==================== design 1
### Routed metal, one color a layer, design 1

Scale: 4 px per um. Only two layers are drawn.
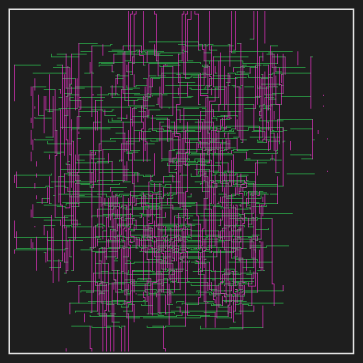
### Cell placement, design 1

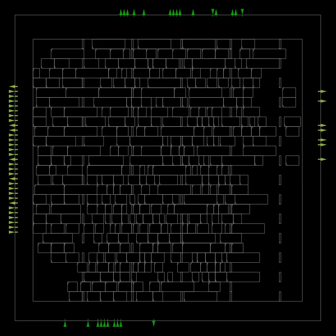
### M2 wires, design 1

Scale: 4 px per um.
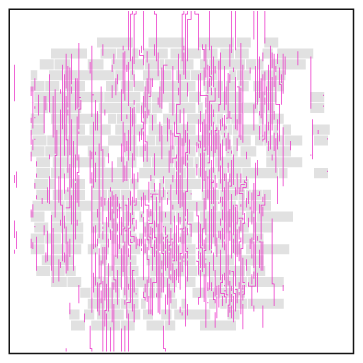
### config.mk
export PLATFORM = sky130hd
export DESIGN_NAME = led_scan_sequencer
export DESIGN_NICKNAME = d
export VERILOG_FILES = /design/src/rtl/led_scan_sequencer.sv
export SDC_FILE = /design/constraint.sdc
export NUM_CORES = 1
export LEC_CHECK = 0
export CAP_MARGIN = 20
export CORE_MARGIN = 5
export CORE_UTILIZATION = 45
export CTS_CLUSTER_SIZE = 25
export DETAILED_ROUTE_END_ITERATION = 10
export HOLD_SLACK_MARGIN = 0.15
export MAX_ROUTING_LAYER = met4
export PLACE_DENSITY = 0.83
export SKIP_CTS_REPAIR_TIMING = 1
export SYNTH_ARGS = -nofsm -noshare
export SYNTH_HDL_FRONTEND = slang
export SYNTH_SLANG_ARGS = --single-unit
### constraint.sdc
create_clock -name clk -period 2 [get_ports clk]
set_input_delay 0.2 -clock clk [delete_from_list [all_inputs] [get_ports clk]]
set_output_delay 0.2 -clock clk [all_outputs]
set_load 0.005 [all_outputs]
### src/rtl/led_scan_sequencer.sv
// -----------------------------------------------------------------------------
// led_scan_sequencer
//
// Scan controller for a HUB75-style 32-row RGB matrix driven at 1/16 scan.
// For every (row, bit plane) pair it reads one framebuffer word per column and
// shifts the selected bit plane of both panel halves out serially. It then
// blanks, updates the row address, latches, and holds the output enable low for
// a binary-weighted time of (brightness+1) << plane.
//
// Loop order: row is the outer loop (0..15) and plane is the inner loop
// (0..BITS-1). One frame is 16*BITS row-planes.
//
// Ports
//   clk, rstn          clock, asynchronous active-low reset
//   clken              clock enable; state and counters advance only when high
//   enable             run scanning; low aborts to IDLE and clears row/plane/col
//   brightness[7:0]    display-time scale, sampled in LATCH only
//   fb_rd, fb_addr     framebuffer read strobe and address {row[3:0], col}
//   fb_data            {r1,g1,b1,r2,g2,b2}, each BITS wide
//   clk_out            panel shift clock
//   r1..b2             panel serial data (r1/g1/b1 upper half, r2/g2/b2 lower)
//   a, b, c, d         row address, a is the LSB
//   latch_SR           panel latch
//   oe                 panel output enable, active low
//   frame_done         one-cycle pulse in the final NEXT of a frame
//   state_dbg          current FSM state encoding, for observation only
//
// Framebuffer read contract: fb_rd is a strobe with no back-pressure. It is
// high for exactly one clken-qualified cycle per column, with fb_addr stable
// in that cycle. The framebuffer returns fb_data in the following cycle (SET)
// and holds it until the next fb_rd.
// -----------------------------------------------------------------------------
module led_scan_sequencer #(
  parameter int COLS = 32,
  parameter int BITS = 4
) (
  input  logic                     clk,
  input  logic                     rstn,
  input  logic                     clken,
  input  logic                     enable,
  input  logic [7:0]               brightness,
  output logic                     fb_rd,
  output logic [3+$clog2(COLS):0]  fb_addr,
  input  logic [6*BITS-1:0]        fb_data,
  output logic                     clk_out,
  output logic                     r1,
  output logic                     g1,
  output logic                     b1,
  output logic                     r2,
  output logic                     g2,
  output logic                     b2,
  output logic                     a,
  output logic                     b,
  output logic                     c,
  output logic                     d,
  output logic                     latch_SR,
  output logic                     oe,
  output logic                     frame_done,
  output logic [2:0]               state_dbg
);

  localparam int CW = $clog2(COLS);
  localparam int PW = (BITS > 1) ? $clog2(BITS) : 1;
  // The display count reaches 256 << (BITS-1), which needs 8+BITS bits.
  localparam int DW = 8 + BITS;

  localparam logic [CW-1:0] COL_LAST   = CW'(COLS - 1);
  localparam logic [PW-1:0] PLANE_LAST = PW'(BITS - 1);

  typedef enum logic [2:0] {
    S_IDLE  = 3'd0,
    S_RD    = 3'd1,
    S_SET   = 3'd2,
    S_CLK   = 3'd3,
    S_BLANK = 3'd4,
    S_LATCH = 3'd5,
    S_DISP  = 3'd6,
    S_NEXT  = 3'd7
  } state_t;

  state_t          state;
  state_t          state_nxt;

  logic [CW-1:0]   col;
  logic [3:0]      row;
  logic [PW-1:0]   plane;
  logic [DW-1:0]   disp_cnt;
  logic [DW-1:0]   disp_load;
  logic [3:0]      row_addr;
  logic [5:0]      pix_live;
  logic [5:0]      pix_q;
  logic            last_rp;

  logic [BITS-1:0] f_r1;
  logic [BITS-1:0] f_g1;
  logic [BITS-1:0] f_b1;
  logic [BITS-1:0] f_r2;
  logic [BITS-1:0] f_g2;
  logic [BITS-1:0] f_b2;

  assign f_r1 = fb_data[5*BITS +: BITS];
  assign f_g1 = fb_data[4*BITS +: BITS];
  assign f_b1 = fb_data[3*BITS +: BITS];
  assign f_r2 = fb_data[2*BITS +: BITS];
  assign f_g2 = fb_data[1*BITS +: BITS];
  assign f_b2 = fb_data[0 +: BITS];

  // Bit [plane] of every colour field of the word returned for this column.
  assign pix_live = {f_r1[plane], f_g1[plane], f_b1[plane],
                     f_r2[plane], f_g2[plane], f_b2[plane]};

  assign disp_load = (DW'(brightness) + DW'(1)) << plane;
  assign last_rp   = (row == 4'hF) && (plane == PLANE_LAST);

  // ---------------------------------------------------------------------------
  // State register. Dropping enable aborts from any state on the next edge,
  // independent of clken.
  // ---------------------------------------------------------------------------
  always_ff @(posedge clk or negedge rstn) begin
    if (!rstn) begin
      state <= S_IDLE;
    end else if (!enable) begin
      state <= S_IDLE;
    end else if (clken) begin
      state <= state_nxt;
    end
  end

  // ---------------------------------------------------------------------------
  // Next-state logic
  // ---------------------------------------------------------------------------
  always_comb begin
    state_nxt = state;
    unique case (state)
      S_IDLE:  state_nxt = enable ? S_RD : S_IDLE;
      S_RD:    state_nxt = S_SET;
      S_SET:   state_nxt = S_CLK;
      S_CLK:   state_nxt = (col == COL_LAST) ? S_BLANK : S_RD;
      S_BLANK: state_nxt = S_LATCH;
      S_LATCH: state_nxt = S_DISP;
      S_DISP:  state_nxt = (disp_cnt == DW'(1)) ? S_NEXT : S_DISP;
      S_NEXT:  state_nxt = S_RD;
      default: state_nxt = S_IDLE;
    endcase
  end

  // ---------------------------------------------------------------------------
  // Scan counters and display counter
  // ---------------------------------------------------------------------------
  always_ff @(posedge clk or negedge rstn) begin
    if (!rstn) begin
      col      <= '0;
      row      <= '0;
      plane    <= '0;
      disp_cnt <= '0;
    end else if (!enable) begin
      col      <= '0;
      row      <= '0;
      plane    <= '0;
      disp_cnt <= '0;
    end else if (clken) begin
      unique case (state)
        S_CLK:   col <= (col == COL_LAST) ? '0 : col + CW'(1);
        S_LATCH: disp_cnt <= disp_load;
        S_DISP:  disp_cnt <= disp_cnt - DW'(1);
        S_NEXT: begin
          if (plane == PLANE_LAST) begin
            plane <= '0;
            row   <= row + 4'd1;
          end else begin
            plane <= plane + PW'(1);
          end
        end
        default: ;
      endcase
    end
  end

  // ---------------------------------------------------------------------------
  // Pixel and row-address holding registers. r/g/b are driven straight from the
  // returned word during SET so they settle a full cycle before clk_out rises.
  // The register keeps that value through CLK and beyond, including after an
  // abort. The row address only moves in BLANK, when oe is high.
  // ---------------------------------------------------------------------------
  always_ff @(posedge clk or negedge rstn) begin
    if (!rstn) begin
      pix_q    <= '0;
      row_addr <= '0;
    end else begin
      if (state == S_SET) begin
        pix_q <= pix_live;
      end
      if ((state == S_BLANK) && enable && clken) begin
        row_addr <= row;
      end
    end
  end

  // ---------------------------------------------------------------------------
  // Output decode
  // ---------------------------------------------------------------------------
  always_comb begin
    fb_rd      = 1'b0;
    clk_out    = 1'b0;
    latch_SR   = 1'b0;
    oe         = 1'b1;
    frame_done = 1'b0;
    unique case (state)
      S_RD:    fb_rd      = clken && enable;
      S_CLK:   clk_out    = 1'b1;
      S_LATCH: latch_SR   = 1'b1;
      S_DISP:  oe         = 1'b0;
      S_NEXT:  frame_done = clken && enable && last_rp;
      default: ;
    endcase
  end

  assign {r1, g1, b1, r2, g2, b2} = (state == S_SET) ? pix_live : pix_q;
  assign {d, c, b, a}             = row_addr;
  assign fb_addr                  = {row, col};
  assign state_dbg                = state;

endmodule
==> results.py <==
# Metrics from the implementation run
metrics = {
    "floorplan": {
        "initial_core_utilization_pct": 46.5,
    },
    "synthesis": {
        "yosys.cell_count.top_type": "sky130_fd_sc_hd__dfrtp_1",
        "synth_area_per_cell_um2": 9.33,
        "synth.cellmix.compoundShare_pct": 16.8,
        "yosysTopAreaCellShare_pct": 35.0,
    },
    "critical_path": {
        "timing.reg2reg.worst_path_depth": 5,
        "cp_max_fo": 6,
        "worstPathCellList": "buf_6, buf_6, mux4_2, mux2_4, buf_6",
        "critical_path_required_ns": 1.80,
        "critPathLaunchType": "register",
        "timing.critical_path.depth": 5,
        "max_stage_delay_ns": 0.48,
        "worst_setup_path_endpoint": "g1",
        "cpLargestDelayFamily": "multiplexers",
    },
    "power": {
        "power-per-cell-area_mw_per_mm2": 483,
        "power.total_mw": 1.82,
        "power.static_leakage_nw": 1.67,
    },
    "global_route": {
        "grtUsageTotal_pct": 19.1,
    },
    "final_timing": {
        "final_hold_viol_count": 0,
        "setup_violations": 2,
        "finalCriticalPeriod_ns": 2.05,
        "timing.final.ws_setup_ns": -0.0522,
    },
    "final_layout": {
        "layout_cell_share_with_drive_strength_beyond_1_pct": 26.4,
        "fin_cells": 451,
    },
    "detailed_routing": {
        "detail_route.first_pass.iterations": 5,
        "post_drt_via_cell_ratio": 5.78,
        "routed_wire_length_per_instance_um": 16.3,
    },
    "placement": {
        "finalWeightedCongestion": 0.897,
        "place.port_buffers": 62,
    },
    "clocking": {
        "worst_skew_pair.late_latency_ns": 0.30,
    },
    "outcome": {
        "result_of_the_run": "finished, violations left",
        "failed_checks": "setup timing",
    },
    "hold_path": {
        "holdCritPathClass": "input port to async pin",
    },
}
## Picture notes: 'Routed metal, one color a layer' of design 1
M1 -> green  # wire length 3,010 um
M2 -> magenta  # wire length 3,710 um

## Picture notes: 'Cell placement' of design 1
tap cells: 72
placeable core region: 0.00554 mm^2
sequential cells: 36
Rows: 27

## Picture notes: 'M2 wires' of design 1
longest straight run = 32.3 um
nets with wire on the layer = 380
share of all routed wire = 50%
main direction = vertical
wire length on this layer = 3,710 um
met2 capacity usage during global routing: 32.6%
final wirelength: 7360 um
Vias: 2,607

power by group:
| part | internal [mW] | switching [mW] |
|---|---|---|
| Clock | 0.243 | 0.285 |
| Combinational | 0.294 | 0.189 |
| Sequential | 0.786 | 0.0227 |
| Total | 1.32 | 0.497 |
cell type report:
type | instances | area (um^2)
Timing Repair Buffer | 110 | 1010
Fill cell | 438 | 1780
Multi-Input combinational cell | 215 | 1640
Clock buffer | 5 | 68.8
Inverter | 10 | 37.5
Clock inverter | 3 | 18.8
Tap cell | 72 | 90.1
Sequential cell | 36 | 905

==================== design 2
**config.mk**
```make
export PLATFORM = sky130hd
export DESIGN_NAME = alu_issue_ctrl
export DESIGN_NICKNAME = d
export VERILOG_FILES = /design/src/rtl/alu_issue_ctrl.sv
export SDC_FILE = /design/constraint.sdc
export NUM_CORES = 1
export LEC_CHECK = 0
export ABC_AREA = 1
export CAP_MARGIN = 5
export CORE_MARGIN = 4
export CORE_UTILIZATION = 68
export DETAILED_ROUTE_END_ITERATION = 12
export DONT_BUFFER_PORTS = 1
export PLACE_DENSITY = 0.84
export SLEW_MARGIN = 25
export SYNTH_ARGS = -nofsm -noshare
export SYNTH_HDL_FRONTEND = slang
export SYNTH_SLANG_ARGS = --single-unit
```
**constraint.sdc**
```tcl
create_clock -name clk -period 3.5 [get_ports clk]
set_input_delay 0.35 -clock clk [delete_from_list [all_inputs] [get_ports clk]]
set_output_delay 0.35 -clock clk [all_outputs]
set_load 0.05 [all_outputs]
```
**src/rtl/alu_issue_ctrl.sv**
```systemverilog
// alu_issue_ctrl: decodes one instruction at a time, drives the ALU inputs, and returns
// the registered result, branch decision and illegal flag over a valid/ready handshake.
module alu_issue_ctrl (
    input  logic        clk,
    input  logic        rst_n,
    input  logic [31:0] instr,
    input  logic [31:0] rs_val,
    input  logic [31:0] rt_val,
    input  logic        instr_valid,
    output logic        instr_ready,
    output logic [31:0] alu_a,
    output logic [31:0] alu_b,
    output logic [4:0]  alu_shamt,
    output logic [2:0]  alu_gin,
    input  logic [31:0] alu_sum,
    input  logic        alu_zout,
    output logic [31:0] result,
    output logic        branch_taken,
    output logic        illegal,
    output logic        result_valid,
    input  logic        result_ready
);
    localparam logic [5:0] OP_R   = 6'h00;
    localparam logic [5:0] OP_LW  = 6'h23;
    localparam logic [5:0] OP_SW  = 6'h2B;
    localparam logic [5:0] OP_BEQ = 6'h04;

    typedef enum logic [1:0] {IDLE, EXEC, DONE} state_t;
    state_t state, state_nx;

    logic [5:0]  op, funct;
    logic [31:0] dec_a, dec_b;
    logic [4:0]  dec_shamt;
    logic [2:0]  dec_gin;
    logic        dec_ill, pend_ill, pend_beq, accept;

    assign op           = instr[31:26];
    assign funct        = instr[5:0];
    assign instr_ready  = (state == IDLE);
    assign result_valid = (state == DONE);
    assign accept       = instr_valid & instr_ready;

    always_comb begin
        state_nx = state;
        case (state)
            IDLE:    state_nx = accept ? EXEC : IDLE;
            EXEC:    state_nx = DONE;
            DONE:    state_nx = result_ready ? IDLE : DONE;
            default: state_nx = IDLE;
        endcase
    end

    always_comb begin
        dec_ill   = 1'b0;
        dec_gin   = 3'b010;
        dec_a     = rs_val;
        dec_b     = rt_val;
        dec_shamt = 5'd0;
        case (op)
            OP_R: begin
                dec_shamt = instr[10:6];
                case (funct)
                    6'h20:   dec_gin = 3'b010;
                    6'h22:   dec_gin = 3'b110;
                    6'h24:   dec_gin = 3'b000;
                    6'h25:   dec_gin = 3'b001;
                    6'h2A:   dec_gin = 3'b111;
                    6'h02:   dec_gin = 3'b011;
                    default: dec_ill = 1'b1;
                endcase
            end
            OP_LW, OP_SW: dec_b = {{16{instr[15]}}, instr[15:0]};
            OP_BEQ:       dec_gin = 3'b110;
            default:      dec_ill = 1'b1;
        endcase
        // Unsupported requests still run through the ALU, but on harmless zero operands
        if (dec_ill) begin
            dec_gin   = 3'b010;
            dec_a     = 32'd0;
            dec_b     = 32'd0;
            dec_shamt = 5'd0;
        end
    end

    always_ff @(posedge clk or negedge rst_n) begin
        if (!rst_n) begin
            state        <= IDLE;
            alu_a        <= 32'd0;
            alu_b        <= 32'd0;
            alu_shamt    <= 5'd0;
            alu_gin      <= 3'b010;
            pend_ill     <= 1'b0;
            pend_beq     <= 1'b0;
            result       <= 32'd0;
            branch_taken <= 1'b0;
            illegal      <= 1'b0;
        end else begin
            state <= state_nx;
            if (accept) begin
                alu_a     <= dec_a;
                alu_b     <= dec_b;
                alu_shamt <= dec_shamt;
                alu_gin   <= dec_gin;
                pend_ill  <= dec_ill;
                pend_beq  <= (op == OP_BEQ);
            end
            if (state == EXEC) begin
                result       <= pend_ill ? 32'd0 : alu_sum;
                branch_taken <= alu_zout & pend_beq;
                illegal      <= pend_ill;
            end
        end
    end
endmodule

```
### Layout detail, design 2

Region (26, 26) to (66, 66) um. Cells in gray, sequential cells in the stronger gray; small squares are vias.
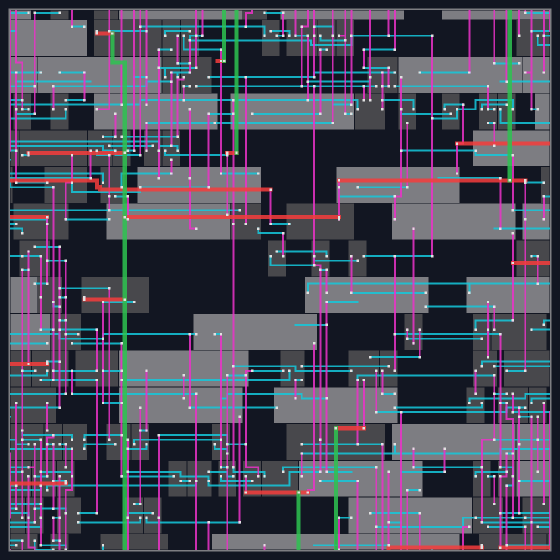
M3 -> red
M4 -> green
M1 -> cyan
M2 -> magenta
netlist names of flops here include = alu_a (7), alu_b (3), alu_gin (3)
sequential cells in the window = 19
most frequent = nand2_1 (32), dfrtp_1 (18), nand4_1 (10)
cells with their middle in the window = 93

## layout by cell type, fill, tap and decap left out, drive strengths merged
| cell | count |
|---|---|
| a21oi | 1 |
| a22o | 32 |
| buf | 7 |
| bufinv | 2 |
| clkbuf | 10 |
| clkinv | 2 |
| dfrtp | 109 |
| dfstp | 1 |
| dlygate4sd3 | 1 |
| inv | 12 |
| nand2 | 209 |
| nand3 | 4 |
| nand3b | 1 |
| nand4 | 67 |
| nor2 | 17 |
| nor3 | 1 |
| nor3b | 1 |
| o21ai | 43 |
| o22ai | 1 |
==> results.py <==
# Metrics from the implementation run
metrics = {
    "outcome": {
        "result_of_the_run": "completed",
    },
    "hold_path": {
        "holdCritPathClass": "input port to register",
        "holdPathEnd": "result[9]$_DFFE_PN0P_",
    },
    "critical_path": {
        "path_class": "register to register",
        "max_stage_delay_ns": 0.55,
        "endpoint_kind": "register",
        "critical_path.startpoint": "state[0]$_DFF_PN0_",
        "critical_path.n_buffers_inverters": 1,
        "worstPathCellList": "nor2_2, nand2_2, buf_4, nor2_1, nand2_1, o21ai_1",
    },
    "power": {
        "power.static_leakage_nw": 2.65,
        "total_switching_power_mw": 1.73,
        "combinationalPower_mw": 0.664,
        "sequentialPower_mw": 2.32,
        "clock_power_share_pct": 22.3,
        "switching_power_as_a_share_of_total_power_pct": 45.0,
    },
    "synthesis": {
        "yosysChipArea_mm2": 0.00489,
        "synth-seq-cells": 110,
        "ys_sh_simple_pct": 27.5,
        "mapped_area_mm2": 0.00489,
        "synth.yosys.num_cells": 540,
        "ys_top_cells_by_count": "sky130_fd_sc_hd__nand2_1, sky130_fd_sc_hd__dfrtp_1, sky130_fd_sc_hd__nand4_1",
        "yosysTopAreaCellShare_pct": 55.8,
        "synth-edff-count": 0,
        "yosysUniqueCellTypes": 23,
        "synth.cellmix.compoundShare_pct": 10.5,
    },
    "clocking": {
        "clock-sinks": 110,
        "post_cts_resize_count": 0,
        "post_cts_hold_buffer_count": 2,
    },
    "final_layout": {
        "seq_cell_count": 110,
        "multi_input_logic_portion_of_the_cell_area_pct": 36.7,
        "utilization_pct": 74.0,
        "diodes": 0,
        "clock_cell_area_share_pct": 4.48,
        "final_design_area_no_fill_mm2": 0.00511,
        "layout_cell_share_with_drive_strength_beyond_1_pct": 7.10,
        "buffers_excl_clock": 8,
    },
    "final_timing": {
        "finalCriticalPeriod_ns": 2.25,
        "rsz0062_at_grt": "false",
        "timing.final.ws_setup_ns": 1.25,
    },
    "detailed_routing": {
        "routed_wire_length_per_instance_um": 20.7,
        "postRouteWirelength_um": 12800,
        "drt_iter0_markers": 190,
        "detail_route.first_pass.iterations": 5,
        "met1_length_um": 4550,
    },
    "global_route": {
        "grt_util_met2_pct": 48.2,
    },
    "floorplan": {
        "area_enclosed_by_the_die_boundary_mm2": 0.00861,
        "well_tap_count": 96,
        "std_cell_rows": 30,
        "initial_core_utilization_pct": 70.8,
    },
    "placement": {
        "finalWeightedCongestion": 0.858,
        "dp_worst_setup_slack_ns": 1.25,
        "place.port_buffers": 0,
    },
}

==================== design 3
### config.mk
export PLATFORM = sky130hd
export DESIGN_NAME = settle_timer
export DESIGN_NICKNAME = d
export VERILOG_FILES = /design/src/rtl/settle_timer.sv
export SDC_FILE = /design/constraint.sdc
export NUM_CORES = 1
export LEC_CHECK = 0
export ABC_AREA = 1
export CAP_MARGIN = 25
export CORE_AREA = 2 2 39 41
export CTS_CLUSTER_DIAMETER = 30
export DETAILED_ROUTE_END_ITERATION = 16
export DIE_AREA = 0 0 41 43
export SETUP_SLACK_MARGIN = 0.2
export SYNTH_ARGS = -nofsm -noshare
export SYNTH_HDL_FRONTEND = slang
export SYNTH_SLANG_ARGS = --single-unit
### constraint.sdc
create_clock -name clk -period 1.15 [get_ports clk]
set_input_delay 0.115 -clock clk [delete_from_list [all_inputs] [get_ports clk]]
set_output_delay 0.115 -clock clk [all_outputs]
set_load 0.03 [all_outputs]
### src/rtl/settle_timer.sv
// rtl/settle_timer.sv - loadable up-counter with clear and terminal count at SETTLE-1
module settle_timer #(
  parameter int SETTLE = 2
) (
  input  logic       clk,
  input  logic       rst_n,
  input  logic       clr_i,
  input  logic       load_i,
  input  logic [3:0] load_val_i,
  input  logic       en_i,
  output logic [3:0] cnt_o,
  output logic       tc_o
);

  localparam logic [3:0] TC_VAL = 4'(SETTLE - 1);

  logic [3:0] cnt_q;
  logic [3:0] cnt_d;

  // Clear beats load, load beats count.
  always_comb begin
    cnt_d = cnt_q;
    if (clr_i) begin
      cnt_d = '0;
    end else if (load_i) begin
      cnt_d = load_val_i;
    end else if (en_i) begin
      cnt_d = cnt_q + 4'd1;
    end
  end

  // Counter register with synchronous reset.
  always_ff @(posedge clk) begin
    if (!rst_n) begin
      cnt_q <= '0;
    end else begin
      cnt_q <= cnt_d;
    end
  end

  assign cnt_o = cnt_q;
  assign tc_o  = (cnt_q == TC_VAL);

endmodule

==> results.py <==
# Metrics from the implementation run
metrics = {
    "placement": {
        "dp.final_hpwl_um": 463,
        "dp_worst_setup_slack_ns": 0.00641,
    },
    "clocking": {
        "clock-sinks": 4,
        "cts-buffers-inserted": 3,
        "worst_skew_pair.late_latency_ns": 0.23,
        "tritoncts_clock_tree": "yes",
    },
    "synthesis": {
        "synth.yosys.num_cells": 35,
        "synth-edff-count": 0,
        "syn-num-nets": 46,
        "yosysTopAreaCellShare_pct": 32.5,
        "yosysSeqAreaShare_pct": 32.5,
        "syn-instance-count": 35,
    },
    "outcome": {
        "failed_checks": "setup timing",
        "result_of_the_run": "finished, violations left",
    },
    "final_timing": {
        "setup_violations": 2,
        "fin_worst_hold_slack_ns": 0.491,
        "timing.final.ws_setup_ns": -0.107,
    },
    "critical_path": {
        "max_stage_delay_ns": 0.33,
        "timing.critical_path.depth": 5,
    },
    "power": {
        "power.share.sequential_pct": 36.2,
        "power.static_leakage_nw": 0.212,
        "power.total_mw": 0.422,
    },
    "final_layout": {
        "layout_cell_share_with_drive_strength_beyond_1_pct": 34.0,
    },
    "detailed_routing": {
        "detail_route.first_pass.iterations": 4,
        "post_drt_via_cell_ratio": 4.30,
    },
    "hold_path": {
        "holdCritPathClass": "input port to register",
    },
}
==> area by class of cell <==
class,count,area [um^2]
flip-flops and latches,4,92.6
inverters,7,28.8
well taps,16,20.0
repair buffers,15,141
fillers,160,912
multi-input cells,24,166
clock buffers,3,22.5
==> layer usage <==
layer,vias to the layer above,wire length [um],GRT usage (%)
met4,0,0,6.00
met2,17,294,13.4
li1,148,-,-
met1,132,205,7.72
met5,-,0,0
met3,0,61,6.28
==> per-stage QoR <==
stage | TNS (ns) | std cells
CTS | -0.159 | 69
finish | -0.131 | 69
global route | -0.231 | 69
detailed placement | 0 | 65
floorplan | 0 | 35
global placement | 0 | 65
### Cell placement, design 3

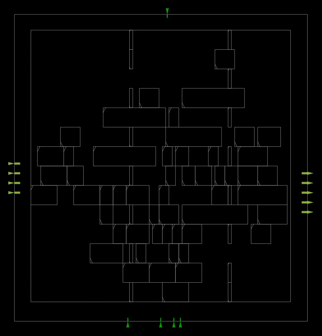
sequential cells: 4
final core area utilization: 34.1%
Rows: 14
fill count: 160
Seq/total area: 19.6%

### M2 wires, design 3

Scale: 8 px per um.
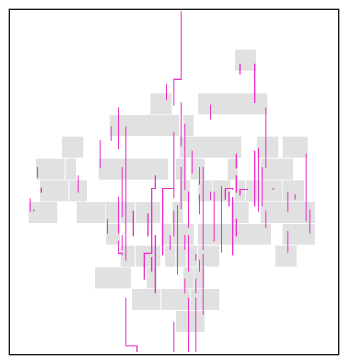
main direction = vertical
wire length on this layer = 294 um


==================== design 4
### Layout detail, design 4

Region (83, 83) to (123, 123) um. Cells in gray, sequential cells in the stronger gray; small squares are vias.
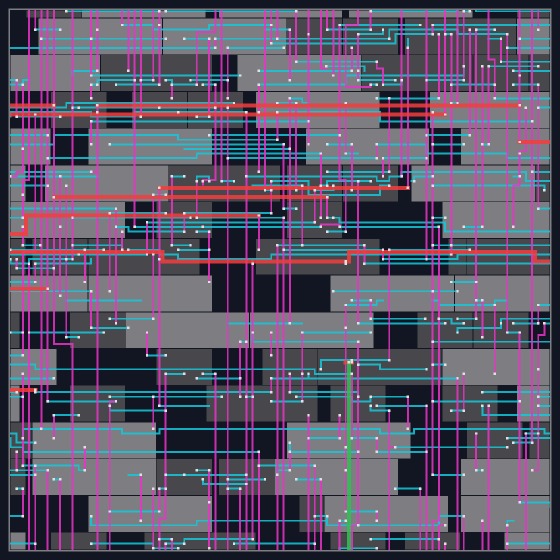
### Cell placement, design 4

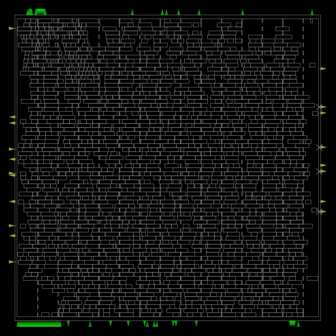
### M2 wires, design 4

Scale: 2 px per um.
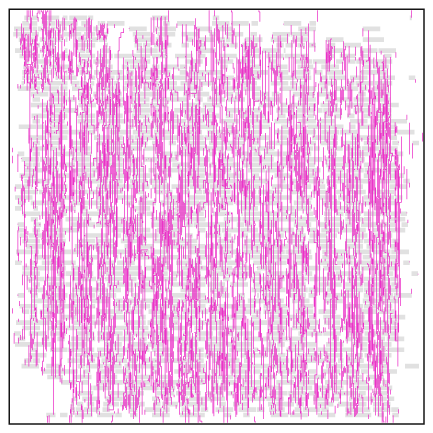
--- src/rtl/instr_mem_loader.sv ---
// Run-time programmable instruction store: byte-stream loader plus a combinational fetch port.
// Optional trailing checksum byte per session when INSTR_LOADER_CHECKSUM_EN is defined.
//
// state | meaning
// IDLE  | waiting for start; fetch-only
// LOAD  | accepting stream bytes into the assembly register
// WRITE | committing the assembled word to mem[addr]
// CSUM  | accepting the checksum byte (INSTR_LOADER_CHECKSUM_EN only)
// DONE  | one-cycle completion pulse
module instr_mem_loader #(
    parameter int DEPTH  = 16,
    parameter int ADDR_W = 4
) (
    input  logic              clk,
    input  logic              reset,
    input  logic              start,
    input  logic [ADDR_W:0]   load_len,
    input  logic [7:0]        in_byte,
    input  logic              in_valid,
    output logic              in_ready,
    input  logic [31:0]       index,
    output logic [31:0]       InstrReg,
    output logic              cpu_hold,
    output logic              busy,
    output logic              done,
    output logic              err
);

    localparam logic [ADDR_W:0]   DEPTH_W = (ADDR_W+1)'(DEPTH);
    localparam logic [ADDR_W:0]   LEN_ONE = (ADDR_W+1)'(1);
    localparam logic [ADDR_W-1:0] ADR_ONE = ADDR_W'(1);

    typedef enum logic [2:0] {
        IDLE  = 3'd0,
        LOAD  = 3'd1,
        WRITE = 3'd2,
`ifdef INSTR_LOADER_CHECKSUM_EN
        CSUM  = 3'd3,
`endif
        DONE  = 3'd4
    } state_t;

    state_t            state;
    logic [ADDR_W:0]   len;
    logic [ADDR_W-1:0] addr;
    logic [1:0]        byte_cnt;
    logic [31:0]       asm_word;
    logic [31:0]       mem [DEPTH];

    logic unused_index;
    assign unused_index = ^index[31:ADDR_W];

    // Upper index bits are dropped so fetches wrap modulo DEPTH.
    assign InstrReg = mem[index[ADDR_W-1:0]];

`ifdef INSTR_LOADER_CHECKSUM_EN
    logic [7:0] sum;
    logic       err_q;
    assign err = err_q;
`else
    assign err = 1'b0;
`endif

    always_ff @(posedge clk or posedge reset) begin
        if (reset) begin
            state    <= IDLE;
            in_ready <= 1'b0;
            cpu_hold <= 1'b0;
            busy     <= 1'b0;
            done     <= 1'b0;
            len      <= '0;
            addr     <= '0;
            byte_cnt <= '0;
            asm_word <= '0;
            for (int i = 0; i < DEPTH; i++) mem[i] <= '0;
`ifdef INSTR_LOADER_CHECKSUM_EN
            sum      <= '0;
            err_q    <= 1'b0;
`endif
        end else begin
            done <= 1'b0;
            case (state)
                IDLE: begin
                    if (start) begin
                        cpu_hold <= 1'b1;
                        busy     <= 1'b1;
                        addr     <= '0;
                        byte_cnt <= '0;
`ifdef INSTR_LOADER_CHECKSUM_EN
                        sum      <= '0;
                        err_q    <= 1'b0;
`endif
                        if (load_len == '0) begin
                            state <= DONE;
                            done  <= 1'b1;
                        end else begin
                            state    <= LOAD;
                            in_ready <= 1'b1;
                            len      <= (load_len > DEPTH_W) ? DEPTH_W : load_len;
                        end
                    end
                end
                LOAD: begin
                    if (in_valid && in_ready) begin
                        // Shift-in gives big-endian order: first byte ends up in [31:24].
                        asm_word <= {asm_word[23:0], in_byte};
                        byte_cnt <= byte_cnt + 2'd1;
`ifdef INSTR_LOADER_CHECKSUM_EN
                        sum      <= sum + in_byte;
`endif
                        if (byte_cnt == 2'd3) begin
                            state    <= WRITE;
                            in_ready <= 1'b0;
                        end
                    end
                end
                WRITE: begin
                    mem[addr] <= asm_word;
                    if ({1'b0, addr} == len - LEN_ONE) begin
`ifdef INSTR_LOADER_CHECKSUM_EN
                        state    <= CSUM;
                        in_ready <= 1'b1;
`else
                        state    <= DONE;
                        done     <= 1'b1;
`endif
                    end else begin
                        addr     <= addr + ADR_ONE;
                        state    <= LOAD;
                        in_ready <= 1'b1;
                    end
                end
`ifdef INSTR_LOADER_CHECKSUM_EN
                CSUM: begin
                    if (in_valid && in_ready) begin
                        if (8'(sum + in_byte) != 8'h00) err_q <= 1'b1;
                        in_ready <= 1'b0;
                        state    <= DONE;
                        done     <= 1'b1;
                    end
                end
`endif
                DONE: begin
                    state    <= IDLE;
                    cpu_hold <= 1'b0;
                    busy     <= 1'b0;
                end
                default: begin
                    state    <= IDLE;
                    in_ready <= 1'b0;
                    cpu_hold <= 1'b0;
                    busy     <= 1'b0;
                end
            endcase
        end
    end

endmodule
--- config.mk ---
export PLATFORM = sky130hd
export DESIGN_NAME = instr_mem_loader
export DESIGN_NICKNAME = d
export VERILOG_FILES = /design/src/rtl/instr_mem_loader.sv
export SDC_FILE = /design/constraint.sdc
export NUM_CORES = 1
export LEC_CHECK = 0
export CAP_MARGIN = 20
export CORE_MARGIN = 1
export CORE_UTILIZATION = 60
export CTS_BUF_LIST = sky130_fd_sc_hd__clkbuf_16
export CTS_CLUSTER_DIAMETER = 40
export CTS_CLUSTER_SIZE = 25
export DETAILED_ROUTE_END_ITERATION = 10
export PLACE_DENSITY = 0.78
export REMOVE_ABC_BUFFERS = 1
export SLEW_MARGIN = 0
export SYNTH_ARGS = -nofsm -noshare
export SYNTH_HDL_FRONTEND = slang
export SYNTH_SLANG_ARGS = --single-unit
--- constraint.sdc ---
create_clock -name clk -period 20.3 [get_ports clk]
set_input_delay 3.045 -clock clk [delete_from_list [all_inputs] [get_ports clk]]
set_output_delay 3.045 -clock clk [all_outputs]
set_load 0.02 [all_outputs]
==> results.py <==
# Metrics from the implementation run
metrics = {
    "outcome": {
        "result_of_the_run": "finished, violations left",
        "failed_checks": "DRC",
    },
    "hold_path": {
        "holdCritPathClass": "register to register",
        "holdPathEnd": "mem[267]$_DFFE_PP0P_",
    },
    "placement": {
        "finalWeightedCongestion": 0.718,
        "post-place-cells": 1988,
    },
    "critical_path": {
        "worstPathCellList": "buf_6, buf_4, mux4_2, mux4_2, clkdlybuf4s50_1",
        "path_class": "input port to primary output",
        "timing.rr.end": "mem[269]$_DFFE_PP0P_",
        "critical_path.n_buffers_inverters": 3,
        "timing.reg2reg.worst_path_depth": 6,
    },
    "final_timing": {
        "final.setup.tns_ns": 0,
        "slew-limit-headroom_pct": 28.2,
        "fmaxAchievable_mhz": 108,
        "finalCriticalPeriod_ns": 9.29,
    },
    "power": {
        "power-per-cell-area_mw_per_mm2": 124,
        "power.static_leakage_nw": 13.6,
    },
    "detailed_routing": {
        "met2RoutedLength_um": 27800,
        "number_of_drc_violations_after_detailed_routing": 4,
        "antenna_left": 0,
        "drt_iter0_markers": 871,
    },
    "synthesis": {
        "post_synth_main_area_contributors": "sky130_fd_sc_hd__dfrtp_1, sky130_fd_sc_hd__mux2_2, sky130_fd_sc_hd__mux4_2",
        "mapped_area_mm2": 0.0251,
    },
    "floorplan": {
        "top_level_ports": 86,
        "area_enclosed_by_the_die_boundary_mm2": 0.0427,
    },
    "clocking": {
        "clk_root_buffer_cell": "sky130_fd_sc_hd__clkbuf_16",
    },
    "global_route": {
        "gr-total-overflow": 0,
        "number_of_antenna_violations_at_the_first_check_in_global_routing": 0,
        "use_met3_pct": 4.38,
    },
    "final_layout": {
        "most-common-layout-cells": "sky130_fd_sc_hd__dfrtp_1, sky130_fd_sc_hd__mux2_2, sky130_fd_sc_hd__mux4_2",
        "layout_cell_share_with_drive_strength_beyond_1_pct": 55.5,
        "fin_cells": 2117,
    },
}
About 'Layout detail' of design 4:
M4 -> green
M3 -> red
M1 -> cyan
M2 -> magenta
most frequent = dfrtp_1 (28), mux2_2 (21), mux4_2 (6)
netlist names of flops here include = mem (27), asm_word (1)
cells with their middle in the window = 61
sequential cells in the window = 28

About 'Cell placement' of design 4:
fill count: 2,662
Seq/total area: 49.5%
placeable core region: 0.0410 mm^2
Rows: 74

About 'M2 wires' of design 4:
share of all routed wire = 51%
longest straight run = 87.0 um

==> layout make-up <==
cell class	count	area (um^2)
Sequential cell	561	14000
Fill cell	2662	12700
Multi-Input combinational cell	800	10400
Clock buffer	74	1850
Timing Repair Buffer	84	798
Tap cell	532	666
Clock inverter	54	547
Inverter	12	52.6
==> power breakdown <==
| group | switching [mW] | internal (mW) |
|---|---|---|
| combinational | 0.236 | 0.388 |
| sequential | 0.267 | 1.37 |
| clock | 0.494 | 0.772 |
==> flip-flops by register name, summed over array words and instances, names as in the netlist <==
signal	cells
addr	4
in_ready	1
busy	1
done	1
byte_cnt	2
mem	512
state	3
asm_word	32
len	5

==================== design 5
### Cell placement, design 5

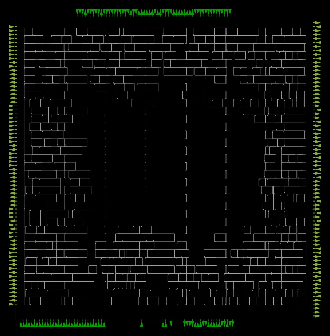
### Routed metal, one color a layer, design 5

Scale: 4 px per um. Only two layers are drawn.
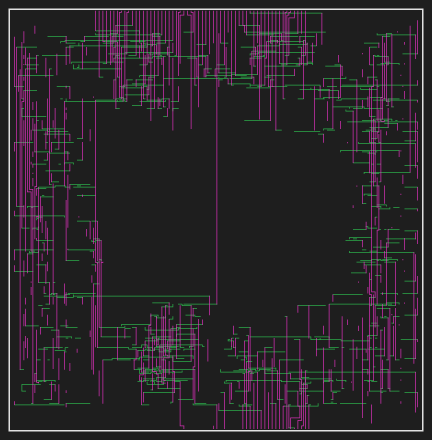
[config.mk]
export PLATFORM = sky130hd
export DESIGN_NAME = instr_mem_arbiter
export DESIGN_NICKNAME = d
export VERILOG_FILES = /design/src/rtl/instr_mem_arbiter.sv
export SDC_FILE = /design/constraint.sdc
export NUM_CORES = 1
export LEC_CHECK = 0
export CAP_MARGIN = 5
export CORE_AREA = 3 3 100 102
export DETAILED_ROUTE_END_ITERATION = 10
export DIE_AREA = 0 0 103 105
export PLACE_DENSITY = 0.69
export SYNTH_ARGS = -nofsm -noshare
export SYNTH_HDL_FRONTEND = slang
export SYNTH_SLANG_ARGS = --single-unit
[constraint.sdc]
create_clock -name clk -period 2.7 [get_ports clk]
set_input_delay 0.405 -clock clk [delete_from_list [all_inputs] [get_ports clk]]
set_output_delay 0.405 -clock clk [all_outputs]
set_load 0.05 [all_outputs]
[src/rtl/instr_mem_arbiter.sv]
// Instruction memory arbiter: shares one single-ported instruction memory
// between the core fetch port and a bus/loader port.
//
// Grants are combinational from the requests and registered arbitration
// state. The bus wins by default. After STARVE_LIMIT consecutive denied
// core cycles the core wins once. A small owner FSM routes the read data,
// which returns one cycle after the grant, back to the port that issued the
// access.
//
// Ports:
//   clk, rst_n                      clock, async active-low reset
//   core_req_i/core_addr_i          core fetch request
//   core_gnt_o                      core request accepted this cycle
//   core_rvalid_o/core_rdata_o      core response
//   bus_req_i/addr/we/be/wdata      bus/loader request
//   bus_gnt_o                       bus request accepted this cycle
//   bus_rvalid_o/bus_rdata_o        bus response (rdata 0 for writes)
//   mem_en_o/addr/we/be/wdata       memory request
//   mem_rdata_i                     memory read data, one cycle after mem_en_o
module instr_mem_arbiter #(
  parameter int unsigned ADDR_WIDTH   = 16,
  parameter int unsigned DATA_WIDTH   = 32,
  parameter int unsigned STARVE_LIMIT = 4
) (
  input  logic                    clk,
  input  logic                    rst_n,
  input  logic                    core_req_i,
  input  logic [31:0]             core_addr_i,
  output logic                    core_gnt_o,
  output logic                    core_rvalid_o,
  output logic [DATA_WIDTH-1:0]   core_rdata_o,
  input  logic                    bus_req_i,
  input  logic [31:0]             bus_addr_i,
  input  logic                    bus_we_i,
  input  logic [DATA_WIDTH/8-1:0] bus_be_i,
  input  logic [DATA_WIDTH-1:0]   bus_wdata_i,
  output logic                    bus_gnt_o,
  output logic                    bus_rvalid_o,
  output logic [DATA_WIDTH-1:0]   bus_rdata_o,
  output logic                    mem_en_o,
  output logic [ADDR_WIDTH-1:0]   mem_addr_o,
  output logic                    mem_we_o,
  output logic [DATA_WIDTH/8-1:0] mem_be_o,
  output logic [DATA_WIDTH-1:0]   mem_wdata_o,
  input  logic [DATA_WIDTH-1:0]   mem_rdata_i
);

  localparam int unsigned CNT_W = (STARVE_LIMIT > 0) ? $clog2(STARVE_LIMIT + 1) : 1;
  localparam logic [CNT_W-1:0] CNT_MAX = CNT_W'(STARVE_LIMIT);

  typedef enum logic [1:0] {
    IDLE = 2'd0,
    CORE = 2'd1,
    BUS  = 2'd2
  } state_t;

  state_t           state_q, state_d;
  logic [CNT_W-1:0] starve_q, starve_d;
  logic             bus_wr_q, bus_wr_d;
  logic             starved;

  // Address bits above ADDR_WIDTH-1 are deliberately ignored.
  if (ADDR_WIDTH < 32) begin : g_unused_addr
    logic unused_addr_bits;
    assign unused_addr_bits = ^{core_addr_i[31:ADDR_WIDTH], bus_addr_i[31:ADDR_WIDTH]};
  end

  // Arbitration and memory request mux; nothing is granted while in reset.
  always_comb begin
    starved     = (starve_q == CNT_MAX);
    core_gnt_o  = 1'b0;
    bus_gnt_o   = 1'b0;
    mem_en_o    = 1'b0;
    mem_addr_o  = '0;
    mem_we_o    = 1'b0;
    mem_be_o    = '0;
    mem_wdata_o = '0;

    if (rst_n) begin
      if (core_req_i && (!bus_req_i || starved)) begin
        core_gnt_o = 1'b1;
      end else if (bus_req_i) begin
        bus_gnt_o = 1'b1;
      end
    end

    if (core_gnt_o) begin
      mem_en_o   = 1'b1;
      mem_addr_o = core_addr_i[ADDR_WIDTH-1:0];
      mem_be_o   = '1;
    end else if (bus_gnt_o) begin
      mem_en_o    = 1'b1;
      mem_addr_o  = bus_addr_i[ADDR_WIDTH-1:0];
      mem_we_o    = bus_we_i;
      mem_be_o    = bus_be_i;
      mem_wdata_o = bus_wdata_i;
    end
  end

  // Response owner state register.
  always_ff @(posedge clk or negedge rst_n) begin
    if (!rst_n) begin
      state_q <= IDLE;
    end else begin
      state_q <= state_d;
    end
  end

  // Starvation counter and write flag travelling with the bus grant.
  always_ff @(posedge clk or negedge rst_n) begin
    if (!rst_n) begin
      starve_q <= '0;
      bus_wr_q <= 1'b0;
    end else begin
      starve_q <= starve_d;
      bus_wr_q <= bus_wr_d;
    end
  end

  // Next owner, counter update and response routing.
  always_comb begin
    state_d       = IDLE;
    starve_d      = '0;
    bus_wr_d      = 1'b0;
    core_rvalid_o = 1'b0;
    bus_rvalid_o  = 1'b0;
    core_rdata_o  = '0;
    bus_rdata_o   = '0;

    if (core_gnt_o) begin
      state_d = CORE;
    end else if (bus_gnt_o) begin
      state_d  = BUS;
      bus_wr_d = bus_we_i;
    end

    // Saturating count of consecutive denied core cycles.
    if (core_req_i && !core_gnt_o) begin
      starve_d = starved ? starve_q : starve_q + CNT_W'(1);
    end

    case (state_q)
      CORE: begin
        core_rvalid_o = 1'b1;
        core_rdata_o  = mem_rdata_i;
      end
      BUS: begin
        bus_rvalid_o = 1'b1;
        bus_rdata_o  = bus_wr_q ? '0 : mem_rdata_i;
      end
      default: ;
    endcase
  end

endmodule

==> results.py <==
# Metrics from the implementation run
metrics = {
    "outcome": {
        "result_of_the_run": "completed",
    },
    "power": {
        "combinationalPower_mw": 0.808,
        "power.share.sequential_pct": 9.5,
        "total_switching_power_mw": 0.444,
    },
    "floorplan": {
        "initial_core_utilization_pct": 13.2,
        "area_enclosed_by_the_die_boundary_mm2": 0.0108,
    },
    "placement": {
        "finalWeightedCongestion": 0.746,
        "dp.final_hpwl_um": 6370,
    },
    "clocking": {
        "post_cts_hold_buffer_count": 0,
        "cts_buffer_depth": 2,
    },
    "synthesis": {
        "synth-seq-cells": 6,
        "ys_sh_xor_pct": 0,
        "yosysChipArea_mm2": 0.00121,
        "ys_sh_simple_pct": 56.1,
    },
    "global_route": {
        "first_global_vias": 2067,
        "pin_count_of_the_biggest_net_entering_global_routing": 51,
    },
    "final_layout": {
        "utilization_pct": 48.3,
        "seq_share_pct": 3.38,
        "ff_latch_area_um2": 150,
        "final_design_area_no_fill_mm2": 0.00444,
    },
    "critical_path": {
        "cpLargestDelayFamily": "buffers and inverters",
    },
    "final_timing": {
        "transition_time_at_the_pin_with_the_least_slew_margin_ns": 0.532,
    },
}
Notes on 'Cell placement' of design 5 above:
tap cells: 111
placeable core region: 0.00920 mm^2
number of cells in the finished layout apart from fillers: 496
fill count: 807

Notes on 'Routed metal, one color a layer' of design 5 above:
M2 -> magenta  # wire length 3,720 um
M1 -> green  # wire length 2,010 um
Vias: 1,989
post-DR wirelength/cell: 14.0 um

==> metal layers <==
layer  global-route usage [%]  part of all wire, %  vias to the layer above
met3                     6.21                   17                        2
met5                        0                    0                        -
met4                     1.11                 0.17                        0
met2                     23.5                   54                      152
met1                     11.1                   29                      857
li1                         -                    -                      978
==> cell usage after synthesis (all sizes together) <==
cell / n
a21oi: 2
a22o: 16
a31o: 4
a31oi: 2
and2: 97
and2b: 1
buf: 9
clkbuf: 6
dfrtp: 6
ha: 2
inv: 2
mux2: 1
nand2: 8
nand2b: 1
nor2b: 2
o211ai: 1
o22ai: 2
or2: 2

==================== design 6
**src/rtl/mem_arb_pkg.sv**
```systemverilog
// Shared types for the two-port memory arbiter.
// The MEM_ARB_RR_EN build switch is consumed by mem_arb_pick.
package mem_arb_pkg;

  typedef enum logic [1:0] {
    IDLE,
    SERVE_I,
    SERVE_D
  } arb_state_t;

  typedef enum logic {
    PORT_I,
    PORT_D
  } arb_port_t;

endpackage

```
**src/rtl/mem_arbiter_if.sv**
```systemverilog
// Bus bundle between fetch path, load/store path, arbiter and the memory port.
// The slave modport is the arbiter's view; master is the core + memory side.
interface mem_arbiter_if #(
  parameter int ADDR_W = 32,
  parameter int DATA_W = 32
);
  logic                  i_read;
  logic [ADDR_W-1:0]     i_address;
  logic [DATA_W-1:0]     i_rdata;
  logic                  i_resp;

  logic                  d_read;
  logic                  d_write;
  logic [DATA_W/8-1:0]   d_mbe;
  logic [ADDR_W-1:0]     d_address;
  logic [DATA_W-1:0]     d_wdata;
  logic [DATA_W-1:0]     d_rdata;
  logic                  d_resp;

  logic                  mem_read;
  logic                  mem_write;
  logic [DATA_W/8-1:0]   mem_byte_enable;
  logic [ADDR_W-1:0]     mem_address;
  logic [DATA_W-1:0]     mem_wdata;
  logic [DATA_W-1:0]     mem_rdata;
  logic                  mem_resp;

  modport slave (
    input  i_read, i_address,
    output i_rdata, i_resp,
    input  d_read, d_write, d_mbe, d_address, d_wdata,
    output d_rdata, d_resp,
    output mem_read, mem_write, mem_byte_enable, mem_address, mem_wdata,
    input  mem_rdata, mem_resp
  );

  modport master (
    output i_read, i_address,
    input  i_rdata, i_resp,
    output d_read, d_write, d_mbe, d_address, d_wdata,
    input  d_rdata, d_resp,
    input  mem_read, mem_write, mem_byte_enable, mem_address, mem_wdata,
    output mem_rdata, mem_resp
  );
endinterface

```
**src/rtl/mem_arb_pick.sv**
```systemverilog
// Combinational winner select between fetch and load/store requests.
// MEM_ARB_RR_EN: ties alternate against last_grant; otherwise ties go to D.
module mem_arb_pick
  import mem_arb_pkg::*;
(
  input  logic      i_req,
  input  logic      d_req,
  input  arb_port_t last_grant,
  output logic      grant_valid,
  output arb_port_t grant
);

`ifndef MEM_ARB_RR_EN
  logic unused_last_grant;
  assign unused_last_grant = (last_grant == PORT_I);
`endif

  always_comb begin
    grant_valid = i_req | d_req;
    grant       = PORT_D;
    if (i_req && !d_req) begin
      grant = PORT_I;
    end else if (i_req && d_req) begin
`ifdef MEM_ARB_RR_EN
      grant = (last_grant == PORT_I) ? PORT_D : PORT_I;
`else
      grant = PORT_D;
`endif
    end
  end

endmodule

```
**src/rtl/mem_arbiter.sv**
```systemverilog
// Shares one memory port between instruction fetch and load/store, one
// transaction at a time. Tie policy selected by MEM_ARB_RR_EN (see mem_arb_pick).
module mem_arbiter
  import mem_arb_pkg::*;
#(
  parameter int ADDR_W = 32,
  parameter int DATA_W = 32
) (
  input  logic          clk,
  input  logic          rst,
  mem_arbiter_if.slave  bus
);

  localparam int BE_W = DATA_W / 8;

  arb_state_t state, state_nxt;
  arb_port_t  last_grant, last_grant_nxt;
  logic       grant_valid;
  arb_port_t  grant;

  logic              mem_read_c;
  logic              mem_write_c;
  logic [BE_W-1:0]   mbe_c;
  logic [ADDR_W-1:0] addr_c;
  logic [DATA_W-1:0] wdata_c;
  logic              i_resp_c;
  logic              d_resp_c;

  mem_arb_pick u_pick (
    .i_req       (bus.i_read),
    .d_req       (bus.d_read | bus.d_write),
    .last_grant  (last_grant),
    .grant_valid (grant_valid),
    .grant       (grant)
  );

  always_ff @(posedge clk) begin
    if (rst) begin
      state      <= IDLE;
      last_grant <= PORT_I;
    end else begin
      state      <= state_nxt;
      last_grant <= last_grant_nxt;
    end
  end

  always_comb begin
    state_nxt      = state;
    last_grant_nxt = last_grant;
    mem_read_c     = 1'b0;
    mem_write_c    = 1'b0;
    mbe_c          = '0;
    addr_c         = '0;
    wdata_c        = '0;
    i_resp_c       = 1'b0;
    d_resp_c       = 1'b0;
    case (state)
      IDLE: begin
        if (grant_valid) begin
          state_nxt = (grant == PORT_I) ? SERVE_I : SERVE_D;
        end
      end
      SERVE_I: begin
        mem_read_c = 1'b1;
        addr_c     = bus.i_address;
        mbe_c      = '1;
        if (bus.mem_resp) begin
          i_resp_c       = 1'b1;
          last_grant_nxt = PORT_I;
          state_nxt      = IDLE;
        end
      end
      SERVE_D: begin
        // A simultaneous read+write request is forwarded as a write only.
        mem_write_c = bus.d_write;
        mem_read_c  = bus.d_read & ~bus.d_write;
        addr_c      = bus.d_address;
        wdata_c     = bus.d_wdata;
        mbe_c       = bus.d_mbe;
        if (bus.mem_resp) begin
          d_resp_c       = 1'b1;
          last_grant_nxt = PORT_D;
          state_nxt      = IDLE;
        end
      end
      default: state_nxt = IDLE;
    endcase
  end

  assign bus.mem_read        = mem_read_c;
  assign bus.mem_write       = mem_write_c;
  assign bus.mem_byte_enable = mbe_c;
  assign bus.mem_address     = addr_c;
  assign bus.mem_wdata       = wdata_c;
  assign bus.i_resp          = i_resp_c;
  assign bus.d_resp          = d_resp_c;
  assign bus.i_rdata         = bus.mem_rdata;
  assign bus.d_rdata         = bus.mem_rdata;

endmodule

```
**src/flat_wrapper.sv**
```systemverilog
// flat-port wrapper written by rule: the top's interface ports become plain ports
module mem_arbiter_flat import mem_arb_pkg::*;
#(
  parameter int ADDR_W = 32,
  parameter int DATA_W = 32
)
  (clk, rst, bus_i_read, bus_i_address, bus_i_rdata, bus_i_resp, bus_d_read, bus_d_write, bus_d_mbe, bus_d_address, bus_d_wdata, bus_d_rdata, bus_d_resp, bus_mem_read, bus_mem_write, bus_mem_byte_enable, bus_mem_address, bus_mem_wdata, bus_mem_rdata, bus_mem_resp);
  mem_arbiter_if #(.ADDR_W(ADDR_W), .DATA_W(DATA_W)) bus_i ();
  input  logic clk;
  input  logic rst;
  input wire logic [$bits(bus_i.i_read)-1:0] bus_i_read;
  input wire logic [$bits(bus_i.i_address)-1:0] bus_i_address;
  output wire logic [$bits(bus_i.i_rdata)-1:0] bus_i_rdata;
  output wire logic [$bits(bus_i.i_resp)-1:0] bus_i_resp;
  input wire logic [$bits(bus_i.d_read)-1:0] bus_d_read;
  input wire logic [$bits(bus_i.d_write)-1:0] bus_d_write;
  input wire logic [$bits(bus_i.d_mbe)-1:0] bus_d_mbe;
  input wire logic [$bits(bus_i.d_address)-1:0] bus_d_address;
  input wire logic [$bits(bus_i.d_wdata)-1:0] bus_d_wdata;
  output wire logic [$bits(bus_i.d_rdata)-1:0] bus_d_rdata;
  output wire logic [$bits(bus_i.d_resp)-1:0] bus_d_resp;
  output wire logic [$bits(bus_i.mem_read)-1:0] bus_mem_read;
  output wire logic [$bits(bus_i.mem_write)-1:0] bus_mem_write;
  output wire logic [$bits(bus_i.mem_byte_enable)-1:0] bus_mem_byte_enable;
  output wire logic [$bits(bus_i.mem_address)-1:0] bus_mem_address;
  output wire logic [$bits(bus_i.mem_wdata)-1:0] bus_mem_wdata;
  input wire logic [$bits(bus_i.mem_rdata)-1:0] bus_mem_rdata;
  input wire logic [$bits(bus_i.mem_resp)-1:0] bus_mem_resp;
  assign bus_i.i_read = bus_i_read;
  assign bus_i.i_address = bus_i_address;
  assign bus_i_rdata = bus_i.i_rdata;
  assign bus_i_resp = bus_i.i_resp;
  assign bus_i.d_read = bus_d_read;
  assign bus_i.d_write = bus_d_write;
  assign bus_i.d_mbe = bus_d_mbe;
  assign bus_i.d_address = bus_d_address;
  assign bus_i.d_wdata = bus_d_wdata;
  assign bus_d_rdata = bus_i.d_rdata;
  assign bus_d_resp = bus_i.d_resp;
  assign bus_mem_read = bus_i.mem_read;
  assign bus_mem_write = bus_i.mem_write;
  assign bus_mem_byte_enable = bus_i.mem_byte_enable;
  assign bus_mem_address = bus_i.mem_address;
  assign bus_mem_wdata = bus_i.mem_wdata;
  assign bus_i.mem_rdata = bus_mem_rdata;
  assign bus_i.mem_resp = bus_mem_resp;
  mem_arbiter #(.ADDR_W(ADDR_W), .DATA_W(DATA_W)) u_core (.clk(clk), .rst(rst), .bus(bus_i));
endmodule
```
**config.mk**
```make
export PLATFORM = sky130hd
export DESIGN_NAME = mem_arbiter_flat
export DESIGN_NICKNAME = d
export VERILOG_FILES = /design/src/rtl/mem_arb_pkg.sv /design/src/rtl/mem_arbiter_if.sv /design/src/rtl/mem_arb_pick.sv /design/src/rtl/mem_arbiter.sv /design/src/flat_wrapper.sv
export SDC_FILE = /design/constraint.sdc
export NUM_CORES = 1
export LEC_CHECK = 0
export ABC_AREA = 1
export CAP_MARGIN = 20
export CORE_AREA = 3 3 106 108
export DETAILED_ROUTE_END_ITERATION = 12
export DIE_AREA = 0 0 109 111
export SETUP_SLACK_MARGIN = 0.15
export SYNTH_ARGS = -nofsm -noshare
export SYNTH_HDL_FRONTEND = slang
export SYNTH_SLANG_ARGS = --single-unit
```
**constraint.sdc**
```tcl
create_clock -name clk -period 4.3 [get_ports clk]
set_clock_uncertainty 0.15 [all_clocks]
set_input_delay 0.645 -clock clk [delete_from_list [all_inputs] [get_ports clk]]
set_output_delay 0.645 -clock clk [all_outputs]
set_load 0.02 [all_outputs]
```
### Power grid, design 6

Scale: 4 px per um. Pins as bars on the die edge. Tap cells in gray.
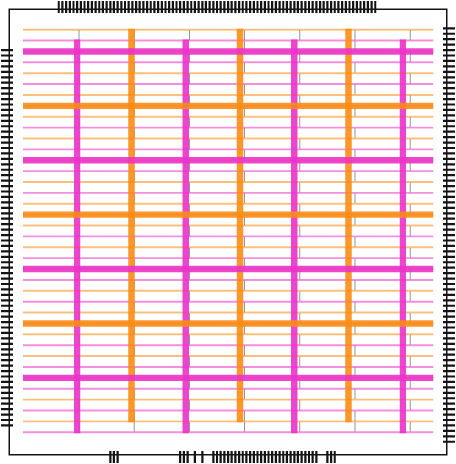
VSS -> magenta
VDD -> orange
tap cells = 136
met4 straps = 7
signal pins = 274

==> results.py <==
# Metrics from the implementation run
metrics = {
    "synthesis": {
        "post_synth_main_area_contributors": "sky130_fd_sc_hd__buf_4, sky130_fd_sc_hd__nand2_1, sky130_fd_sc_hd__a21oi_1",
        "yosysTopAreaCellShare_pct": 33.0,
        "synth.yosys.num_cells": 278,
        "yosys.area_share.adder_pct": 3.34,
        "yosysChipArea_mm2": 0.00150,
        "synth.cellmix.compoundShare_pct": 14.5,
        "yosys.cell_count.top_type": "sky130_fd_sc_hd__nand2_1",
        "ys_sh_xor_pct": 0,
        "netlist_logic_family_top": "buffers and inverters",
    },
    "power": {
        "power.static_leakage_nw": 1.23,
        "clock_net_power_mw": 0.0740,
        "switching_power_as_a_share_of_total_power_pct": 40.6,
        "combinationalPower_mw": 0.332,
    },
    "detailed_routing": {
        "antenna_left": 0,
        "met2RoutedLength_um": 3270,
    },
    "floorplan": {
        "core-area_mm2": 0.0103,
        "area_enclosed_by_the_die_boundary_mm2": 0.0121,
        "std_cell_rows": 37,
        "die_height_um": 111,
        "die_width_um": 109,
    },
    "outcome": {
        "result_of_the_run": "completed",
    },
    "placement": {
        "post-place-cells": 516,
        "place.port_buffers": 177,
        "dp.final_hpwl_um": 5440,
    },
    "clocking": {
        "clk_root_buffer_cell": "sky130_fd_sc_hd__clkbuf_8",
        "clk_transition_reported_paths_ns": 0.03,
        "cts_buffer_depth": 2,
        "cts_setup_buffers": 0,
    },
    "final_layout": {
        "fin_cells": 519,
        "most_flop_heavy_register": "u_core.state",
        "ff_latch_area_um2": 40.0,
        "largest_reg_flops": 2,
    },
    "global_route": {
        "first_global_vias": 1907,
        "pin_count_of_the_biggest_net_entering_global_routing": 38,
        "grt_first_pass_wirelength_um": 9130,
        "use_met3_pct": 3.44,
        "gr-total-overflow": 0,
        "number_of_antenna_violations_at_the_first_check_in_global_routing": 0,
    },
    "run": {
        "max_cap_viol_count": 0,
    },
    "final_timing": {
        "slew-limit-headroom_pct": 55.0,
        "final_hold_viol_count": 0,
        "fmaxAchievable_mhz": 316,
        "timing.final.crit_share_pct": 73.5,
        "setup_violations": 0,
    },
    "critical_path": {
        "cpLargestDelayFamily": "buffers and inverters",
    },
    "hold_path": {
        "holdCritPathClass": "register to register",
    },
}
### I/O pins on the die edge, design 6

Scale: 4 px per um. Pins as bars across the die edge, other pins in gray.
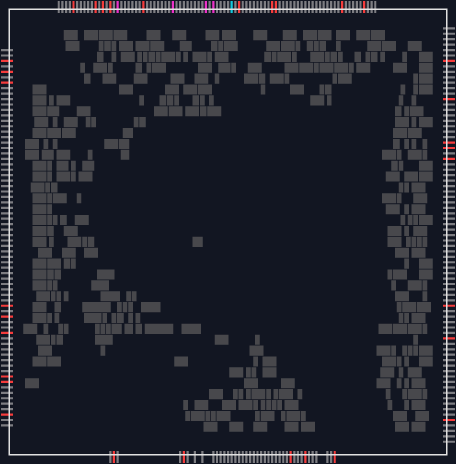
bus_i_rdata -> red  # pins 32, direction output, edge 10 top, 9 left, 8 right, 5 bottom
bus_mem_read -> cyan  # pins 1, direction output, edge top
bus_d_mbe -> magenta  # pins 4, direction input, edge top
all pins by edge = 87 top, 77 right, 70 left, 40 bottom

cell type report:
class                           instances  area share (%)
Tap cell                              136            5.86
Sequential cell                         2            1.38
Timing Repair Buffer                  180            61.8
Multi-Input combinational cell        157            24.3
Inverter                               41            5.30
Clock buffer                            3            1.42
path summary, 6_finish.rpt:
check / slack (ns) / to / cells after the start
worst max-delay path: 1.14 / bus_mem_address[18] / 6
worst min-delay path: 0.36 / u_core.state[1]$_SDFFE_PP0P_ / 2
worst max register to register: 2.92 / u_core.state[0]$_SDFFE_PP0P_ / 6
worst min register to register: 0.36 / u_core.state[1]$_SDFFE_PP0P_ / 2

==================== design 7
===== src/rtl/serial_subtractor.sv =====
// serial_subtractor: bit-serial two's-complement subtractor, D = A - B - Bin.
// One bit per clock, LSB first, WIDTH cycles of RUN followed by one DONE cycle.
// Handshake: start is accepted only when busy=0 (IDLE or DONE). Once accepted,
// busy stays high for exactly WIDTH cycles and done then pulses for one cycle
// with D/Bout/ovf valid; D/Bout/ovf hold until the next accepted start.
// Optional feature macro: SERIAL_SUB_OVF_EN enables the signed overflow flag;
// without it ovf is tied to 0 and no MSB-capture flops exist.
module serial_subtractor #(
  parameter int WIDTH = 4
) (
  input  logic             clk,
  input  logic             rst_n,
  input  logic             start,
  input  logic [WIDTH-1:0] A,
  input  logic [WIDTH-1:0] B,
  input  logic             Bin,
  output logic             busy,
  output logic             done,
  output logic [WIDTH-1:0] D,
  output logic             Bout,
  output logic             ovf
);

  localparam int CW = (WIDTH > 1) ? $clog2(WIDTH) : 1;
  localparam logic [CW-1:0] CNT_LAST = CW'(WIDTH - 1);

  typedef enum logic [1:0] {
    S_IDLE = 2'd0,
    S_RUN  = 2'd1,
    S_DONE = 2'd2
  } state_t;

  state_t           state_q, state_d;
  logic [WIDTH-1:0] a_q, a_d;
  logic [WIDTH-1:0] b_q, b_d;
  logic [WIDTH-1:0] d_q, d_d;
  logic [CW-1:0]    cnt_q, cnt_d;
  logic             br_q, br_d;
  logic             busy_q, busy_d;
  logic             done_q, done_d;
  logic             bout_q, bout_d;

  // Current bit slice: difference bit and borrow into the next position.
  logic bit_diff;
  logic bit_borrow;
  logic accept;

  assign bit_diff   = a_q[0] ^ b_q[0] ^ br_q;
  assign bit_borrow = (~a_q[0] & b_q[0]) | (~(a_q[0] ^ b_q[0]) & br_q);
  assign accept     = start && (state_q != S_RUN);

  // Next-state, datapath shift and output-register logic.
  always_comb begin
    state_d = state_q;
    a_d     = a_q;
    b_d     = b_q;
    d_d     = d_q;
    cnt_d   = cnt_q;
    br_d    = br_q;
    busy_d  = 1'b0;
    done_d  = 1'b0;
    bout_d  = bout_q;
    case (state_q)
      S_IDLE, S_DONE: begin
        if (accept) begin
          a_d     = A;
          b_d     = B;
          br_d    = Bin;
          d_d     = '0;
          cnt_d   = '0;
          busy_d  = 1'b1;
          state_d = S_RUN;
        end else begin
          state_d = S_IDLE;
        end
      end
      S_RUN: begin
        a_d  = a_q >> 1;
        b_d  = b_q >> 1;
        br_d = bit_borrow;
        // New bits enter at the MSB so the LSB lands at D[0] after WIDTH shifts.
        d_d  = {bit_diff, d_q[WIDTH-1:1]};
        if (cnt_q == CNT_LAST) begin
          cnt_d   = '0;
          done_d  = 1'b1;
          bout_d  = bit_borrow;
          state_d = S_DONE;
        end else begin
          cnt_d  = cnt_q + CW'(1);
          busy_d = 1'b1;
        end
      end
      default: begin
        state_d = S_IDLE;
      end
    endcase
  end

  // State and datapath registers; reset aborts any operation in flight.
  always_ff @(posedge clk or negedge rst_n) begin
    if (!rst_n) begin
      state_q <= S_IDLE;
      a_q     <= '0;
      b_q     <= '0;
      d_q     <= '0;
      cnt_q   <= '0;
      br_q    <= 1'b0;
      busy_q  <= 1'b0;
      done_q  <= 1'b0;
      bout_q  <= 1'b0;
    end else begin
      state_q <= state_d;
      a_q     <= a_d;
      b_q     <= b_d;
      d_q     <= d_d;
      cnt_q   <= cnt_d;
      br_q    <= br_d;
      busy_q  <= busy_d;
      done_q  <= done_d;
      bout_q  <= bout_d;
    end
  end

  assign busy = busy_q;
  assign done = done_q;
  assign D    = d_q;
  assign Bout = bout_q;

`ifdef SERIAL_SUB_OVF_EN
  logic a_msb_q, a_msb_d;
  logic b_msb_q, b_msb_d;
  logic ovf_q, ovf_d;

  // Operand MSBs are kept separately because the shift registers lose them.
  always_comb begin
    a_msb_d = a_msb_q;
    b_msb_d = b_msb_q;
    ovf_d   = ovf_q;
    if (accept) begin
      a_msb_d = A[WIDTH-1];
      b_msb_d = B[WIDTH-1];
    end
    if (state_q == S_RUN && cnt_q == CNT_LAST) begin
      // The bit produced on the last RUN cycle is the result MSB.
      ovf_d = (a_msb_q ^ b_msb_q) & (a_msb_q ^ bit_diff);
    end
  end

  // Overflow flag and captured MSB registers.
  always_ff @(posedge clk or negedge rst_n) begin
    if (!rst_n) begin
      a_msb_q <= 1'b0;
      b_msb_q <= 1'b0;
      ovf_q   <= 1'b0;
    end else begin
      a_msb_q <= a_msb_d;
      b_msb_q <= b_msb_d;
      ovf_q   <= ovf_d;
    end
  end

  assign ovf = ovf_q;
`else
  assign ovf = 1'b0;
`endif

endmodule

===== config.mk =====
export PLATFORM = sky130hd
export DESIGN_NAME = serial_subtractor
export DESIGN_NICKNAME = d
export VERILOG_FILES = /design/src/rtl/serial_subtractor.sv
export SDC_FILE = /design/constraint.sdc
export NUM_CORES = 1
export LEC_CHECK = 0
export CAP_MARGIN = 10
export CORE_AREA = 2 2 42 73
export DETAILED_ROUTE_END_ITERATION = 16
export DIE_AREA = 0 0 44 75
export GPL_TIMING_DRIVEN = 0
export PLACE_DENSITY = 0.6
export RECOVER_POWER = 25
export SLEW_MARGIN = 20
export SYNTH_ARGS = -nofsm -noshare
export SYNTH_HDL_FRONTEND = slang
export SYNTH_SLANG_ARGS = --single-unit

===== constraint.sdc =====
create_clock -name clk -period 1.7 [get_ports clk]
set_input_delay 0.34 -clock clk [delete_from_list [all_inputs] [get_ports clk]]
set_output_delay 0.34 -clock clk [all_outputs]
set_load 0.01 [all_outputs]

### I/O pins on the die edge, design 7

Scale: 8 px per um. Pins as bars across the die edge, other pins in gray.
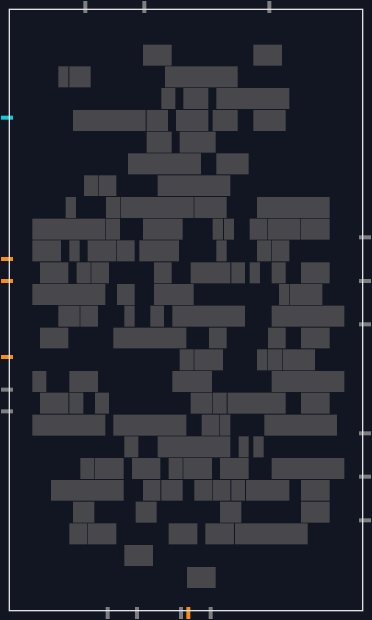
clk -> cyan  # pins 1, direction input, edge left
A -> orange  # pins 4, direction input, edge 3 left, 1 bottom
all pins by edge = 6 left, 6 right, 5 bottom, 3 top

### Cell placement, design 7

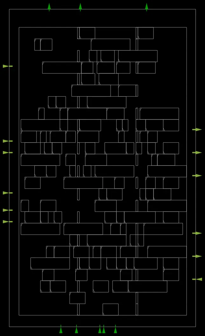
fill count: 267
sequential cells: 20
placeable core region: 0.00269 mm^2
Seq/total area: 38.7%

==> results.py <==
# Metrics from the implementation run
metrics = {
    "detailed_routing": {
        "met2RoutedLength_um": 1030,
        "post_drt_via_cell_ratio": 5.24,
        "postRouteWirelength_um": 2010,
        "dr_total_vias": 755,
        "routed_wire_length_per_instance_um": 14.0,
        "detail_route.first_pass.iterations": 2,
    },
    "synthesis": {
        "ys_top_cells_by_count": "sky130_fd_sc_hd__dfrtp_1, sky130_fd_sc_hd__mux2i_1, sky130_fd_sc_hd__nor2b_1",
        "yosysSeqAreaShare_pct": 47.5,
        "synth-seq-cells": 20,
        "mapped_area_mm2": 0.00105,
        "synth.yosys.num_cells": 96,
        "syn-num-nets": 110,
        "yosysChipArea_mm2": 0.00105,
        "synthFlopType": "sky130_fd_sc_hd__dfrtp_1",
        "yosysTopAreaCellShare_pct": 47.5,
    },
    "power": {
        "vdd_ir_drop_max_v": 0.000903,
        "power_frac_comb_pct": 46.6,
        "clock_net_power_mw": 0.361,
        "top_power_group": "combinational cells",
        "combinationalPower_mw": 1.05,
        "power.static_leakage_nw": 0.562,
        "sequentialPower_mw": 0.835,
        "total_switching_power_mw": 0.776,
        "internal_power_mw": 1.47,
    },
    "outcome": {
        "result_of_the_run": "completed",
    },
    "floorplan": {
        "die_width_um": 44,
        "top_level_ports": 20,
        "die_height_um": 75,
        "area_enclosed_by_the_die_boundary_mm2": 0.00330,
        "well_tap_count": 27,
    },
    "final_layout": {
        "nNonClkInverters": 3,
        "fin_cells": 144,
        "clock_cell_area_share_pct": 4.26,
        "diodes": 0,
        "nets_final": 132,
        "area_growth_pct": 22.8,
        "layout_top_cell_excl_fill_tap": "sky130_fd_sc_hd__dfrtp_1",
        "layout_cell_share_with_drive_strength_beyond_1_pct": 10.3,
        "num-multi-input-gates": 65,
        "layout.clock_buffers": 4,
    },
    "final_timing": {
        "final.setup.tns_ns": 0,
        "fmaxAchievable_mhz": 657,
        "finalCriticalPeriod_ns": 1.52,
    },
    "global_route": {
        "number_of_antenna_violations_at_the_first_check_in_global_routing": 0,
        "first_global_vias": 751,
        "grt_util_met2_pct": 24.2,
        "use_met3_pct": 2.16,
        "grt_first_pass_wirelength_um": 3500,
        "grt_use_met1_pct": 17.7,
        "pin_count_of_the_biggest_net_entering_global_routing": 21,
    },
    "clocking": {
        "cts_buffer_depth": 2,
        "worst_skew_pair.late_latency_ns": 0.25,
        "post_cts_hold_buffer_count": 0,
        "tritoncts_clock_tree": "yes",
        "post_cts_resize_count": 0,
        "cts-buffers-inserted": 3,
    },
    "critical_path": {
        "critical_path.startpoint": "D[2]$_DFFE_PN0P_",
        "worst-endpoint-arrival_ns": 1.18,
        "cp_max_fo": 4,
        "endpoint_kind": "primary output",
        "critical_path.n_buffers_inverters": 1,
        "timing.rr.end": "cnt_q[0]$_DFFE_PN0P_",
    },
    "placement": {
        "placement_cell_area_mm2": 0.00126,
        "dp.final_hpwl_um": 1450,
        "place.port_buffers": 17,
    },
    "hold_path": {
        "holdPathEnd": "a_q[3]$_DFFE_PN0P_",
    },
}
## logic make-up (layout without fill, tap and decap cells)
logic type	Yosys count	count (layout)	share of synthesized area [%]
adders and majority gates	2	2	3.09
muxes	13	13	13.4
and+or+nand+nor	26	26	15.0
buffers and inverters	11	32	6.89
other	1	1	0.356
AOI/OAI and AO/OA	23	23	13.8
DFF	20	20	47.5
## sequential cells by signal (all words and copies together), names as in the netlist
signal,flops
Bout,1
D,4
a_q,4
b_q,4
br_q,1
busy,1
cnt_q,2
done,1
state_q,2

==================== design 8
### Cell placement, design 8

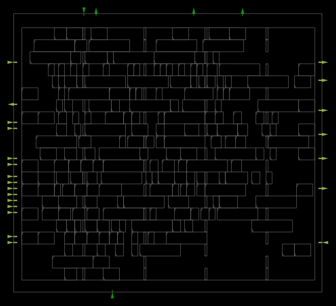
$ cat src/rtl/barrel_pkg.sv
// barrel_pkg
// Shared definitions for the pipelined barrel shifter.
//   MODE_LSL / MODE_LSR / MODE_ASR / MODE_ROR : operation codes carried on 'mode'
//   stage_t                                   : record held in every pipeline stage
// stage_t is sized for the largest supported WIDTH (64) so that one typedef serves
// every instantiation; a narrower shifter leaves the upper data bits at zero.
package barrel_pkg;

    localparam int MAX_W   = 64;
    localparam int MAX_SHW = 6;

    localparam logic [1:0] MODE_LSL = 2'b00;
    localparam logic [1:0] MODE_LSR = 2'b01;
    localparam logic [1:0] MODE_ASR = 2'b10;
    localparam logic [1:0] MODE_ROR = 2'b11;

    typedef struct packed {
        logic [MAX_W-1:0]   data;
        logic [1:0]         mode;
        logic [MAX_SHW-1:0] shamt;
        logic               valid;
    } stage_t;

endpackage

$ cat src/rtl/barrel_stage.sv
// barrel_stage
// One pipeline stage of the barrel shifter: shifts the incoming record by 2^K when
// shamt bit K is set, then registers the whole record when 'en' is high.
// Optional feature: define BARREL_ROTATE_EN to include the rotate-right path.
// Ports:
//   clk   : clock, rising edge
//   rst_n : asynchronous active-low reset, clears the stage register
//   en    : pipeline advance; the register holds when low
//   d     : record from the previous stage (or the input decode)
//   q     : registered record for the next stage
module barrel_stage
    import barrel_pkg::*;
#(
    parameter int WIDTH = 8,
    parameter int K     = 0
) (
    input  logic   clk,
    input  logic   rst_n,
    input  logic   en,
    input  stage_t d,
    output stage_t q
);

    localparam int S = 1 << K;

    logic        [WIDTH-1:0] din;
    logic signed [WIDTH-1:0] din_s;
    logic        [WIDTH-1:0] shifted;
    stage_t                  nxt;
    logic                    unused_hi;

    assign din       = d.data[WIDTH-1:0];
    assign din_s     = $signed(din);
    // Upper record bits beyond WIDTH are always zero and never looked at.
    assign unused_hi = ^(d.data >> WIDTH);

    always_comb begin
        shifted = din;
        if (d.shamt[K]) begin
            case (d.mode)
                MODE_LSL: shifted = din << S;
                MODE_ASR: shifted = din_s >>> S;
`ifdef BARREL_ROTATE_EN
                MODE_ROR: shifted = (din >> S) | (din << (WIDTH - S));
`endif
                default:  shifted = din >> S;
            endcase
        end
    end

    always_comb begin
        nxt      = d;
        nxt.data = MAX_W'(shifted);
    end

    // ---- stage K register boundary ----
    always_ff @(posedge clk or negedge rst_n) begin
        if (!rst_n) begin
            q <= '0;
        end else if (en) begin
            q <= nxt;
        end
    end

endmodule

$ cat src/rtl/barrel_shift_pipe.sv
// barrel_shift_pipe
// Pipelined barrel shifter with valid/ready handshake on both sides. SHW = log2(WIDTH)
// registered stages, stage k shifting by 2^k; the whole pipe advances or holds as one.
// Optional feature: define BARREL_ROTATE_EN to enable rotate-right (mode 11);
// without it mode 11 is decoded to a logical right shift on entry.
// Ports:
//   clk       : clock, rising edge
//   rst_n     : asynchronous active-low reset, flushes the pipe
//   in        : operand
//   shamt     : shift amount, 0..WIDTH-1
//   mode      : 00 LSL, 01 LSR, 10 ASR, 11 ROR
//   in_valid  : in/shamt/mode valid
//   in_ready  : pipe accepts an operand this cycle
//   out       : result, straight from the last stage register
//   out_valid : out holds a result
//   out_ready : sink takes out this cycle
module barrel_shift_pipe
    import barrel_pkg::*;
#(
    parameter  int WIDTH = 8,
    localparam int SHW   = $clog2(WIDTH)
) (
    input  logic             clk,
    input  logic             rst_n,
    input  logic [WIDTH-1:0] in,
    input  logic [SHW-1:0]   shamt,
    input  logic [1:0]       mode,
    input  logic             in_valid,
    output logic             in_ready,
    output logic [WIDTH-1:0] out,
    output logic             out_valid,
    input  logic             out_ready
);

    logic       advance;
    logic [1:0] mode_dec;
    stage_t     stage_in;
    stage_t     stage_q [0:SHW-1];
    logic       unused_tail;

    // A full pipe still moves when the sink drains the last stage, so a new
    // operand can enter on the same edge the result leaves.
    assign advance  = !out_valid || out_ready;
    assign in_ready = advance;

`ifdef BARREL_ROTATE_EN
    assign mode_dec = mode;
`else
    assign mode_dec = (mode == MODE_ROR) ? MODE_LSR : mode;
`endif

    // An idle input cycle enters as an all-zero bubble.
    always_comb begin
        stage_in = '0;
        if (in_valid) begin
            stage_in.data  = MAX_W'(in);
            stage_in.mode  = mode_dec;
            stage_in.shamt = MAX_SHW'(shamt);
            stage_in.valid = 1'b1;
        end
    end

    for (genvar k = 0; k < SHW; k++) begin : g_stage
        stage_t d_k;
        if (k == 0) begin : g_first
            assign d_k = stage_in;
        end else begin : g_rest
            assign d_k = stage_q[k-1];
        end

        // ---- stage k: shift by 2^k, registered ----
        barrel_stage #(
            .WIDTH (WIDTH),
            .K     (k)
        ) u_stage (
            .clk   (clk),
            .rst_n (rst_n),
            .en    (advance),
            .d     (d_k),
            .q     (stage_q[k])
        );
    end

    assign out       = stage_q[SHW-1].data[WIDTH-1:0];
    assign out_valid = stage_q[SHW-1].valid;

    // Mode and residual shift amount are spent once the last stage is reached.
    assign unused_tail = ^{stage_q[SHW-1].mode, stage_q[SHW-1].shamt,
                           stage_q[SHW-1].data >> WIDTH};

endmodule

$ cat config.mk
export PLATFORM = sky130hd
export DESIGN_NAME = barrel_shift_pipe
export DESIGN_NICKNAME = d
export VERILOG_FILES = /design/src/rtl/barrel_pkg.sv /design/src/rtl/barrel_stage.sv /design/src/rtl/barrel_shift_pipe.sv
export SDC_FILE = /design/constraint.sdc
export NUM_CORES = 1
export LEC_CHECK = 0
export CAP_MARGIN = 15
export CORE_ASPECT_RATIO = 0.9
export CORE_MARGIN = 1.5
export CORE_UTILIZATION = 45
export CTS_CLUSTER_DIAMETER = 30
export DETAILED_ROUTE_END_ITERATION = 7
export PLACE_DENSITY = 0.71
export SLEW_MARGIN = 10
export SYNTH_ARGS = -nofsm -noshare
export SYNTH_HDL_FRONTEND = slang
export SYNTH_SLANG_ARGS = --single-unit
$ cat constraint.sdc
create_clock -name clk -period 2.35 [get_ports clk]
set_clock_uncertainty 0.1 [all_clocks]
set_input_delay 0.235 -clock clk [delete_from_list [all_inputs] [get_ports clk]]
set_output_delay 0.235 -clock clk [all_outputs]
set_load 0.005 [all_outputs]
==> results.py <==
# Metrics from the implementation run
metrics = {
    "synthesis": {
        "yosysChipArea_mm2": 0.00180,
        "netlist_logic_family_top": "AND-OR/OR-AND gates",
        "yosys_warn_count": 0,
        "synth-seq-cells": 34,
        "yosysUniqueCellTypes": 34,
        "yosysTopAreaCellShare_pct": 47.2,
        "synth_area_per_cell_um2": 9.38,
        "syn-num-nets": 209,
        "post_synth_main_area_contributors": "sky130_fd_sc_hd__dfrtp_1, sky130_fd_sc_hd__nand2_1, sky130_fd_sc_hd__o21ai_0",
    },
    "final_layout": {
        "largest_reg_flops": 34,
        "num-multi-input-gates": 135,
        "fin_cells": 260,
        "nNonClkInverters": 8,
        "layout.clock_buffers": 7,
        "most_flop_heavy_register": "g_stage.u_stage.q",
        "layout.nonclk_buf_share_pct": 13.7,
        "multi_input_logic_portion_of_the_cell_area_pct": 38.5,
        "layout_top_registers": "g_stage.u_stage.q (34)",
        "most-common-layout-cells": "sky130_fd_sc_hd__nand2_1, sky130_fd_sc_hd__dfrtp_1, sky130_fd_sc_hd__clkdlybuf4s50_1",
        "diodes": 0,
    },
    "detailed_routing": {
        "post_drt_via_cell_ratio": 5.69,
        "met3_wire_length_um": 170,
        "detail_route.first_pass.iterations": 4,
        "met1_length_um": 1720,
        "dr_total_vias": 1479,
    },
    "power": {
        "vdd_ir_drop_max_v": 0.000493,
        "total_switching_power_mw": 0.670,
        "internal_power_mw": 1.33,
        "power.share.sequential_pct": 46.6,
    },
    "floorplan": {
        "die_height_um": 63.0,
        "die_width_um": 69.7,
    },
    "global_route": {
        "gr-total-overflow": 0,
        "grtUsageTotal_pct": 18.1,
        "grt_use_met1_pct": 22.3,
    },
    "final_timing": {
        "timing.final.crit_share_pct": 71.6,
        "timing.final.ws_setup_ns": 0.667,
        "final.setup.tns_ns": 0,
        "transition_time_at_the_pin_with_the_least_slew_margin_ns": 0.461,
    },
    "clocking": {
        "post_cts_resize_count": 0,
    },
    "run": {
        "warning_count": 26,
    },
    "placement": {
        "post-place-cells": 253,
        "finalWeightedCongestion": 0.803,
    },
    "critical_path": {
        "path_class": "input port to primary output",
        "critical_path_required_ns": 2.02,
        "worstPathCellList": "clkdlybuf4s50_1, nor2b_4, inv_2, clkdlybuf4s50_1",
        "timing.rr.end": "g_stage[1].u_stage.q[10]$_DFFE_PN0P_",
        "worst-endpoint-arrival_ns": 1.35,
        "critPathLaunchType": "input port",
        "timing.reg2reg.worst_path_depth": 4,
    },
    "outcome": {
        "result_of_the_run": "completed",
    },
}
Notes on 'Cell placement' of design 8 above:
tap cells: 46
sequential cells: 34
Seq/total area: 40.1%
fill count: 360
placeable core region: 0.00378 mm^2

==> power groups by stage <==
stage	registers (mW)	clock network, mW	logic [mW]
after floorplan	0.889	0	0.461
after global placement	0.933	0	0.665
after detailed placement	0.946	0	0.678
after CTS	0.934	0.407	0.681
after global routing	0.963	0.438	0.747
final	0.934	0.395	0.675
==> worst max-delay path: cells and delay by family <==
kind / cells / cell delay (ns)
buffers and inverters: 3 / 1.05
and+or+nand+nor: 1 / 0.05

==================== design 9
`config.mk`:
```
export PLATFORM = sky130hd
export DESIGN_NAME = sample_voice_reader
export DESIGN_NICKNAME = d
export VERILOG_FILES = /design/src/rtl/sample_voice_reader.sv
export SDC_FILE = /design/constraint.sdc
export NUM_CORES = 1
export LEC_CHECK = 0
export ABC_AREA = 1
export CELL_PAD_IN_SITES_DETAIL_PLACEMENT = 0
export CELL_PAD_IN_SITES_GLOBAL_PLACEMENT = 2
export CORE_UTILIZATION = 28
export DETAILED_ROUTE_END_ITERATION = 16
export PLACE_DENSITY_LB_ADDON = 0.2
export SLEW_MARGIN = 25
export SYNTH_ARGS = -nofsm -noshare
export SYNTH_HDL_FRONTEND = slang
export SYNTH_SLANG_ARGS = --single-unit
```
`constraint.sdc`:
```
create_clock -name clk -period 2.75 [get_ports clk]
set_clock_uncertainty 0.15 [all_clocks]
set_input_delay 0.825 -clock clk [delete_from_list [all_inputs] [get_ports clk]]
set_output_delay 0.825 -clock clk [all_outputs]
set_load 0.01 [all_outputs]
```
`src/rtl/sample_voice_reader.sv`:
```
// One-shot sample voice: fetches words from shared sample memory into a
// small prefetch FIFO and streams them to the mixer with the latched velocity.
module sample_voice_reader #(
  parameter int ADDR_WIDTH = 24,
  parameter int FIFO_DEPTH = 4
) (
  input  logic                  clk,
  input  logic                  rst,
  input  logic                  trigger,
  input  logic [6:0]            trig_velocity,
  input  logic [ADDR_WIDTH-1:0] sample_start,
  input  logic [ADDR_WIDTH-1:0] sample_len,
  output logic [6:0]            velocity,
  output logic [15:0]           dout,
  output logic                  dout_valid,
  input  logic                  dout_ready,
  output logic                  playing,
  output logic                  underrun,
  output logic                  mem_req,
  output logic [ADDR_WIDTH-1:0] mem_addr,
  input  logic                  mem_gnt,
  input  logic [15:0]           mem_rdata,
  input  logic                  mem_rvalid
);

  localparam int PW = $clog2(FIFO_DEPTH);
  localparam int CW = PW + 1;

  typedef enum logic {
    IDLE,
    PLAY
  } state_t;

  state_t                state;
  logic [ADDR_WIDTH-1:0] fetch_addr;
  logic [ADDR_WIDTH-1:0] fetch_left;
  logic [ADDR_WIDTH-1:0] out_left;
  logic                  outstanding;
  logic                  discard;

  logic [15:0]   fifo_mem [FIFO_DEPTH];
  logic [PW-1:0] wr_ptr;
  logic [PW-1:0] rd_ptr;
  logic [CW-1:0] fifo_count;

  logic fifo_empty;
  logic fifo_room;
  logic grant;
  logic push;
  logic pop;

  assign fifo_empty = (fifo_count == '0);
  assign fifo_room  = (fifo_count < CW'(FIFO_DEPTH));

  assign playing    = (state == PLAY);
  assign dout_valid = playing && !fifo_empty;
  assign dout       = dout_valid ? fifo_mem[rd_ptr] : 16'h0000;

  // A fetch is only issued when the FIFO can absorb its reply,
  // so a push can never overflow.
  assign mem_req  = playing && (fetch_left != '0) && !outstanding
                    && fifo_room && !trigger;
  assign mem_addr = fetch_addr;

  assign grant = mem_req && mem_gnt;
  assign push  = !trigger && mem_rvalid && outstanding && !discard;
  assign pop   = !trigger && dout_valid && dout_ready;

  always_ff @(posedge clk) begin
    if (push) begin
      fifo_mem[wr_ptr] <= mem_rdata;
    end
  end

  always_ff @(posedge clk) begin
    if (rst) begin
      state       <= IDLE;
      velocity    <= '0;
      fetch_addr  <= '0;
      fetch_left  <= '0;
      out_left    <= '0;
      outstanding <= 1'b0;
      discard     <= 1'b0;
      wr_ptr      <= '0;
      rd_ptr      <= '0;
      fifo_count  <= '0;
      underrun    <= 1'b0;
    end else begin
      underrun <= playing && dout_ready && fifo_empty;
      if (trigger) begin
        velocity   <= trig_velocity;
        fetch_addr <= sample_start;
        fetch_left <= sample_len;
        out_left   <= sample_len;
        wr_ptr     <= '0;
        rd_ptr     <= '0;
        fifo_count <= '0;
        // A reply still in flight belongs to the old sample: keep the
        // slot reserved but throw the data away when it lands.
        if (outstanding && !mem_rvalid) begin
          discard <= 1'b1;
        end else begin
          outstanding <= 1'b0;
          discard     <= 1'b0;
        end
        state <= (sample_len != '0) ? PLAY : IDLE;
      end else begin
        if (grant) begin
          fetch_addr  <= fetch_addr + 1'b1;
          fetch_left  <= fetch_left - 1'b1;
          outstanding <= 1'b1;
        end else if (mem_rvalid && outstanding) begin
          outstanding <= 1'b0;
          discard     <= 1'b0;
        end
        if (push) begin
          wr_ptr <= wr_ptr + 1'b1;
        end
        if (pop) begin
          rd_ptr   <= rd_ptr + 1'b1;
          out_left <= out_left - 1'b1;
          if (out_left == ADDR_WIDTH'(1)) begin
            state <= IDLE;
          end
        end
        unique case ({push, pop})
          2'b10:   fifo_count <= fifo_count + 1'b1;
          2'b01:   fifo_count <= fifo_count - 1'b1;
          default: fifo_count <= fifo_count;
        endcase
      end
    end
  end

endmodule

```
==> results.py <==
# Metrics from the implementation run
metrics = {
    "outcome": {
        "result_of_the_run": "completed",
    },
    "final_layout": {
        "nets_final": 1413,
        "diodes": 0,
        "area_occupied_by_multi_input_gates_mm2": 0.00406,
        "nNonClkInverters": 91,
        "clock_cell_area_share_pct": 5.50,
        "layout.clock_buffers": 17,
        "final_design_area_no_fill_mm2": 0.0110,
    },
    "critical_path": {
        "critical_path.startpoint": "fifo_count[1]$_SDFFE_PP0P_",
        "timing.reg2reg.worst_path_depth": 12,
        "critical-path-slowest-cell": "sky130_fd_sc_hd__clkdlybuf4s50_1",
        "worst-endpoint-arrival_ns": 1.69,
        "timing.critical_path.depth": 4,
        "critical_path.n_buffers_inverters": 2,
        "critical_path_required_ns": 1.78,
        "timing.rr.end": "fifo_count[2]$_SDFFE_PP0P_",
    },
    "power": {
        "power.share.sequential_pct": 43.4,
        "clock_net_power_mw": 2.43,
        "combinationalPower_mw": 0.922,
    },
    "clocking": {
        "cts_buffer_depth": 2,
        "clk_root_buffer_cell": "sky130_fd_sc_hd__clkbuf_16",
        "post_cts_hold_buffer_count": 0,
        "tritoncts_clock_tree": "yes",
        "worst_skew_pair.late_latency_ns": 0.43,
        "cts_setup_buffers": 4,
    },
    "final_timing": {
        "finalMaxSlewViolations": 0,
        "transition_time_at_the_pin_with_the_least_slew_margin_ns": 0.670,
        "timing.final.crit_share_pct": 96.8,
        "fmaxAchievable_mhz": 376,
    },
    "placement": {
        "post-place-cells": 1685,
        "placement_cell_area_mm2": 0.0104,
        "place.port_buffers": 127,
        "finalWeightedCongestion": 0.785,
    },
    "hold_path": {
        "holdCritPathClass": "register to register",
        "min_path_cells": 2,
        "holdPathEnd": "rd_ptr[1]$_SDFFE_PP0P_",
    },
    "floorplan": {
        "area_enclosed_by_the_die_boundary_mm2": 0.0305,
        "std_cell_rows": 62,
        "core-area_mm2": 0.0290,
        "initial_core_utilization_pct": 28.8,
    },
    "synthesis": {
        "top_area_cell": "sky130_fd_sc_hd__edfxtp_1",
        "synth.yosys.num_cells": 1166,
        "mapped_area_mm2": 0.00836,
        "syn-num-nets": 1254,
        "yosysUniqueCellTypes": 36,
        "synth-seq-cells": 156,
        "yosysChipArea_mm2": 0.00836,
        "synth_area_per_cell_um2": 7.17,
        "post_synth_main_area_contributors": "sky130_fd_sc_hd__edfxtp_1, sky130_fd_sc_hd__dfxtp_1, sky130_fd_sc_hd__nand2_1",
    },
    "detailed_routing": {
        "met1_length_um": 13900,
        "drt_iter0_markers": 430,
        "number_of_drc_violations_after_detailed_routing": 0,
        "routed.top_layer": "met4",
        "met3_wire_length_um": 806,
        "postRouteWirelength_um": 27100,
    },
    "global_route": {
        "pin_count_of_the_biggest_net_entering_global_routing": 66,
    },
    "run": {
        "warning_count": 32,
    },
}
-- logic make-up after synthesis --
kind of cell    Yosys count  synth area share [%]
flops                   156                  45.0
xor+xnor                 35                  3.67
simple gates            664                  32.7
fa+ha+maj                11                  1.74
buf+inv                 135                  6.62
compound gates          165                  10.3
-- sequential cells by signal, indices dropped and copies added (netlist names), named ones only --
| register | cells |
|---|---|
| outstanding | 1 |
| out_left | 24 |
| wr_ptr | 2 |
| playing | 1 |
| mem_addr | 24 |
| underrun | 1 |
| fifo_count | 3 |
| discard | 1 |
| velocity | 7 |
| rd_ptr | 2 |
| fifo_mem | 64 |
| fetch_left | 24 |
### M2 wires, design 9

Scale: 2 px per um.
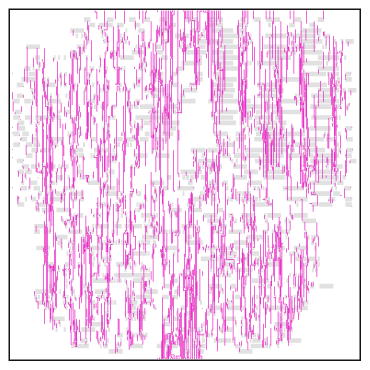
share of all routed wire = 45%
main direction = vertical
longest straight run = 94.3 um
wire length on this layer = 12,100 um
nets with wire on the layer = 1,030


==================== design 10
--- src/rtl/pcie_tlp_pkg.sv ---
// Shared TLP constants, FSM state encoding and registered request record
// for the AXI-Stream TX TLP generator.
package pcie_tlp_pkg;

    localparam logic [7:0] FMT_TYPE_MWR32 = 8'h40;
    localparam logic [7:0] FMT_TYPE_CPLD  = 8'h4A;

    localparam int unsigned LEN_W = 10;
    localparam int unsigned CNT_W = 11;
    localparam int unsigned TAG_W = 8;
    localparam int unsigned ID_W  = 16;
    localparam int unsigned BC_W  = 12;

    typedef enum logic [2:0] {
        StIdle,
        StHdr0,
        StHdr1,
        StHdr2,
        StData
    } tx_state_e;

    typedef struct packed {
        logic              req_type;
        logic [31:0]       addr;
        logic [LEN_W-1:0]  len;
        logic [TAG_W-1:0]  tag;
        logic [ID_W-1:0]   requester_id;
        logic [BC_W-1:0]   byte_count;
        logic [ID_W-1:0]   local_id;
    } tlp_req_t;

    // A zero length field encodes the maximum payload of 1024 DW.
    function automatic logic [CNT_W-1:0] len_to_beats(input logic [LEN_W-1:0] len);
        return (len == '0) ? CNT_W'(1024) : {1'b0, len};
    endfunction

endpackage

--- src/rtl/pcie_tx_hdr_fmt.sv ---
// Combinational 3-DW header builder for MWr32 and CplD TLPs.
module pcie_tx_hdr_fmt
    import pcie_tlp_pkg::*;
(
    input  tlp_req_t    req_i,
    output logic [31:0] dw0_o,
    output logic [31:0] dw1_o,
    output logic [31:0] dw2_o
);

    logic [3:0] last_be;

    always_comb begin
        // A single-DW write carries all its enables in first BE.
        last_be = (req_i.len == LEN_W'(1)) ? 4'h0 : 4'hF;
        if (req_i.req_type) begin
            dw0_o = {FMT_TYPE_CPLD, 8'h00, 6'b0, req_i.len};
            dw1_o = {req_i.local_id, 3'b000, 1'b0, req_i.byte_count};
            dw2_o = {req_i.requester_id, req_i.tag, 1'b0, req_i.addr[6:0]};
        end else begin
            dw0_o = {FMT_TYPE_MWR32, 8'h00, 6'b0, req_i.len};
            dw1_o = {req_i.local_id, req_i.tag, last_be, 4'hF};
            dw2_o = {req_i.addr[31:2], 2'b00};
        end
    end

endmodule

--- src/rtl/pcie_axi_tx_tlp_gen.sv ---
// Streams a MWr32 or CplD TLP (3 header DW + payload) onto the PCIe core's
// AXI4-Stream TX port, arbitrating against configuration-space access.
module pcie_axi_tx_tlp_gen
    import pcie_tlp_pkg::*;
#(
    parameter int unsigned BUF_AV_MIN = 2
) (
    input  logic        clk,
    input  logic        rst,
    input  logic [7:0]  i_cfg_bus_number,
    input  logic [4:0]  i_cfg_device_number,
    input  logic [2:0]  i_cfg_function_number,
    input  logic        i_req_stb,
    output logic        o_req_ack,
    input  logic        i_req_type,
    input  logic [31:0] i_req_addr,
    input  logic [9:0]  i_req_dword_count,
    input  logic [7:0]  i_req_tag,
    input  logic [15:0] i_req_requester_id,
    input  logic [11:0] i_req_byte_count,
    input  logic [31:0] i_data,
    input  logic        i_data_valid,
    output logic        o_data_ready,
    output logic [31:0] s_axis_tx_tdata,
    output logic [3:0]  s_axis_tx_tkeep,
    output logic [3:0]  s_axis_tx_tuser,
    output logic        s_axis_tx_tlast,
    output logic        s_axis_tx_tvalid,
    input  logic        s_axis_tx_tready,
    input  logic [5:0]  tx_buf_av,
    input  logic        tx_err_drop,
    input  logic        tx_cfg_req,
    output logic        tx_cfg_gnt,
    output logic        o_busy,
    output logic        o_done,
    output logic        o_err_drop
);

    tx_state_e        state_q, state_d;
    tlp_req_t         req_q, req_d;
    logic [CNT_W-1:0] cnt_q, cnt_d;
    logic             err_drop_q, err_drop_d;
    logic             accept, data_fire, last_fire;
    logic [31:0]      hdr_dw0, hdr_dw1, hdr_dw2;

    pcie_tx_hdr_fmt u_hdr_fmt (
        .req_i (req_q),
        .dw0_o (hdr_dw0),
        .dw1_o (hdr_dw1),
        .dw2_o (hdr_dw2)
    );

    always_comb begin
        accept    = (state_q == StIdle) && i_req_stb && !tx_cfg_req &&
                    (32'(tx_buf_av) >= BUF_AV_MIN);
        data_fire = (state_q == StData) && i_data_valid && s_axis_tx_tready;
        last_fire = data_fire && (cnt_q == CNT_W'(1));

        o_req_ack  = accept && !rst;
        o_done     = last_fire && !rst;
        tx_cfg_gnt = (state_q == StIdle) && tx_cfg_req && !rst;
        o_busy     = (state_q != StIdle);
        o_err_drop = err_drop_q;

        s_axis_tx_tkeep  = 4'hF;
        s_axis_tx_tuser  = 4'h0;
        s_axis_tx_tvalid = 1'b0;
        s_axis_tx_tdata  = '0;
        o_data_ready     = 1'b0;
        unique case (state_q)
            StHdr0: begin
                s_axis_tx_tvalid = 1'b1;
                s_axis_tx_tdata  = hdr_dw0;
            end
            StHdr1: begin
                s_axis_tx_tvalid = 1'b1;
                s_axis_tx_tdata  = hdr_dw1;
            end
            StHdr2: begin
                s_axis_tx_tvalid = 1'b1;
                s_axis_tx_tdata  = hdr_dw2;
            end
            StData: begin
                // Payload is a zero-latency pass-through of the source handshake.
                s_axis_tx_tvalid = i_data_valid;
                s_axis_tx_tdata  = i_data;
                o_data_ready     = s_axis_tx_tready;
            end
            default: ;
        endcase
        s_axis_tx_tlast = (state_q == StData) && (cnt_q == CNT_W'(1)) && s_axis_tx_tvalid;
    end

    always_comb begin
        state_d    = state_q;
        req_d      = req_q;
        cnt_d      = cnt_q;
        // A drop reported in the acknowledge cycle must survive the clear.
        err_drop_d = tx_err_drop | (err_drop_q & ~accept);
        unique case (state_q)
            StIdle: begin
                if (accept) begin
                    state_d            = StHdr0;
                    req_d.req_type     = i_req_type;
                    req_d.addr         = i_req_addr;
                    req_d.len          = i_req_dword_count;
                    req_d.tag          = i_req_tag;
                    req_d.requester_id = i_req_requester_id;
                    req_d.byte_count   = i_req_byte_count;
                    req_d.local_id     = {i_cfg_bus_number, i_cfg_device_number,
                                          i_cfg_function_number};
                    cnt_d              = len_to_beats(i_req_dword_count);
                end
            end
            StHdr0: if (s_axis_tx_tready) state_d = StHdr1;
            StHdr1: if (s_axis_tx_tready) state_d = StHdr2;
            StHdr2: if (s_axis_tx_tready) state_d = StData;
            StData: begin
                if (data_fire) begin
                    cnt_d = cnt_q - CNT_W'(1);
                    if (last_fire) state_d = StIdle;
                end
            end
            default: state_d = StIdle;
        endcase
    end

    always_ff @(posedge clk) begin
        if (rst) begin
            state_q    <= StIdle;
            req_q      <= '0;
            cnt_q      <= '0;
            err_drop_q <= 1'b0;
        end else begin
            state_q    <= state_d;
            req_q      <= req_d;
            cnt_q      <= cnt_d;
            err_drop_q <= err_drop_d;
        end
    end

endmodule

--- config.mk ---
export PLATFORM = sky130hd
export DESIGN_NAME = pcie_axi_tx_tlp_gen
export DESIGN_NICKNAME = d
export VERILOG_FILES = /design/src/rtl/pcie_tlp_pkg.sv /design/src/rtl/pcie_tx_hdr_fmt.sv /design/src/rtl/pcie_axi_tx_tlp_gen.sv
export SDC_FILE = /design/constraint.sdc
export NUM_CORES = 1
export LEC_CHECK = 0
export CAP_MARGIN = 30
export CORE_MARGIN = 10
export CORE_UTILIZATION = 40
export DETAILED_ROUTE_END_ITERATION = 8
export GPL_TIMING_DRIVEN = 0
export PLACE_DENSITY = 0.72
export SYNTH_ARGS = -nofsm -noshare
export SYNTH_HDL_FRONTEND = slang
export SYNTH_SLANG_ARGS = --single-unit
--- constraint.sdc ---
create_clock -name clk -period 2.5 [get_ports clk]
set_input_delay 0.375 -clock clk [delete_from_list [all_inputs] [get_ports clk]]
set_output_delay 0.375 -clock clk [all_outputs]
set_load 0.005 [all_outputs]
### I/O pins on the die edge, design 10

Scale: 3 px per um. Pins as bars across the die edge, other pins in gray.
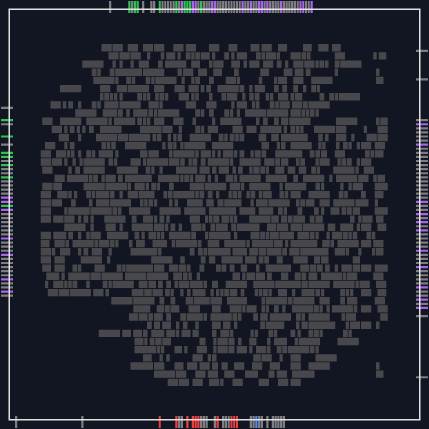
i_req_dword_count -> red  # pins 10, direction input, edge bottom
tx_cfg_req -> blue  # pins 1, direction input, edge bottom
i_req_requester_id -> green  # pins 16, direction input, edge 9 top, 7 left
i_data -> purple  # pins 32, direction input, edge 14 top, 11 right, 7 left
all pins by edge = 64 top, 51 right, 41 left, 32 bottom
overall die height: 136 um
horizontal extent of the die: 136 um
I/O Buffers: 177

### M2 wires, design 10

Scale: 3 px per um.
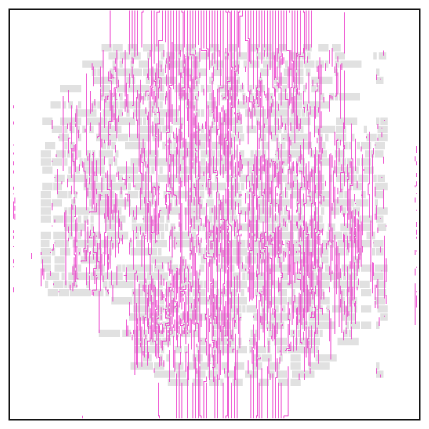
share of all routed wire = 45%
nets with wire on the layer = 831
longest straight run = 54.1 um
main direction = vertical
met2 capacity usage during global routing: 35.4%
final wirelength: 21,700 um

==> results.py <==
# Metrics from the implementation run
metrics = {
    "final_layout": {
        "area_growth_pct": 49.4,
        "num-multi-input-gates": 552,
        "area_occupied_by_multi_input_gates_mm2": 0.00302,
        "clock_cell_area_share_pct": 3.68,
        "seq_share_pct": 27.3,
        "layout.clock_buffers": 10,
    },
    "clocking": {
        "cts-buffers-inserted": 9,
        "clock-sinks": 110,
        "worst_skew_pair.late_latency_ns": 0.35,
    },
    "critical_path": {
        "cp_max_fo": 10,
        "path_class": "register to register",
        "max_stage_delay_ns": 0.38,
        "worst_setup_path_endpoint": "cnt_q[9]$_SDFFE_PP0P_",
        "timing.critical_path.depth": 9,
        "timing.critical_path.mode_cell": "sky130_fd_sc_hd__buf_4",
        "critical_path.startpoint": "state_q[0]$_SDFFE_PP0P_",
        "endpoint_kind": "register",
    },
    "power": {
        "power.total_mw": 4.32,
        "power.share.sequential_pct": 44.4,
        "internal_power_mw": 3.05,
        "switching_power_as_a_share_of_total_power_pct": 29.5,
        "power_frac_comb_pct": 22.1,
        "total_switching_power_mw": 1.28,
    },
    "detailed_routing": {
        "detail_route.first_pass.iterations": 5,
        "routed_wire_length_per_instance_um": 19.4,
        "antenna_left": 0,
        "number_of_drc_violations_after_detailed_routing": 0,
    },
    "final_timing": {
        "final.setup.tns_ns": 0,
        "finClkSkew_ns": 0.00787,
        "setup_violations": 0,
    },
    "global_route": {
        "grtUsageTotal_pct": 22.6,
        "number_of_antenna_violations_at_the_first_check_in_global_routing": 0,
        "gr-total-overflow": 0,
    },
    "floorplan": {
        "initial_core_utilization_pct": 40.9,
        "well_tap_count": 176,
    },
    "placement": {
        "dp_worst_setup_slack_ns": -0.671,
        "placement_cell_area_mm2": 0.00743,
    },
    "outcome": {
        "result_of_the_run": "completed",
    },
    "synthesis": {
        "ys_top_cells_by_count": "sky130_fd_sc_hd__nand2_1, sky130_fd_sc_hd__a21oi_1, sky130_fd_sc_hd__dfxtp_1",
        "synth_area_per_cell_um2": 7.36,
        "synth-seq-cells": 110,
        "synth-edff-count": 0,
        "syn-instance-count": 736,
        "yosysTopAreaCellShare_pct": 40.7,
        "yosysChipArea_mm2": 0.00542,
    },
    "hold_path": {
        "min_path_cells": 3,
        "min-delay-start": "s_axis_tx_tready",
    },
    "run": {
        "max_cap_viol_count": 0,
    },
}
[routing by layer]
layer	part of all wire, %	track usage [%]	vias to the layer above
li1	-	-	2930
met1	42	28.7	2723
met2	45	35.4	322
met3	10	6.05	41
met4	3.0	9.41	0
met5	0	0	-
[flip-flops by register name, summed over array words and instances (netlist names)]
| name | flops |
|---|---|
| o_err_drop | 1 |
| cnt_q | 11 |
| state_q | 3 |
| req_q | 95 |
[tightest hold or removal path, delay by kind of cell]
kind                   cells  cell delay [ns]
AND-OR/OR-AND              1             0.05
buffers and inverters      1             0.18
AND/OR/NAND/NOR            1             0.13

==================== design 11
### I/O pins on the die edge, design 11

Scale: 3 px per um. Pins as bars across the die edge, other pins in gray.
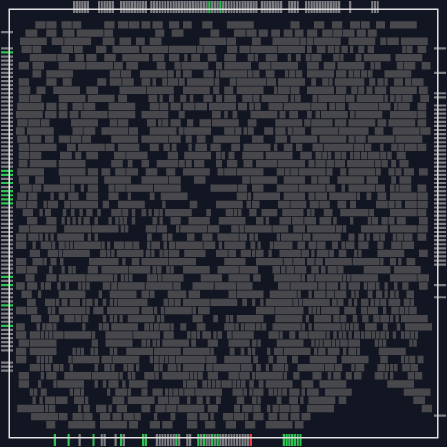
### Routed metal, one color a layer, design 11

Scale: 3 px per um. Only two layers are drawn.
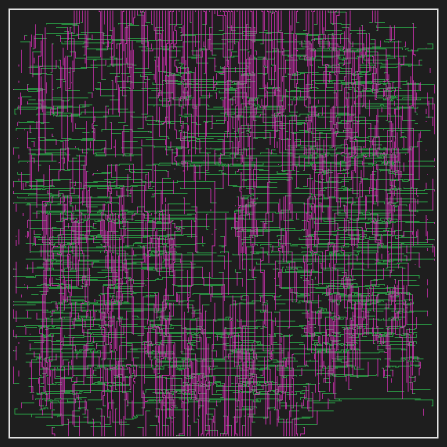
--- src/rtl/mem_port_arbiter.sv ---
// Serialises the RV32I data and fetch accesses onto one variable-latency memory port,
// stalling the pipeline for the whole step and aborting any access the memory never acknowledges.
module mem_port_arbiter #(
    parameter int              size     = 32,
    parameter int              TIMEOUT  = 255,
    parameter logic [size-1:0] NOP_INST = 'h00000013
) (
    input  logic            clk_i,
    input  logic            rst_ni,
    input  logic [size-1:0] inst_adr_i,
    output logic [size-1:0] inst_o,
    input  logic            d_rd_i,
    input  logic            d_wr_i,
    input  logic [size-1:0] data_adr_i,
    input  logic [size-1:0] data_out_i,
    output logic [size-1:0] data_in_o,
    output logic            stall_o,
    output logic            mem_req_o,
    output logic            mem_we_o,
    output logic [size-1:0] mem_addr_o,
    output logic [size-1:0] mem_wdata_o,
    input  logic [size-1:0] mem_rdata_i,
    input  logic            mem_ack_i,
    output logic            err_o
);

    typedef enum logic [1:0] {ARB, DACC, IACC, REL} state_e;

    localparam logic [15:0] LAST_CNT = 16'(TIMEOUT - 1);

    state_e          state_q, state_d;
    logic [size-1:0] instAdr_q, instAdr_d;
    logic            memReq_q, memReq_d;
    logic            memWe_q, memWe_d;
    logic [size-1:0] memAddr_q, memAddr_d;
    logic [size-1:0] memWdata_q, memWdata_d;
    logic [size-1:0] inst_q, inst_d;
    logic [size-1:0] data_q, data_d;
    logic            err_q, err_d;
    logic [15:0]     cnt_q, cnt_d;
    logic            expire;

    // An ack in the final watchdog cycle wins over the abort.
    assign expire = !mem_ack_i && (cnt_q == LAST_CNT);

    always_comb begin
        state_d    = state_q;
        instAdr_d  = instAdr_q;
        memReq_d   = memReq_q;
        memWe_d    = memWe_q;
        memAddr_d  = memAddr_q;
        memWdata_d = memWdata_q;
        inst_d     = inst_q;
        data_d     = data_q;
        err_d      = err_q;
        cnt_d      = cnt_q;
        unique case (state_q)
            ARB: begin
                instAdr_d = inst_adr_i;
                memReq_d  = 1'b1;
                cnt_d     = '0;
                if (d_rd_i || d_wr_i) begin
                    state_d    = DACC;
                    memWe_d    = d_wr_i;
                    memAddr_d  = data_adr_i;
                    memWdata_d = data_out_i;
                end else begin
                    state_d   = IACC;
                    memWe_d   = 1'b0;
                    memAddr_d = inst_adr_i;
                end
            end
            DACC: begin
                if (mem_ack_i || expire) begin
                    if (!memWe_q) begin
                        data_d = mem_ack_i ? mem_rdata_i : '0;
                    end
                    if (expire) begin
                        err_d = 1'b1;
                    end
                    state_d   = IACC;
                    memWe_d   = 1'b0;
                    memAddr_d = instAdr_q;
                    cnt_d     = '0;
                end else begin
                    cnt_d = cnt_q + 16'd1;
                end
            end
            IACC: begin
                if (mem_ack_i || expire) begin
                    inst_d = mem_ack_i ? mem_rdata_i : NOP_INST;
                    if (expire) begin
                        err_d = 1'b1;
                    end
                    state_d  = REL;
                    memReq_d = 1'b0;
                    memWe_d  = 1'b0;
                    cnt_d    = '0;
                end else begin
                    cnt_d = cnt_q + 16'd1;
                end
            end
            REL: begin
                state_d = ARB;
            end
            default: begin
                state_d = ARB;
            end
        endcase
    end

    always_ff @(posedge clk_i or negedge rst_ni) begin
        if (!rst_ni) begin
            state_q    <= ARB;
            instAdr_q  <= '0;
            memReq_q   <= 1'b0;
            memWe_q    <= 1'b0;
            memAddr_q  <= '0;
            memWdata_q <= '0;
            inst_q     <= NOP_INST;
            data_q     <= '0;
            err_q      <= 1'b0;
            cnt_q      <= '0;
        end else begin
            state_q    <= state_d;
            instAdr_q  <= instAdr_d;
            memReq_q   <= memReq_d;
            memWe_q    <= memWe_d;
            memAddr_q  <= memAddr_d;
            memWdata_q <= memWdata_d;
            inst_q     <= inst_d;
            data_q     <= data_d;
            err_q      <= err_d;
            cnt_q      <= cnt_d;
        end
    end

    assign stall_o     = (state_q != REL);
    assign mem_req_o   = memReq_q;
    assign mem_we_o    = memWe_q;
    assign mem_addr_o  = memAddr_q;
    assign mem_wdata_o = memWdata_q;
    assign inst_o      = inst_q;
    assign data_in_o   = data_q;
    assign err_o       = err_q;

endmodule

--- config.mk ---
export PLATFORM = sky130hd
export DESIGN_NAME = mem_port_arbiter
export DESIGN_NICKNAME = d
export VERILOG_FILES = /design/src/rtl/mem_port_arbiter.sv
export SDC_FILE = /design/constraint.sdc
export NUM_CORES = 1
export LEC_CHECK = 0
export ABC_AREA = 1
export CAP_MARGIN = 20
export CORE_MARGIN = 1.5
export CORE_UTILIZATION = 42
export DETAILED_ROUTE_END_ITERATION = 16
export HOLD_SLACK_MARGIN = 0.06
export PLACE_DENSITY_LB_ADDON = 0.05
export SLEW_MARGIN = 15
export SYNTH_ARGS = -nofsm -noshare
export SYNTH_HDL_FRONTEND = slang
export SYNTH_SLANG_ARGS = --single-unit
--- constraint.sdc ---
create_clock -name clk_i -period 1.55 [get_ports clk_i]
set_input_delay 0.31 -clock clk_i [delete_from_list [all_inputs] [get_ports clk_i]]
set_output_delay 0.31 -clock clk_i [all_outputs]
set_load 0.02 [all_outputs]
==> results.py <==
# Metrics from the implementation run
metrics = {
    "outcome": {
        "result_of_the_run": "finished, violations left",
        "failed_checks": "setup timing",
    },
    "synthesis": {
        "yosys.cell_count.top_type": "sky130_fd_sc_hd__nand2_1",
        "yosysTopAreaCellShare_pct": 54.6,
        "yosys_warn_count": 0,
        "synth.yosys.num_cells": 943,
        "async_reset_ff_share_pct": 100,
    },
    "placement": {
        "dp.final_hpwl_um": 16600,
        "finalWeightedCongestion": 0.809,
    },
    "critical_path": {
        "cpLargestDelayFamily": "simple AND/OR/NAND/NOR gates",
        "worst_setup_path_endpoint": "data_in_o[9]$_DFFE_PN0P_",
        "path_class": "register to register",
        "endpoint_kind": "register",
        "timing.critical_path.depth": 12,
    },
    "final_layout": {
        "num-multi-input-gates": 663,
        "ff_latch_area_mm2": 0.00454,
        "nNonClkInverters": 43,
        "seq_share_pct": 33.5,
        "layout.clock_buffers": 18,
        "multi_input_logic_portion_of_the_cell_area_pct": 31.0,
        "fin_cells": 1538,
    },
    "final_timing": {
        "finalCriticalPeriod_ns": 1.74,
        "rsz0062_at_grt": "true",
        "finClkSkew_ns": 0.0122,
        "setup_violations": 100,
        "timing.final.crit_share_pct": 113,
        "final.setup.tns_ns": -13.74,
        "finalMaxSlewViolations": 0,
        "timing.final.ws_setup_ns": -0.195,
    },
    "clocking": {
        "worst_skew_pair.late_latency_ns": 0.43,
        "post_cts_resize_count": 286,
    },
    "run": {
        "max_cap_viol_count": 0,
        "warning_count": 32,
    },
    "global_route": {
        "first_global_vias": 7858,
        "grt_util_met2_pct": 43.5,
        "pin_count_of_the_biggest_net_entering_global_routing": 56,
        "grt_use_met1_pct": 32.3,
    },
    "hold_path": {
        "min_path_cells": 3,
        "min-delay-start": "mem_ack_i",
        "holdPathEnd": "data_in_o[6]$_DFFE_PN0P_",
    },
    "detailed_routing": {
        "met3_wire_length_um": 1850,
        "number_of_drc_violations_after_detailed_routing": 0,
        "detail_route.first_pass.iterations": 5,
    },
    "floorplan": {
        "std_cell_rows": 50,
        "core-area_mm2": 0.0189,
    },
    "power": {
        "power.static_leakage_nw": 6.51,
        "power-per-cell-area_mw_per_mm2": 2050,
        "clock_power_share_pct": 15.5,
        "top_power_group": "combinational cells",
        "power.total_mw": 27.7,
        "clock_net_power_mw": 4.30,
    },
}
About 'I/O pins on the die edge' of design 11:
mem_addr_o -> green  # pins 32, direction output, edge 18 bottom, 12 left, 2 top
d_wr_i -> red  # pins 1, direction input, edge bottom
all pins by edge = 90 top, 79 left, 49 bottom, 47 right
I/O Buffers: 264
overall die height: 142 um
horizontal extent of the die: 142 um

About 'Routed metal, one color a layer' of design 11:
M1 -> green  # wire length 10,500 um
M2 -> magenta  # wire length 12,900 um
post-DR wirelength/cell: 16.9 um
global-route usage over all layers: 26.0%
Vias: 7,768
final wirelength: 26,000 um

## cells by family after synthesis
family / Yosys count / synth area share (%)
muxes: 32 / 4.42
xor gates and xnor gates: 6 / 0.645
DFF: 181 / 55.6
and+or+nand+nor: 542 / 27.9
AOI/OAI and AO/OA: 77 / 5.08
adders and majority gates: 6 / 0.921
buffers and inverters: 99 / 5.42

==================== design 12
### Cell placement, design 12

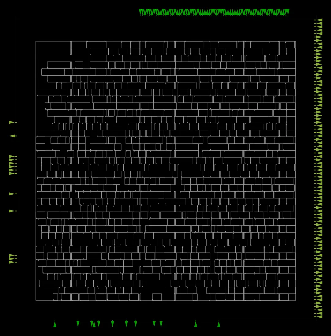
### M2 wires, design 12

Scale: 3 px per um.
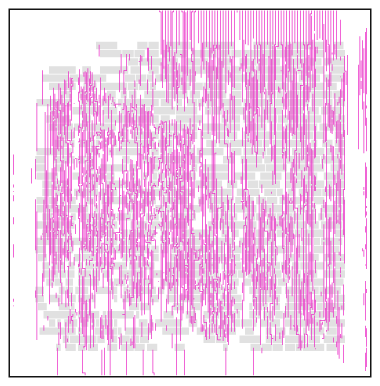
==> src/rtl/fwd_scoreboard_unit.sv <==
// EX-stage operand forwarding with a busy scoreboard for variable-latency producers.
// Optional build macro FWD_STATS_EN adds stall_cycles / raw_events counters.
module fwd_scoreboard_unit #(
  parameter int XLEN    = 32,
  parameter int NUM_SRC = 2,
  parameter int NUM_BYP = 2,
  parameter int RA_W    = 5
) (
  input  logic                    clk,
  input  logic                    rst_n,
  input  logic [NUM_SRC*RA_W-1:0] ex_rs,
  input  logic [NUM_SRC-1:0]      ex_rs_used,
  input  logic [NUM_BYP-1:0]      byp_valid,
  input  logic [NUM_BYP*RA_W-1:0] byp_rd,
  input  logic [NUM_BYP*XLEN-1:0] byp_data,
  input  logic                    issue_valid,
  input  logic [RA_W-1:0]         issue_rd,
  input  logic                    cmpl_valid,
  input  logic [RA_W-1:0]         cmpl_rd,
  input  logic                    flush,
  output logic [NUM_SRC-1:0]      fwd_sel,
  output logic [NUM_SRC*XLEN-1:0] fwd_data,
  output logic                    stall,
  output logic                    issue_accept,
  output logic [RA_W:0]           busy_cnt,
  output logic                    cmpl_err
`ifdef FWD_STATS_EN
  ,
  output logic [31:0]             stall_cycles,
  output logic [31:0]             raw_events
`endif
);

  localparam int NREG = 1 << RA_W;

  logic [NREG-1:0]    busy;
  logic [NUM_SRC-1:0] raw;
  logic               raw_any;
  logic               waw;
  logic               do_clr;
  logic               do_set;
  logic               inc;
  logic               dec;

  always_comb begin
    logic [RA_W-1:0] rs;
    logic            hit;
    logic [XLEN-1:0] data;
    fwd_sel  = '0;
    fwd_data = '0;
    raw      = '0;
    for (int i = 0; i < NUM_SRC; i++) begin
      rs   = ex_rs[i*RA_W +: RA_W];
      hit  = 1'b0;
      data = '0;
      // Scan oldest to youngest so the lowest-index match overwrites last.
      for (int j = NUM_BYP-1; j >= 0; j--) begin
        if (byp_valid[j] && (byp_rd[j*RA_W +: RA_W] == rs)) begin
          hit  = 1'b1;
          data = byp_data[j*XLEN +: XLEN];
        end
      end
      if (ex_rs_used[i] && (rs != '0)) begin
        if (hit) begin
          fwd_sel[i]                = 1'b1;
          fwd_data[i*XLEN +: XLEN]  = data;
        end else if (busy[rs]) begin
          raw[i] = 1'b1;
        end
      end
    end
  end

  assign raw_any = |raw;
  assign waw = issue_valid && (issue_rd != '0) && busy[issue_rd] &&
               !(cmpl_valid && (cmpl_rd == issue_rd));
  assign stall        = (raw_any || waw) && !flush;
  assign issue_accept = issue_valid && !stall;

  assign do_clr = cmpl_valid && (cmpl_rd != '0);
  assign do_set = issue_accept && (issue_rd != '0);
  // A same-register issue+completion leaves the bit set, so only count real transitions.
  assign inc = do_set && !busy[issue_rd];
  assign dec = do_clr && busy[cmpl_rd] && !(do_set && (issue_rd == cmpl_rd));

  always_ff @(posedge clk or negedge rst_n) begin
    if (!rst_n) begin
      busy     <= '0;
      busy_cnt <= '0;
      cmpl_err <= 1'b0;
    end else if (flush) begin
      busy     <= '0;
      busy_cnt <= '0;
    end else begin
      if (do_clr) begin
        busy[cmpl_rd] <= 1'b0;
        if (!busy[cmpl_rd]) cmpl_err <= 1'b1;
      end
      if (do_set) busy[issue_rd] <= 1'b1;
      busy_cnt <= busy_cnt + (RA_W+1)'(inc) - (RA_W+1)'(dec);
    end
  end

`ifdef FWD_STATS_EN
  logic raw_prev;

  always_ff @(posedge clk or negedge rst_n) begin
    if (!rst_n) begin
      stall_cycles <= '0;
      raw_events   <= '0;
      raw_prev     <= 1'b0;
    end else begin
      raw_prev <= raw_any;
      if (stall && (stall_cycles != 32'hFFFF_FFFF)) stall_cycles <= stall_cycles + 32'd1;
      if (raw_any && !raw_prev) raw_events <= raw_events + 32'd1;
    end
  end
`endif

endmodule

==> config.mk <==
export PLATFORM = sky130hd
export DESIGN_NAME = fwd_scoreboard_unit
export DESIGN_NICKNAME = d
export VERILOG_FILES = /design/src/rtl/fwd_scoreboard_unit.sv
export SDC_FILE = /design/constraint.sdc
export NUM_CORES = 1
export LEC_CHECK = 0
export CAP_MARGIN = 20
export CORE_AREA = 8 8 112 114
export DETAILED_ROUTE_END_ITERATION = 16
export DIE_AREA = 0 0 120 122
export PLACE_DENSITY = 0.81
export SLEW_MARGIN = 20
export SYNTH_ARGS = -nofsm -noshare
export SYNTH_HDL_FRONTEND = slang
export SYNTH_SLANG_ARGS = --single-unit
export TNS_END_PERCENT = 50
==> constraint.sdc <==
create_clock -name clk -period 5.4 [get_ports clk]
set_clock_uncertainty 0.1 [all_clocks]
set_input_delay 1.62 -clock clk [delete_from_list [all_inputs] [get_ports clk]]
set_output_delay 1.62 -clock clk [all_outputs]
set_load 0.1 [all_outputs]
==> results.py <==
# Metrics from the implementation run
metrics = {
    "outcome": {
        "result_of_the_run": "completed",
    },
    "final_layout": {
        "num-multi-input-gates": 450,
        "clock_cell_area_share_pct": 1.11,
        "seq_share_pct": 11.7,
        "diodes": 0,
        "area_growth_pct": 72.4,
    },
    "critical_path": {
        "worst-endpoint-arrival_ns": 3.65,
    },
    "final_timing": {
        "fmaxAchievable_mhz": 186,
        "finalMaxSlewViolations": 0,
        "timing.final.crit_share_pct": 99.5,
    },
    "global_route": {
        "busiest_layer": "met2",
        "grtUsageTotal_pct": 29.6,
    },
    "clocking": {
        "clock-sinks": 39,
        "cts_buffer_depth": 2,
    },
    "floorplan": {
        "std_cell_rows": 38,
        "initial_core_utilization_pct": 45.3,
    },
    "detailed_routing": {
        "met3_wire_length_um": 2240,
    },
    "power": {
        "power.total_mw": 1.16,
    },
}
## Picture notes: 'Cell placement' of design 12
number of cells in the finished layout apart from fillers: 905
sequential cells: 39
tap cells: 140

## Picture notes: 'M2 wires' of design 12
wire length on this layer = 11,200 um
nets with wire on the layer = 792
main direction = vertical
longest straight run = 52.2 um
share of all routed wire = 49%
Vias: 5,664
met2 capacity usage during global routing: 51.4%
final wirelength: 22,700 um

[repair_timing]
| action | 4_1_cts | 5_1_grt |
|---|---|---|
| setup endpoints to repair | 70 | 39 |
| pin swaps | 4 | 8 |
| setup buffers | 2 | 0 |
| gates resized | 27 | 36 |
[through the flow]
step	hold WS (ns)	instance area, um^2	setup TNS (ns)
5_1_grt	0.470	8360	-0.265
4_1_cts	0.440	8230	-0.0206
3_3_place_gp	0.420	8110	-7.86
3_5_place_dp	0.416	8110	-12.21
2_1_floorplan	0.412	5150	-6.11
6_report	0.431	8360	0


==> screenshots <==
Routed metal, one color a layer.
(a)
Scale: 2 px per um. Only two layers are drawn.
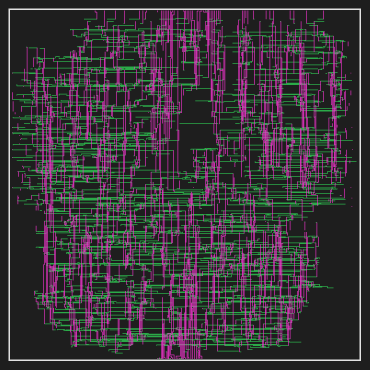
(b)
Scale: 3 px per um. Only two layers are drawn.
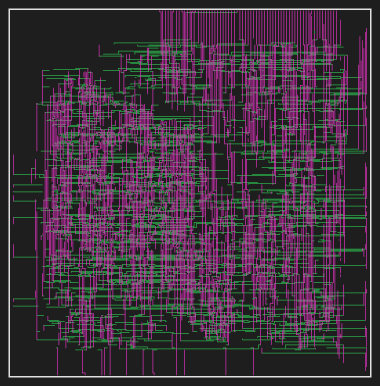
(c)
Scale: 2 px per um. Only two layers are drawn.
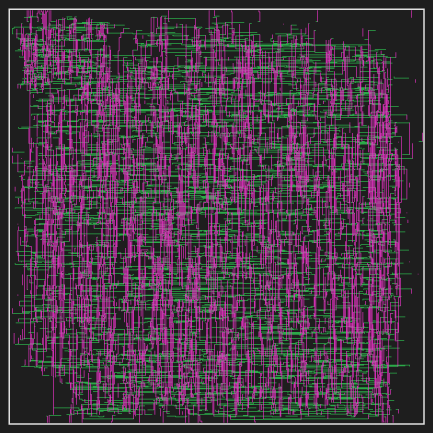
(d)
Scale: 3 px per um. Only two layers are drawn.
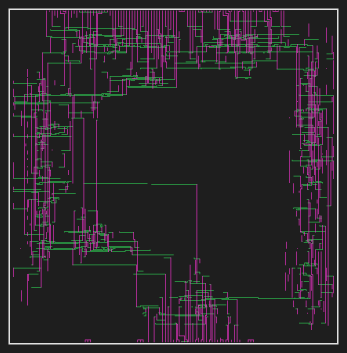
(e)
Scale: 6 px per um. Only two layers are drawn.
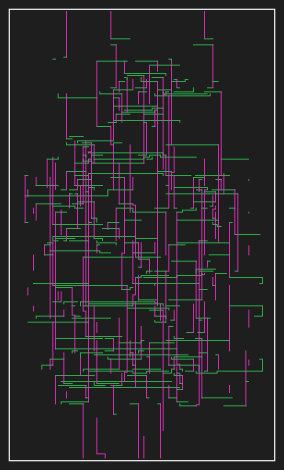
(f)
Scale: 3 px per um. Only two layers are drawn.
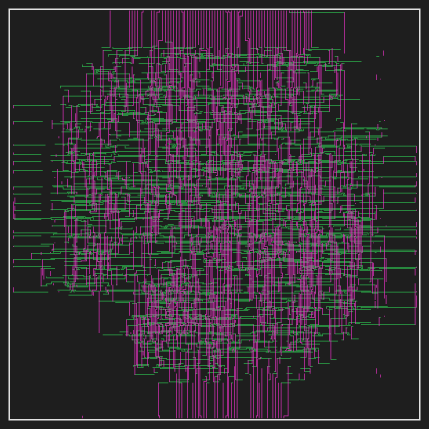
(f) is design 10.
(a) is design 9.
(e) is design 7.
(b) is design 12.
(d) is design 6.
(c) is design 4.
- most wire: (c)
- smallest die: (e)


==> gallery <==
Cell placement.
picture 1
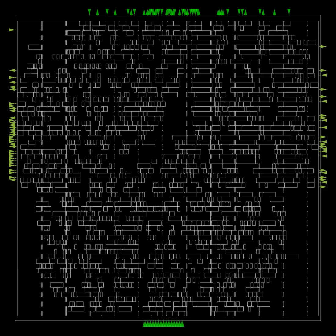
picture 2
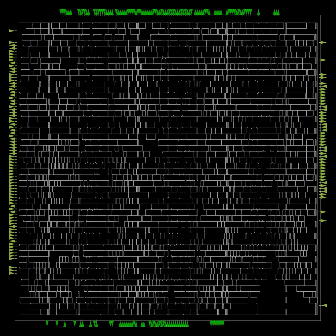
picture 3
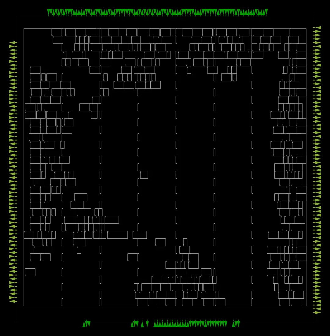
picture 4
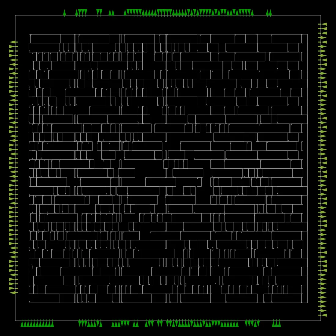
picture 5
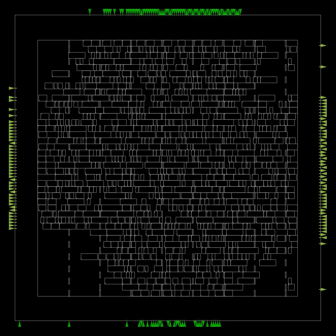
- fewest cells: picture 3
- fewest sequential cells: picture 3
picture 3 -> design 6
picture 4 -> design 2
picture 1 -> design 9
picture 5 -> design 10
picture 2 -> design 11

Power figures rest on the tool's default switching activity, not on a simulated workload.
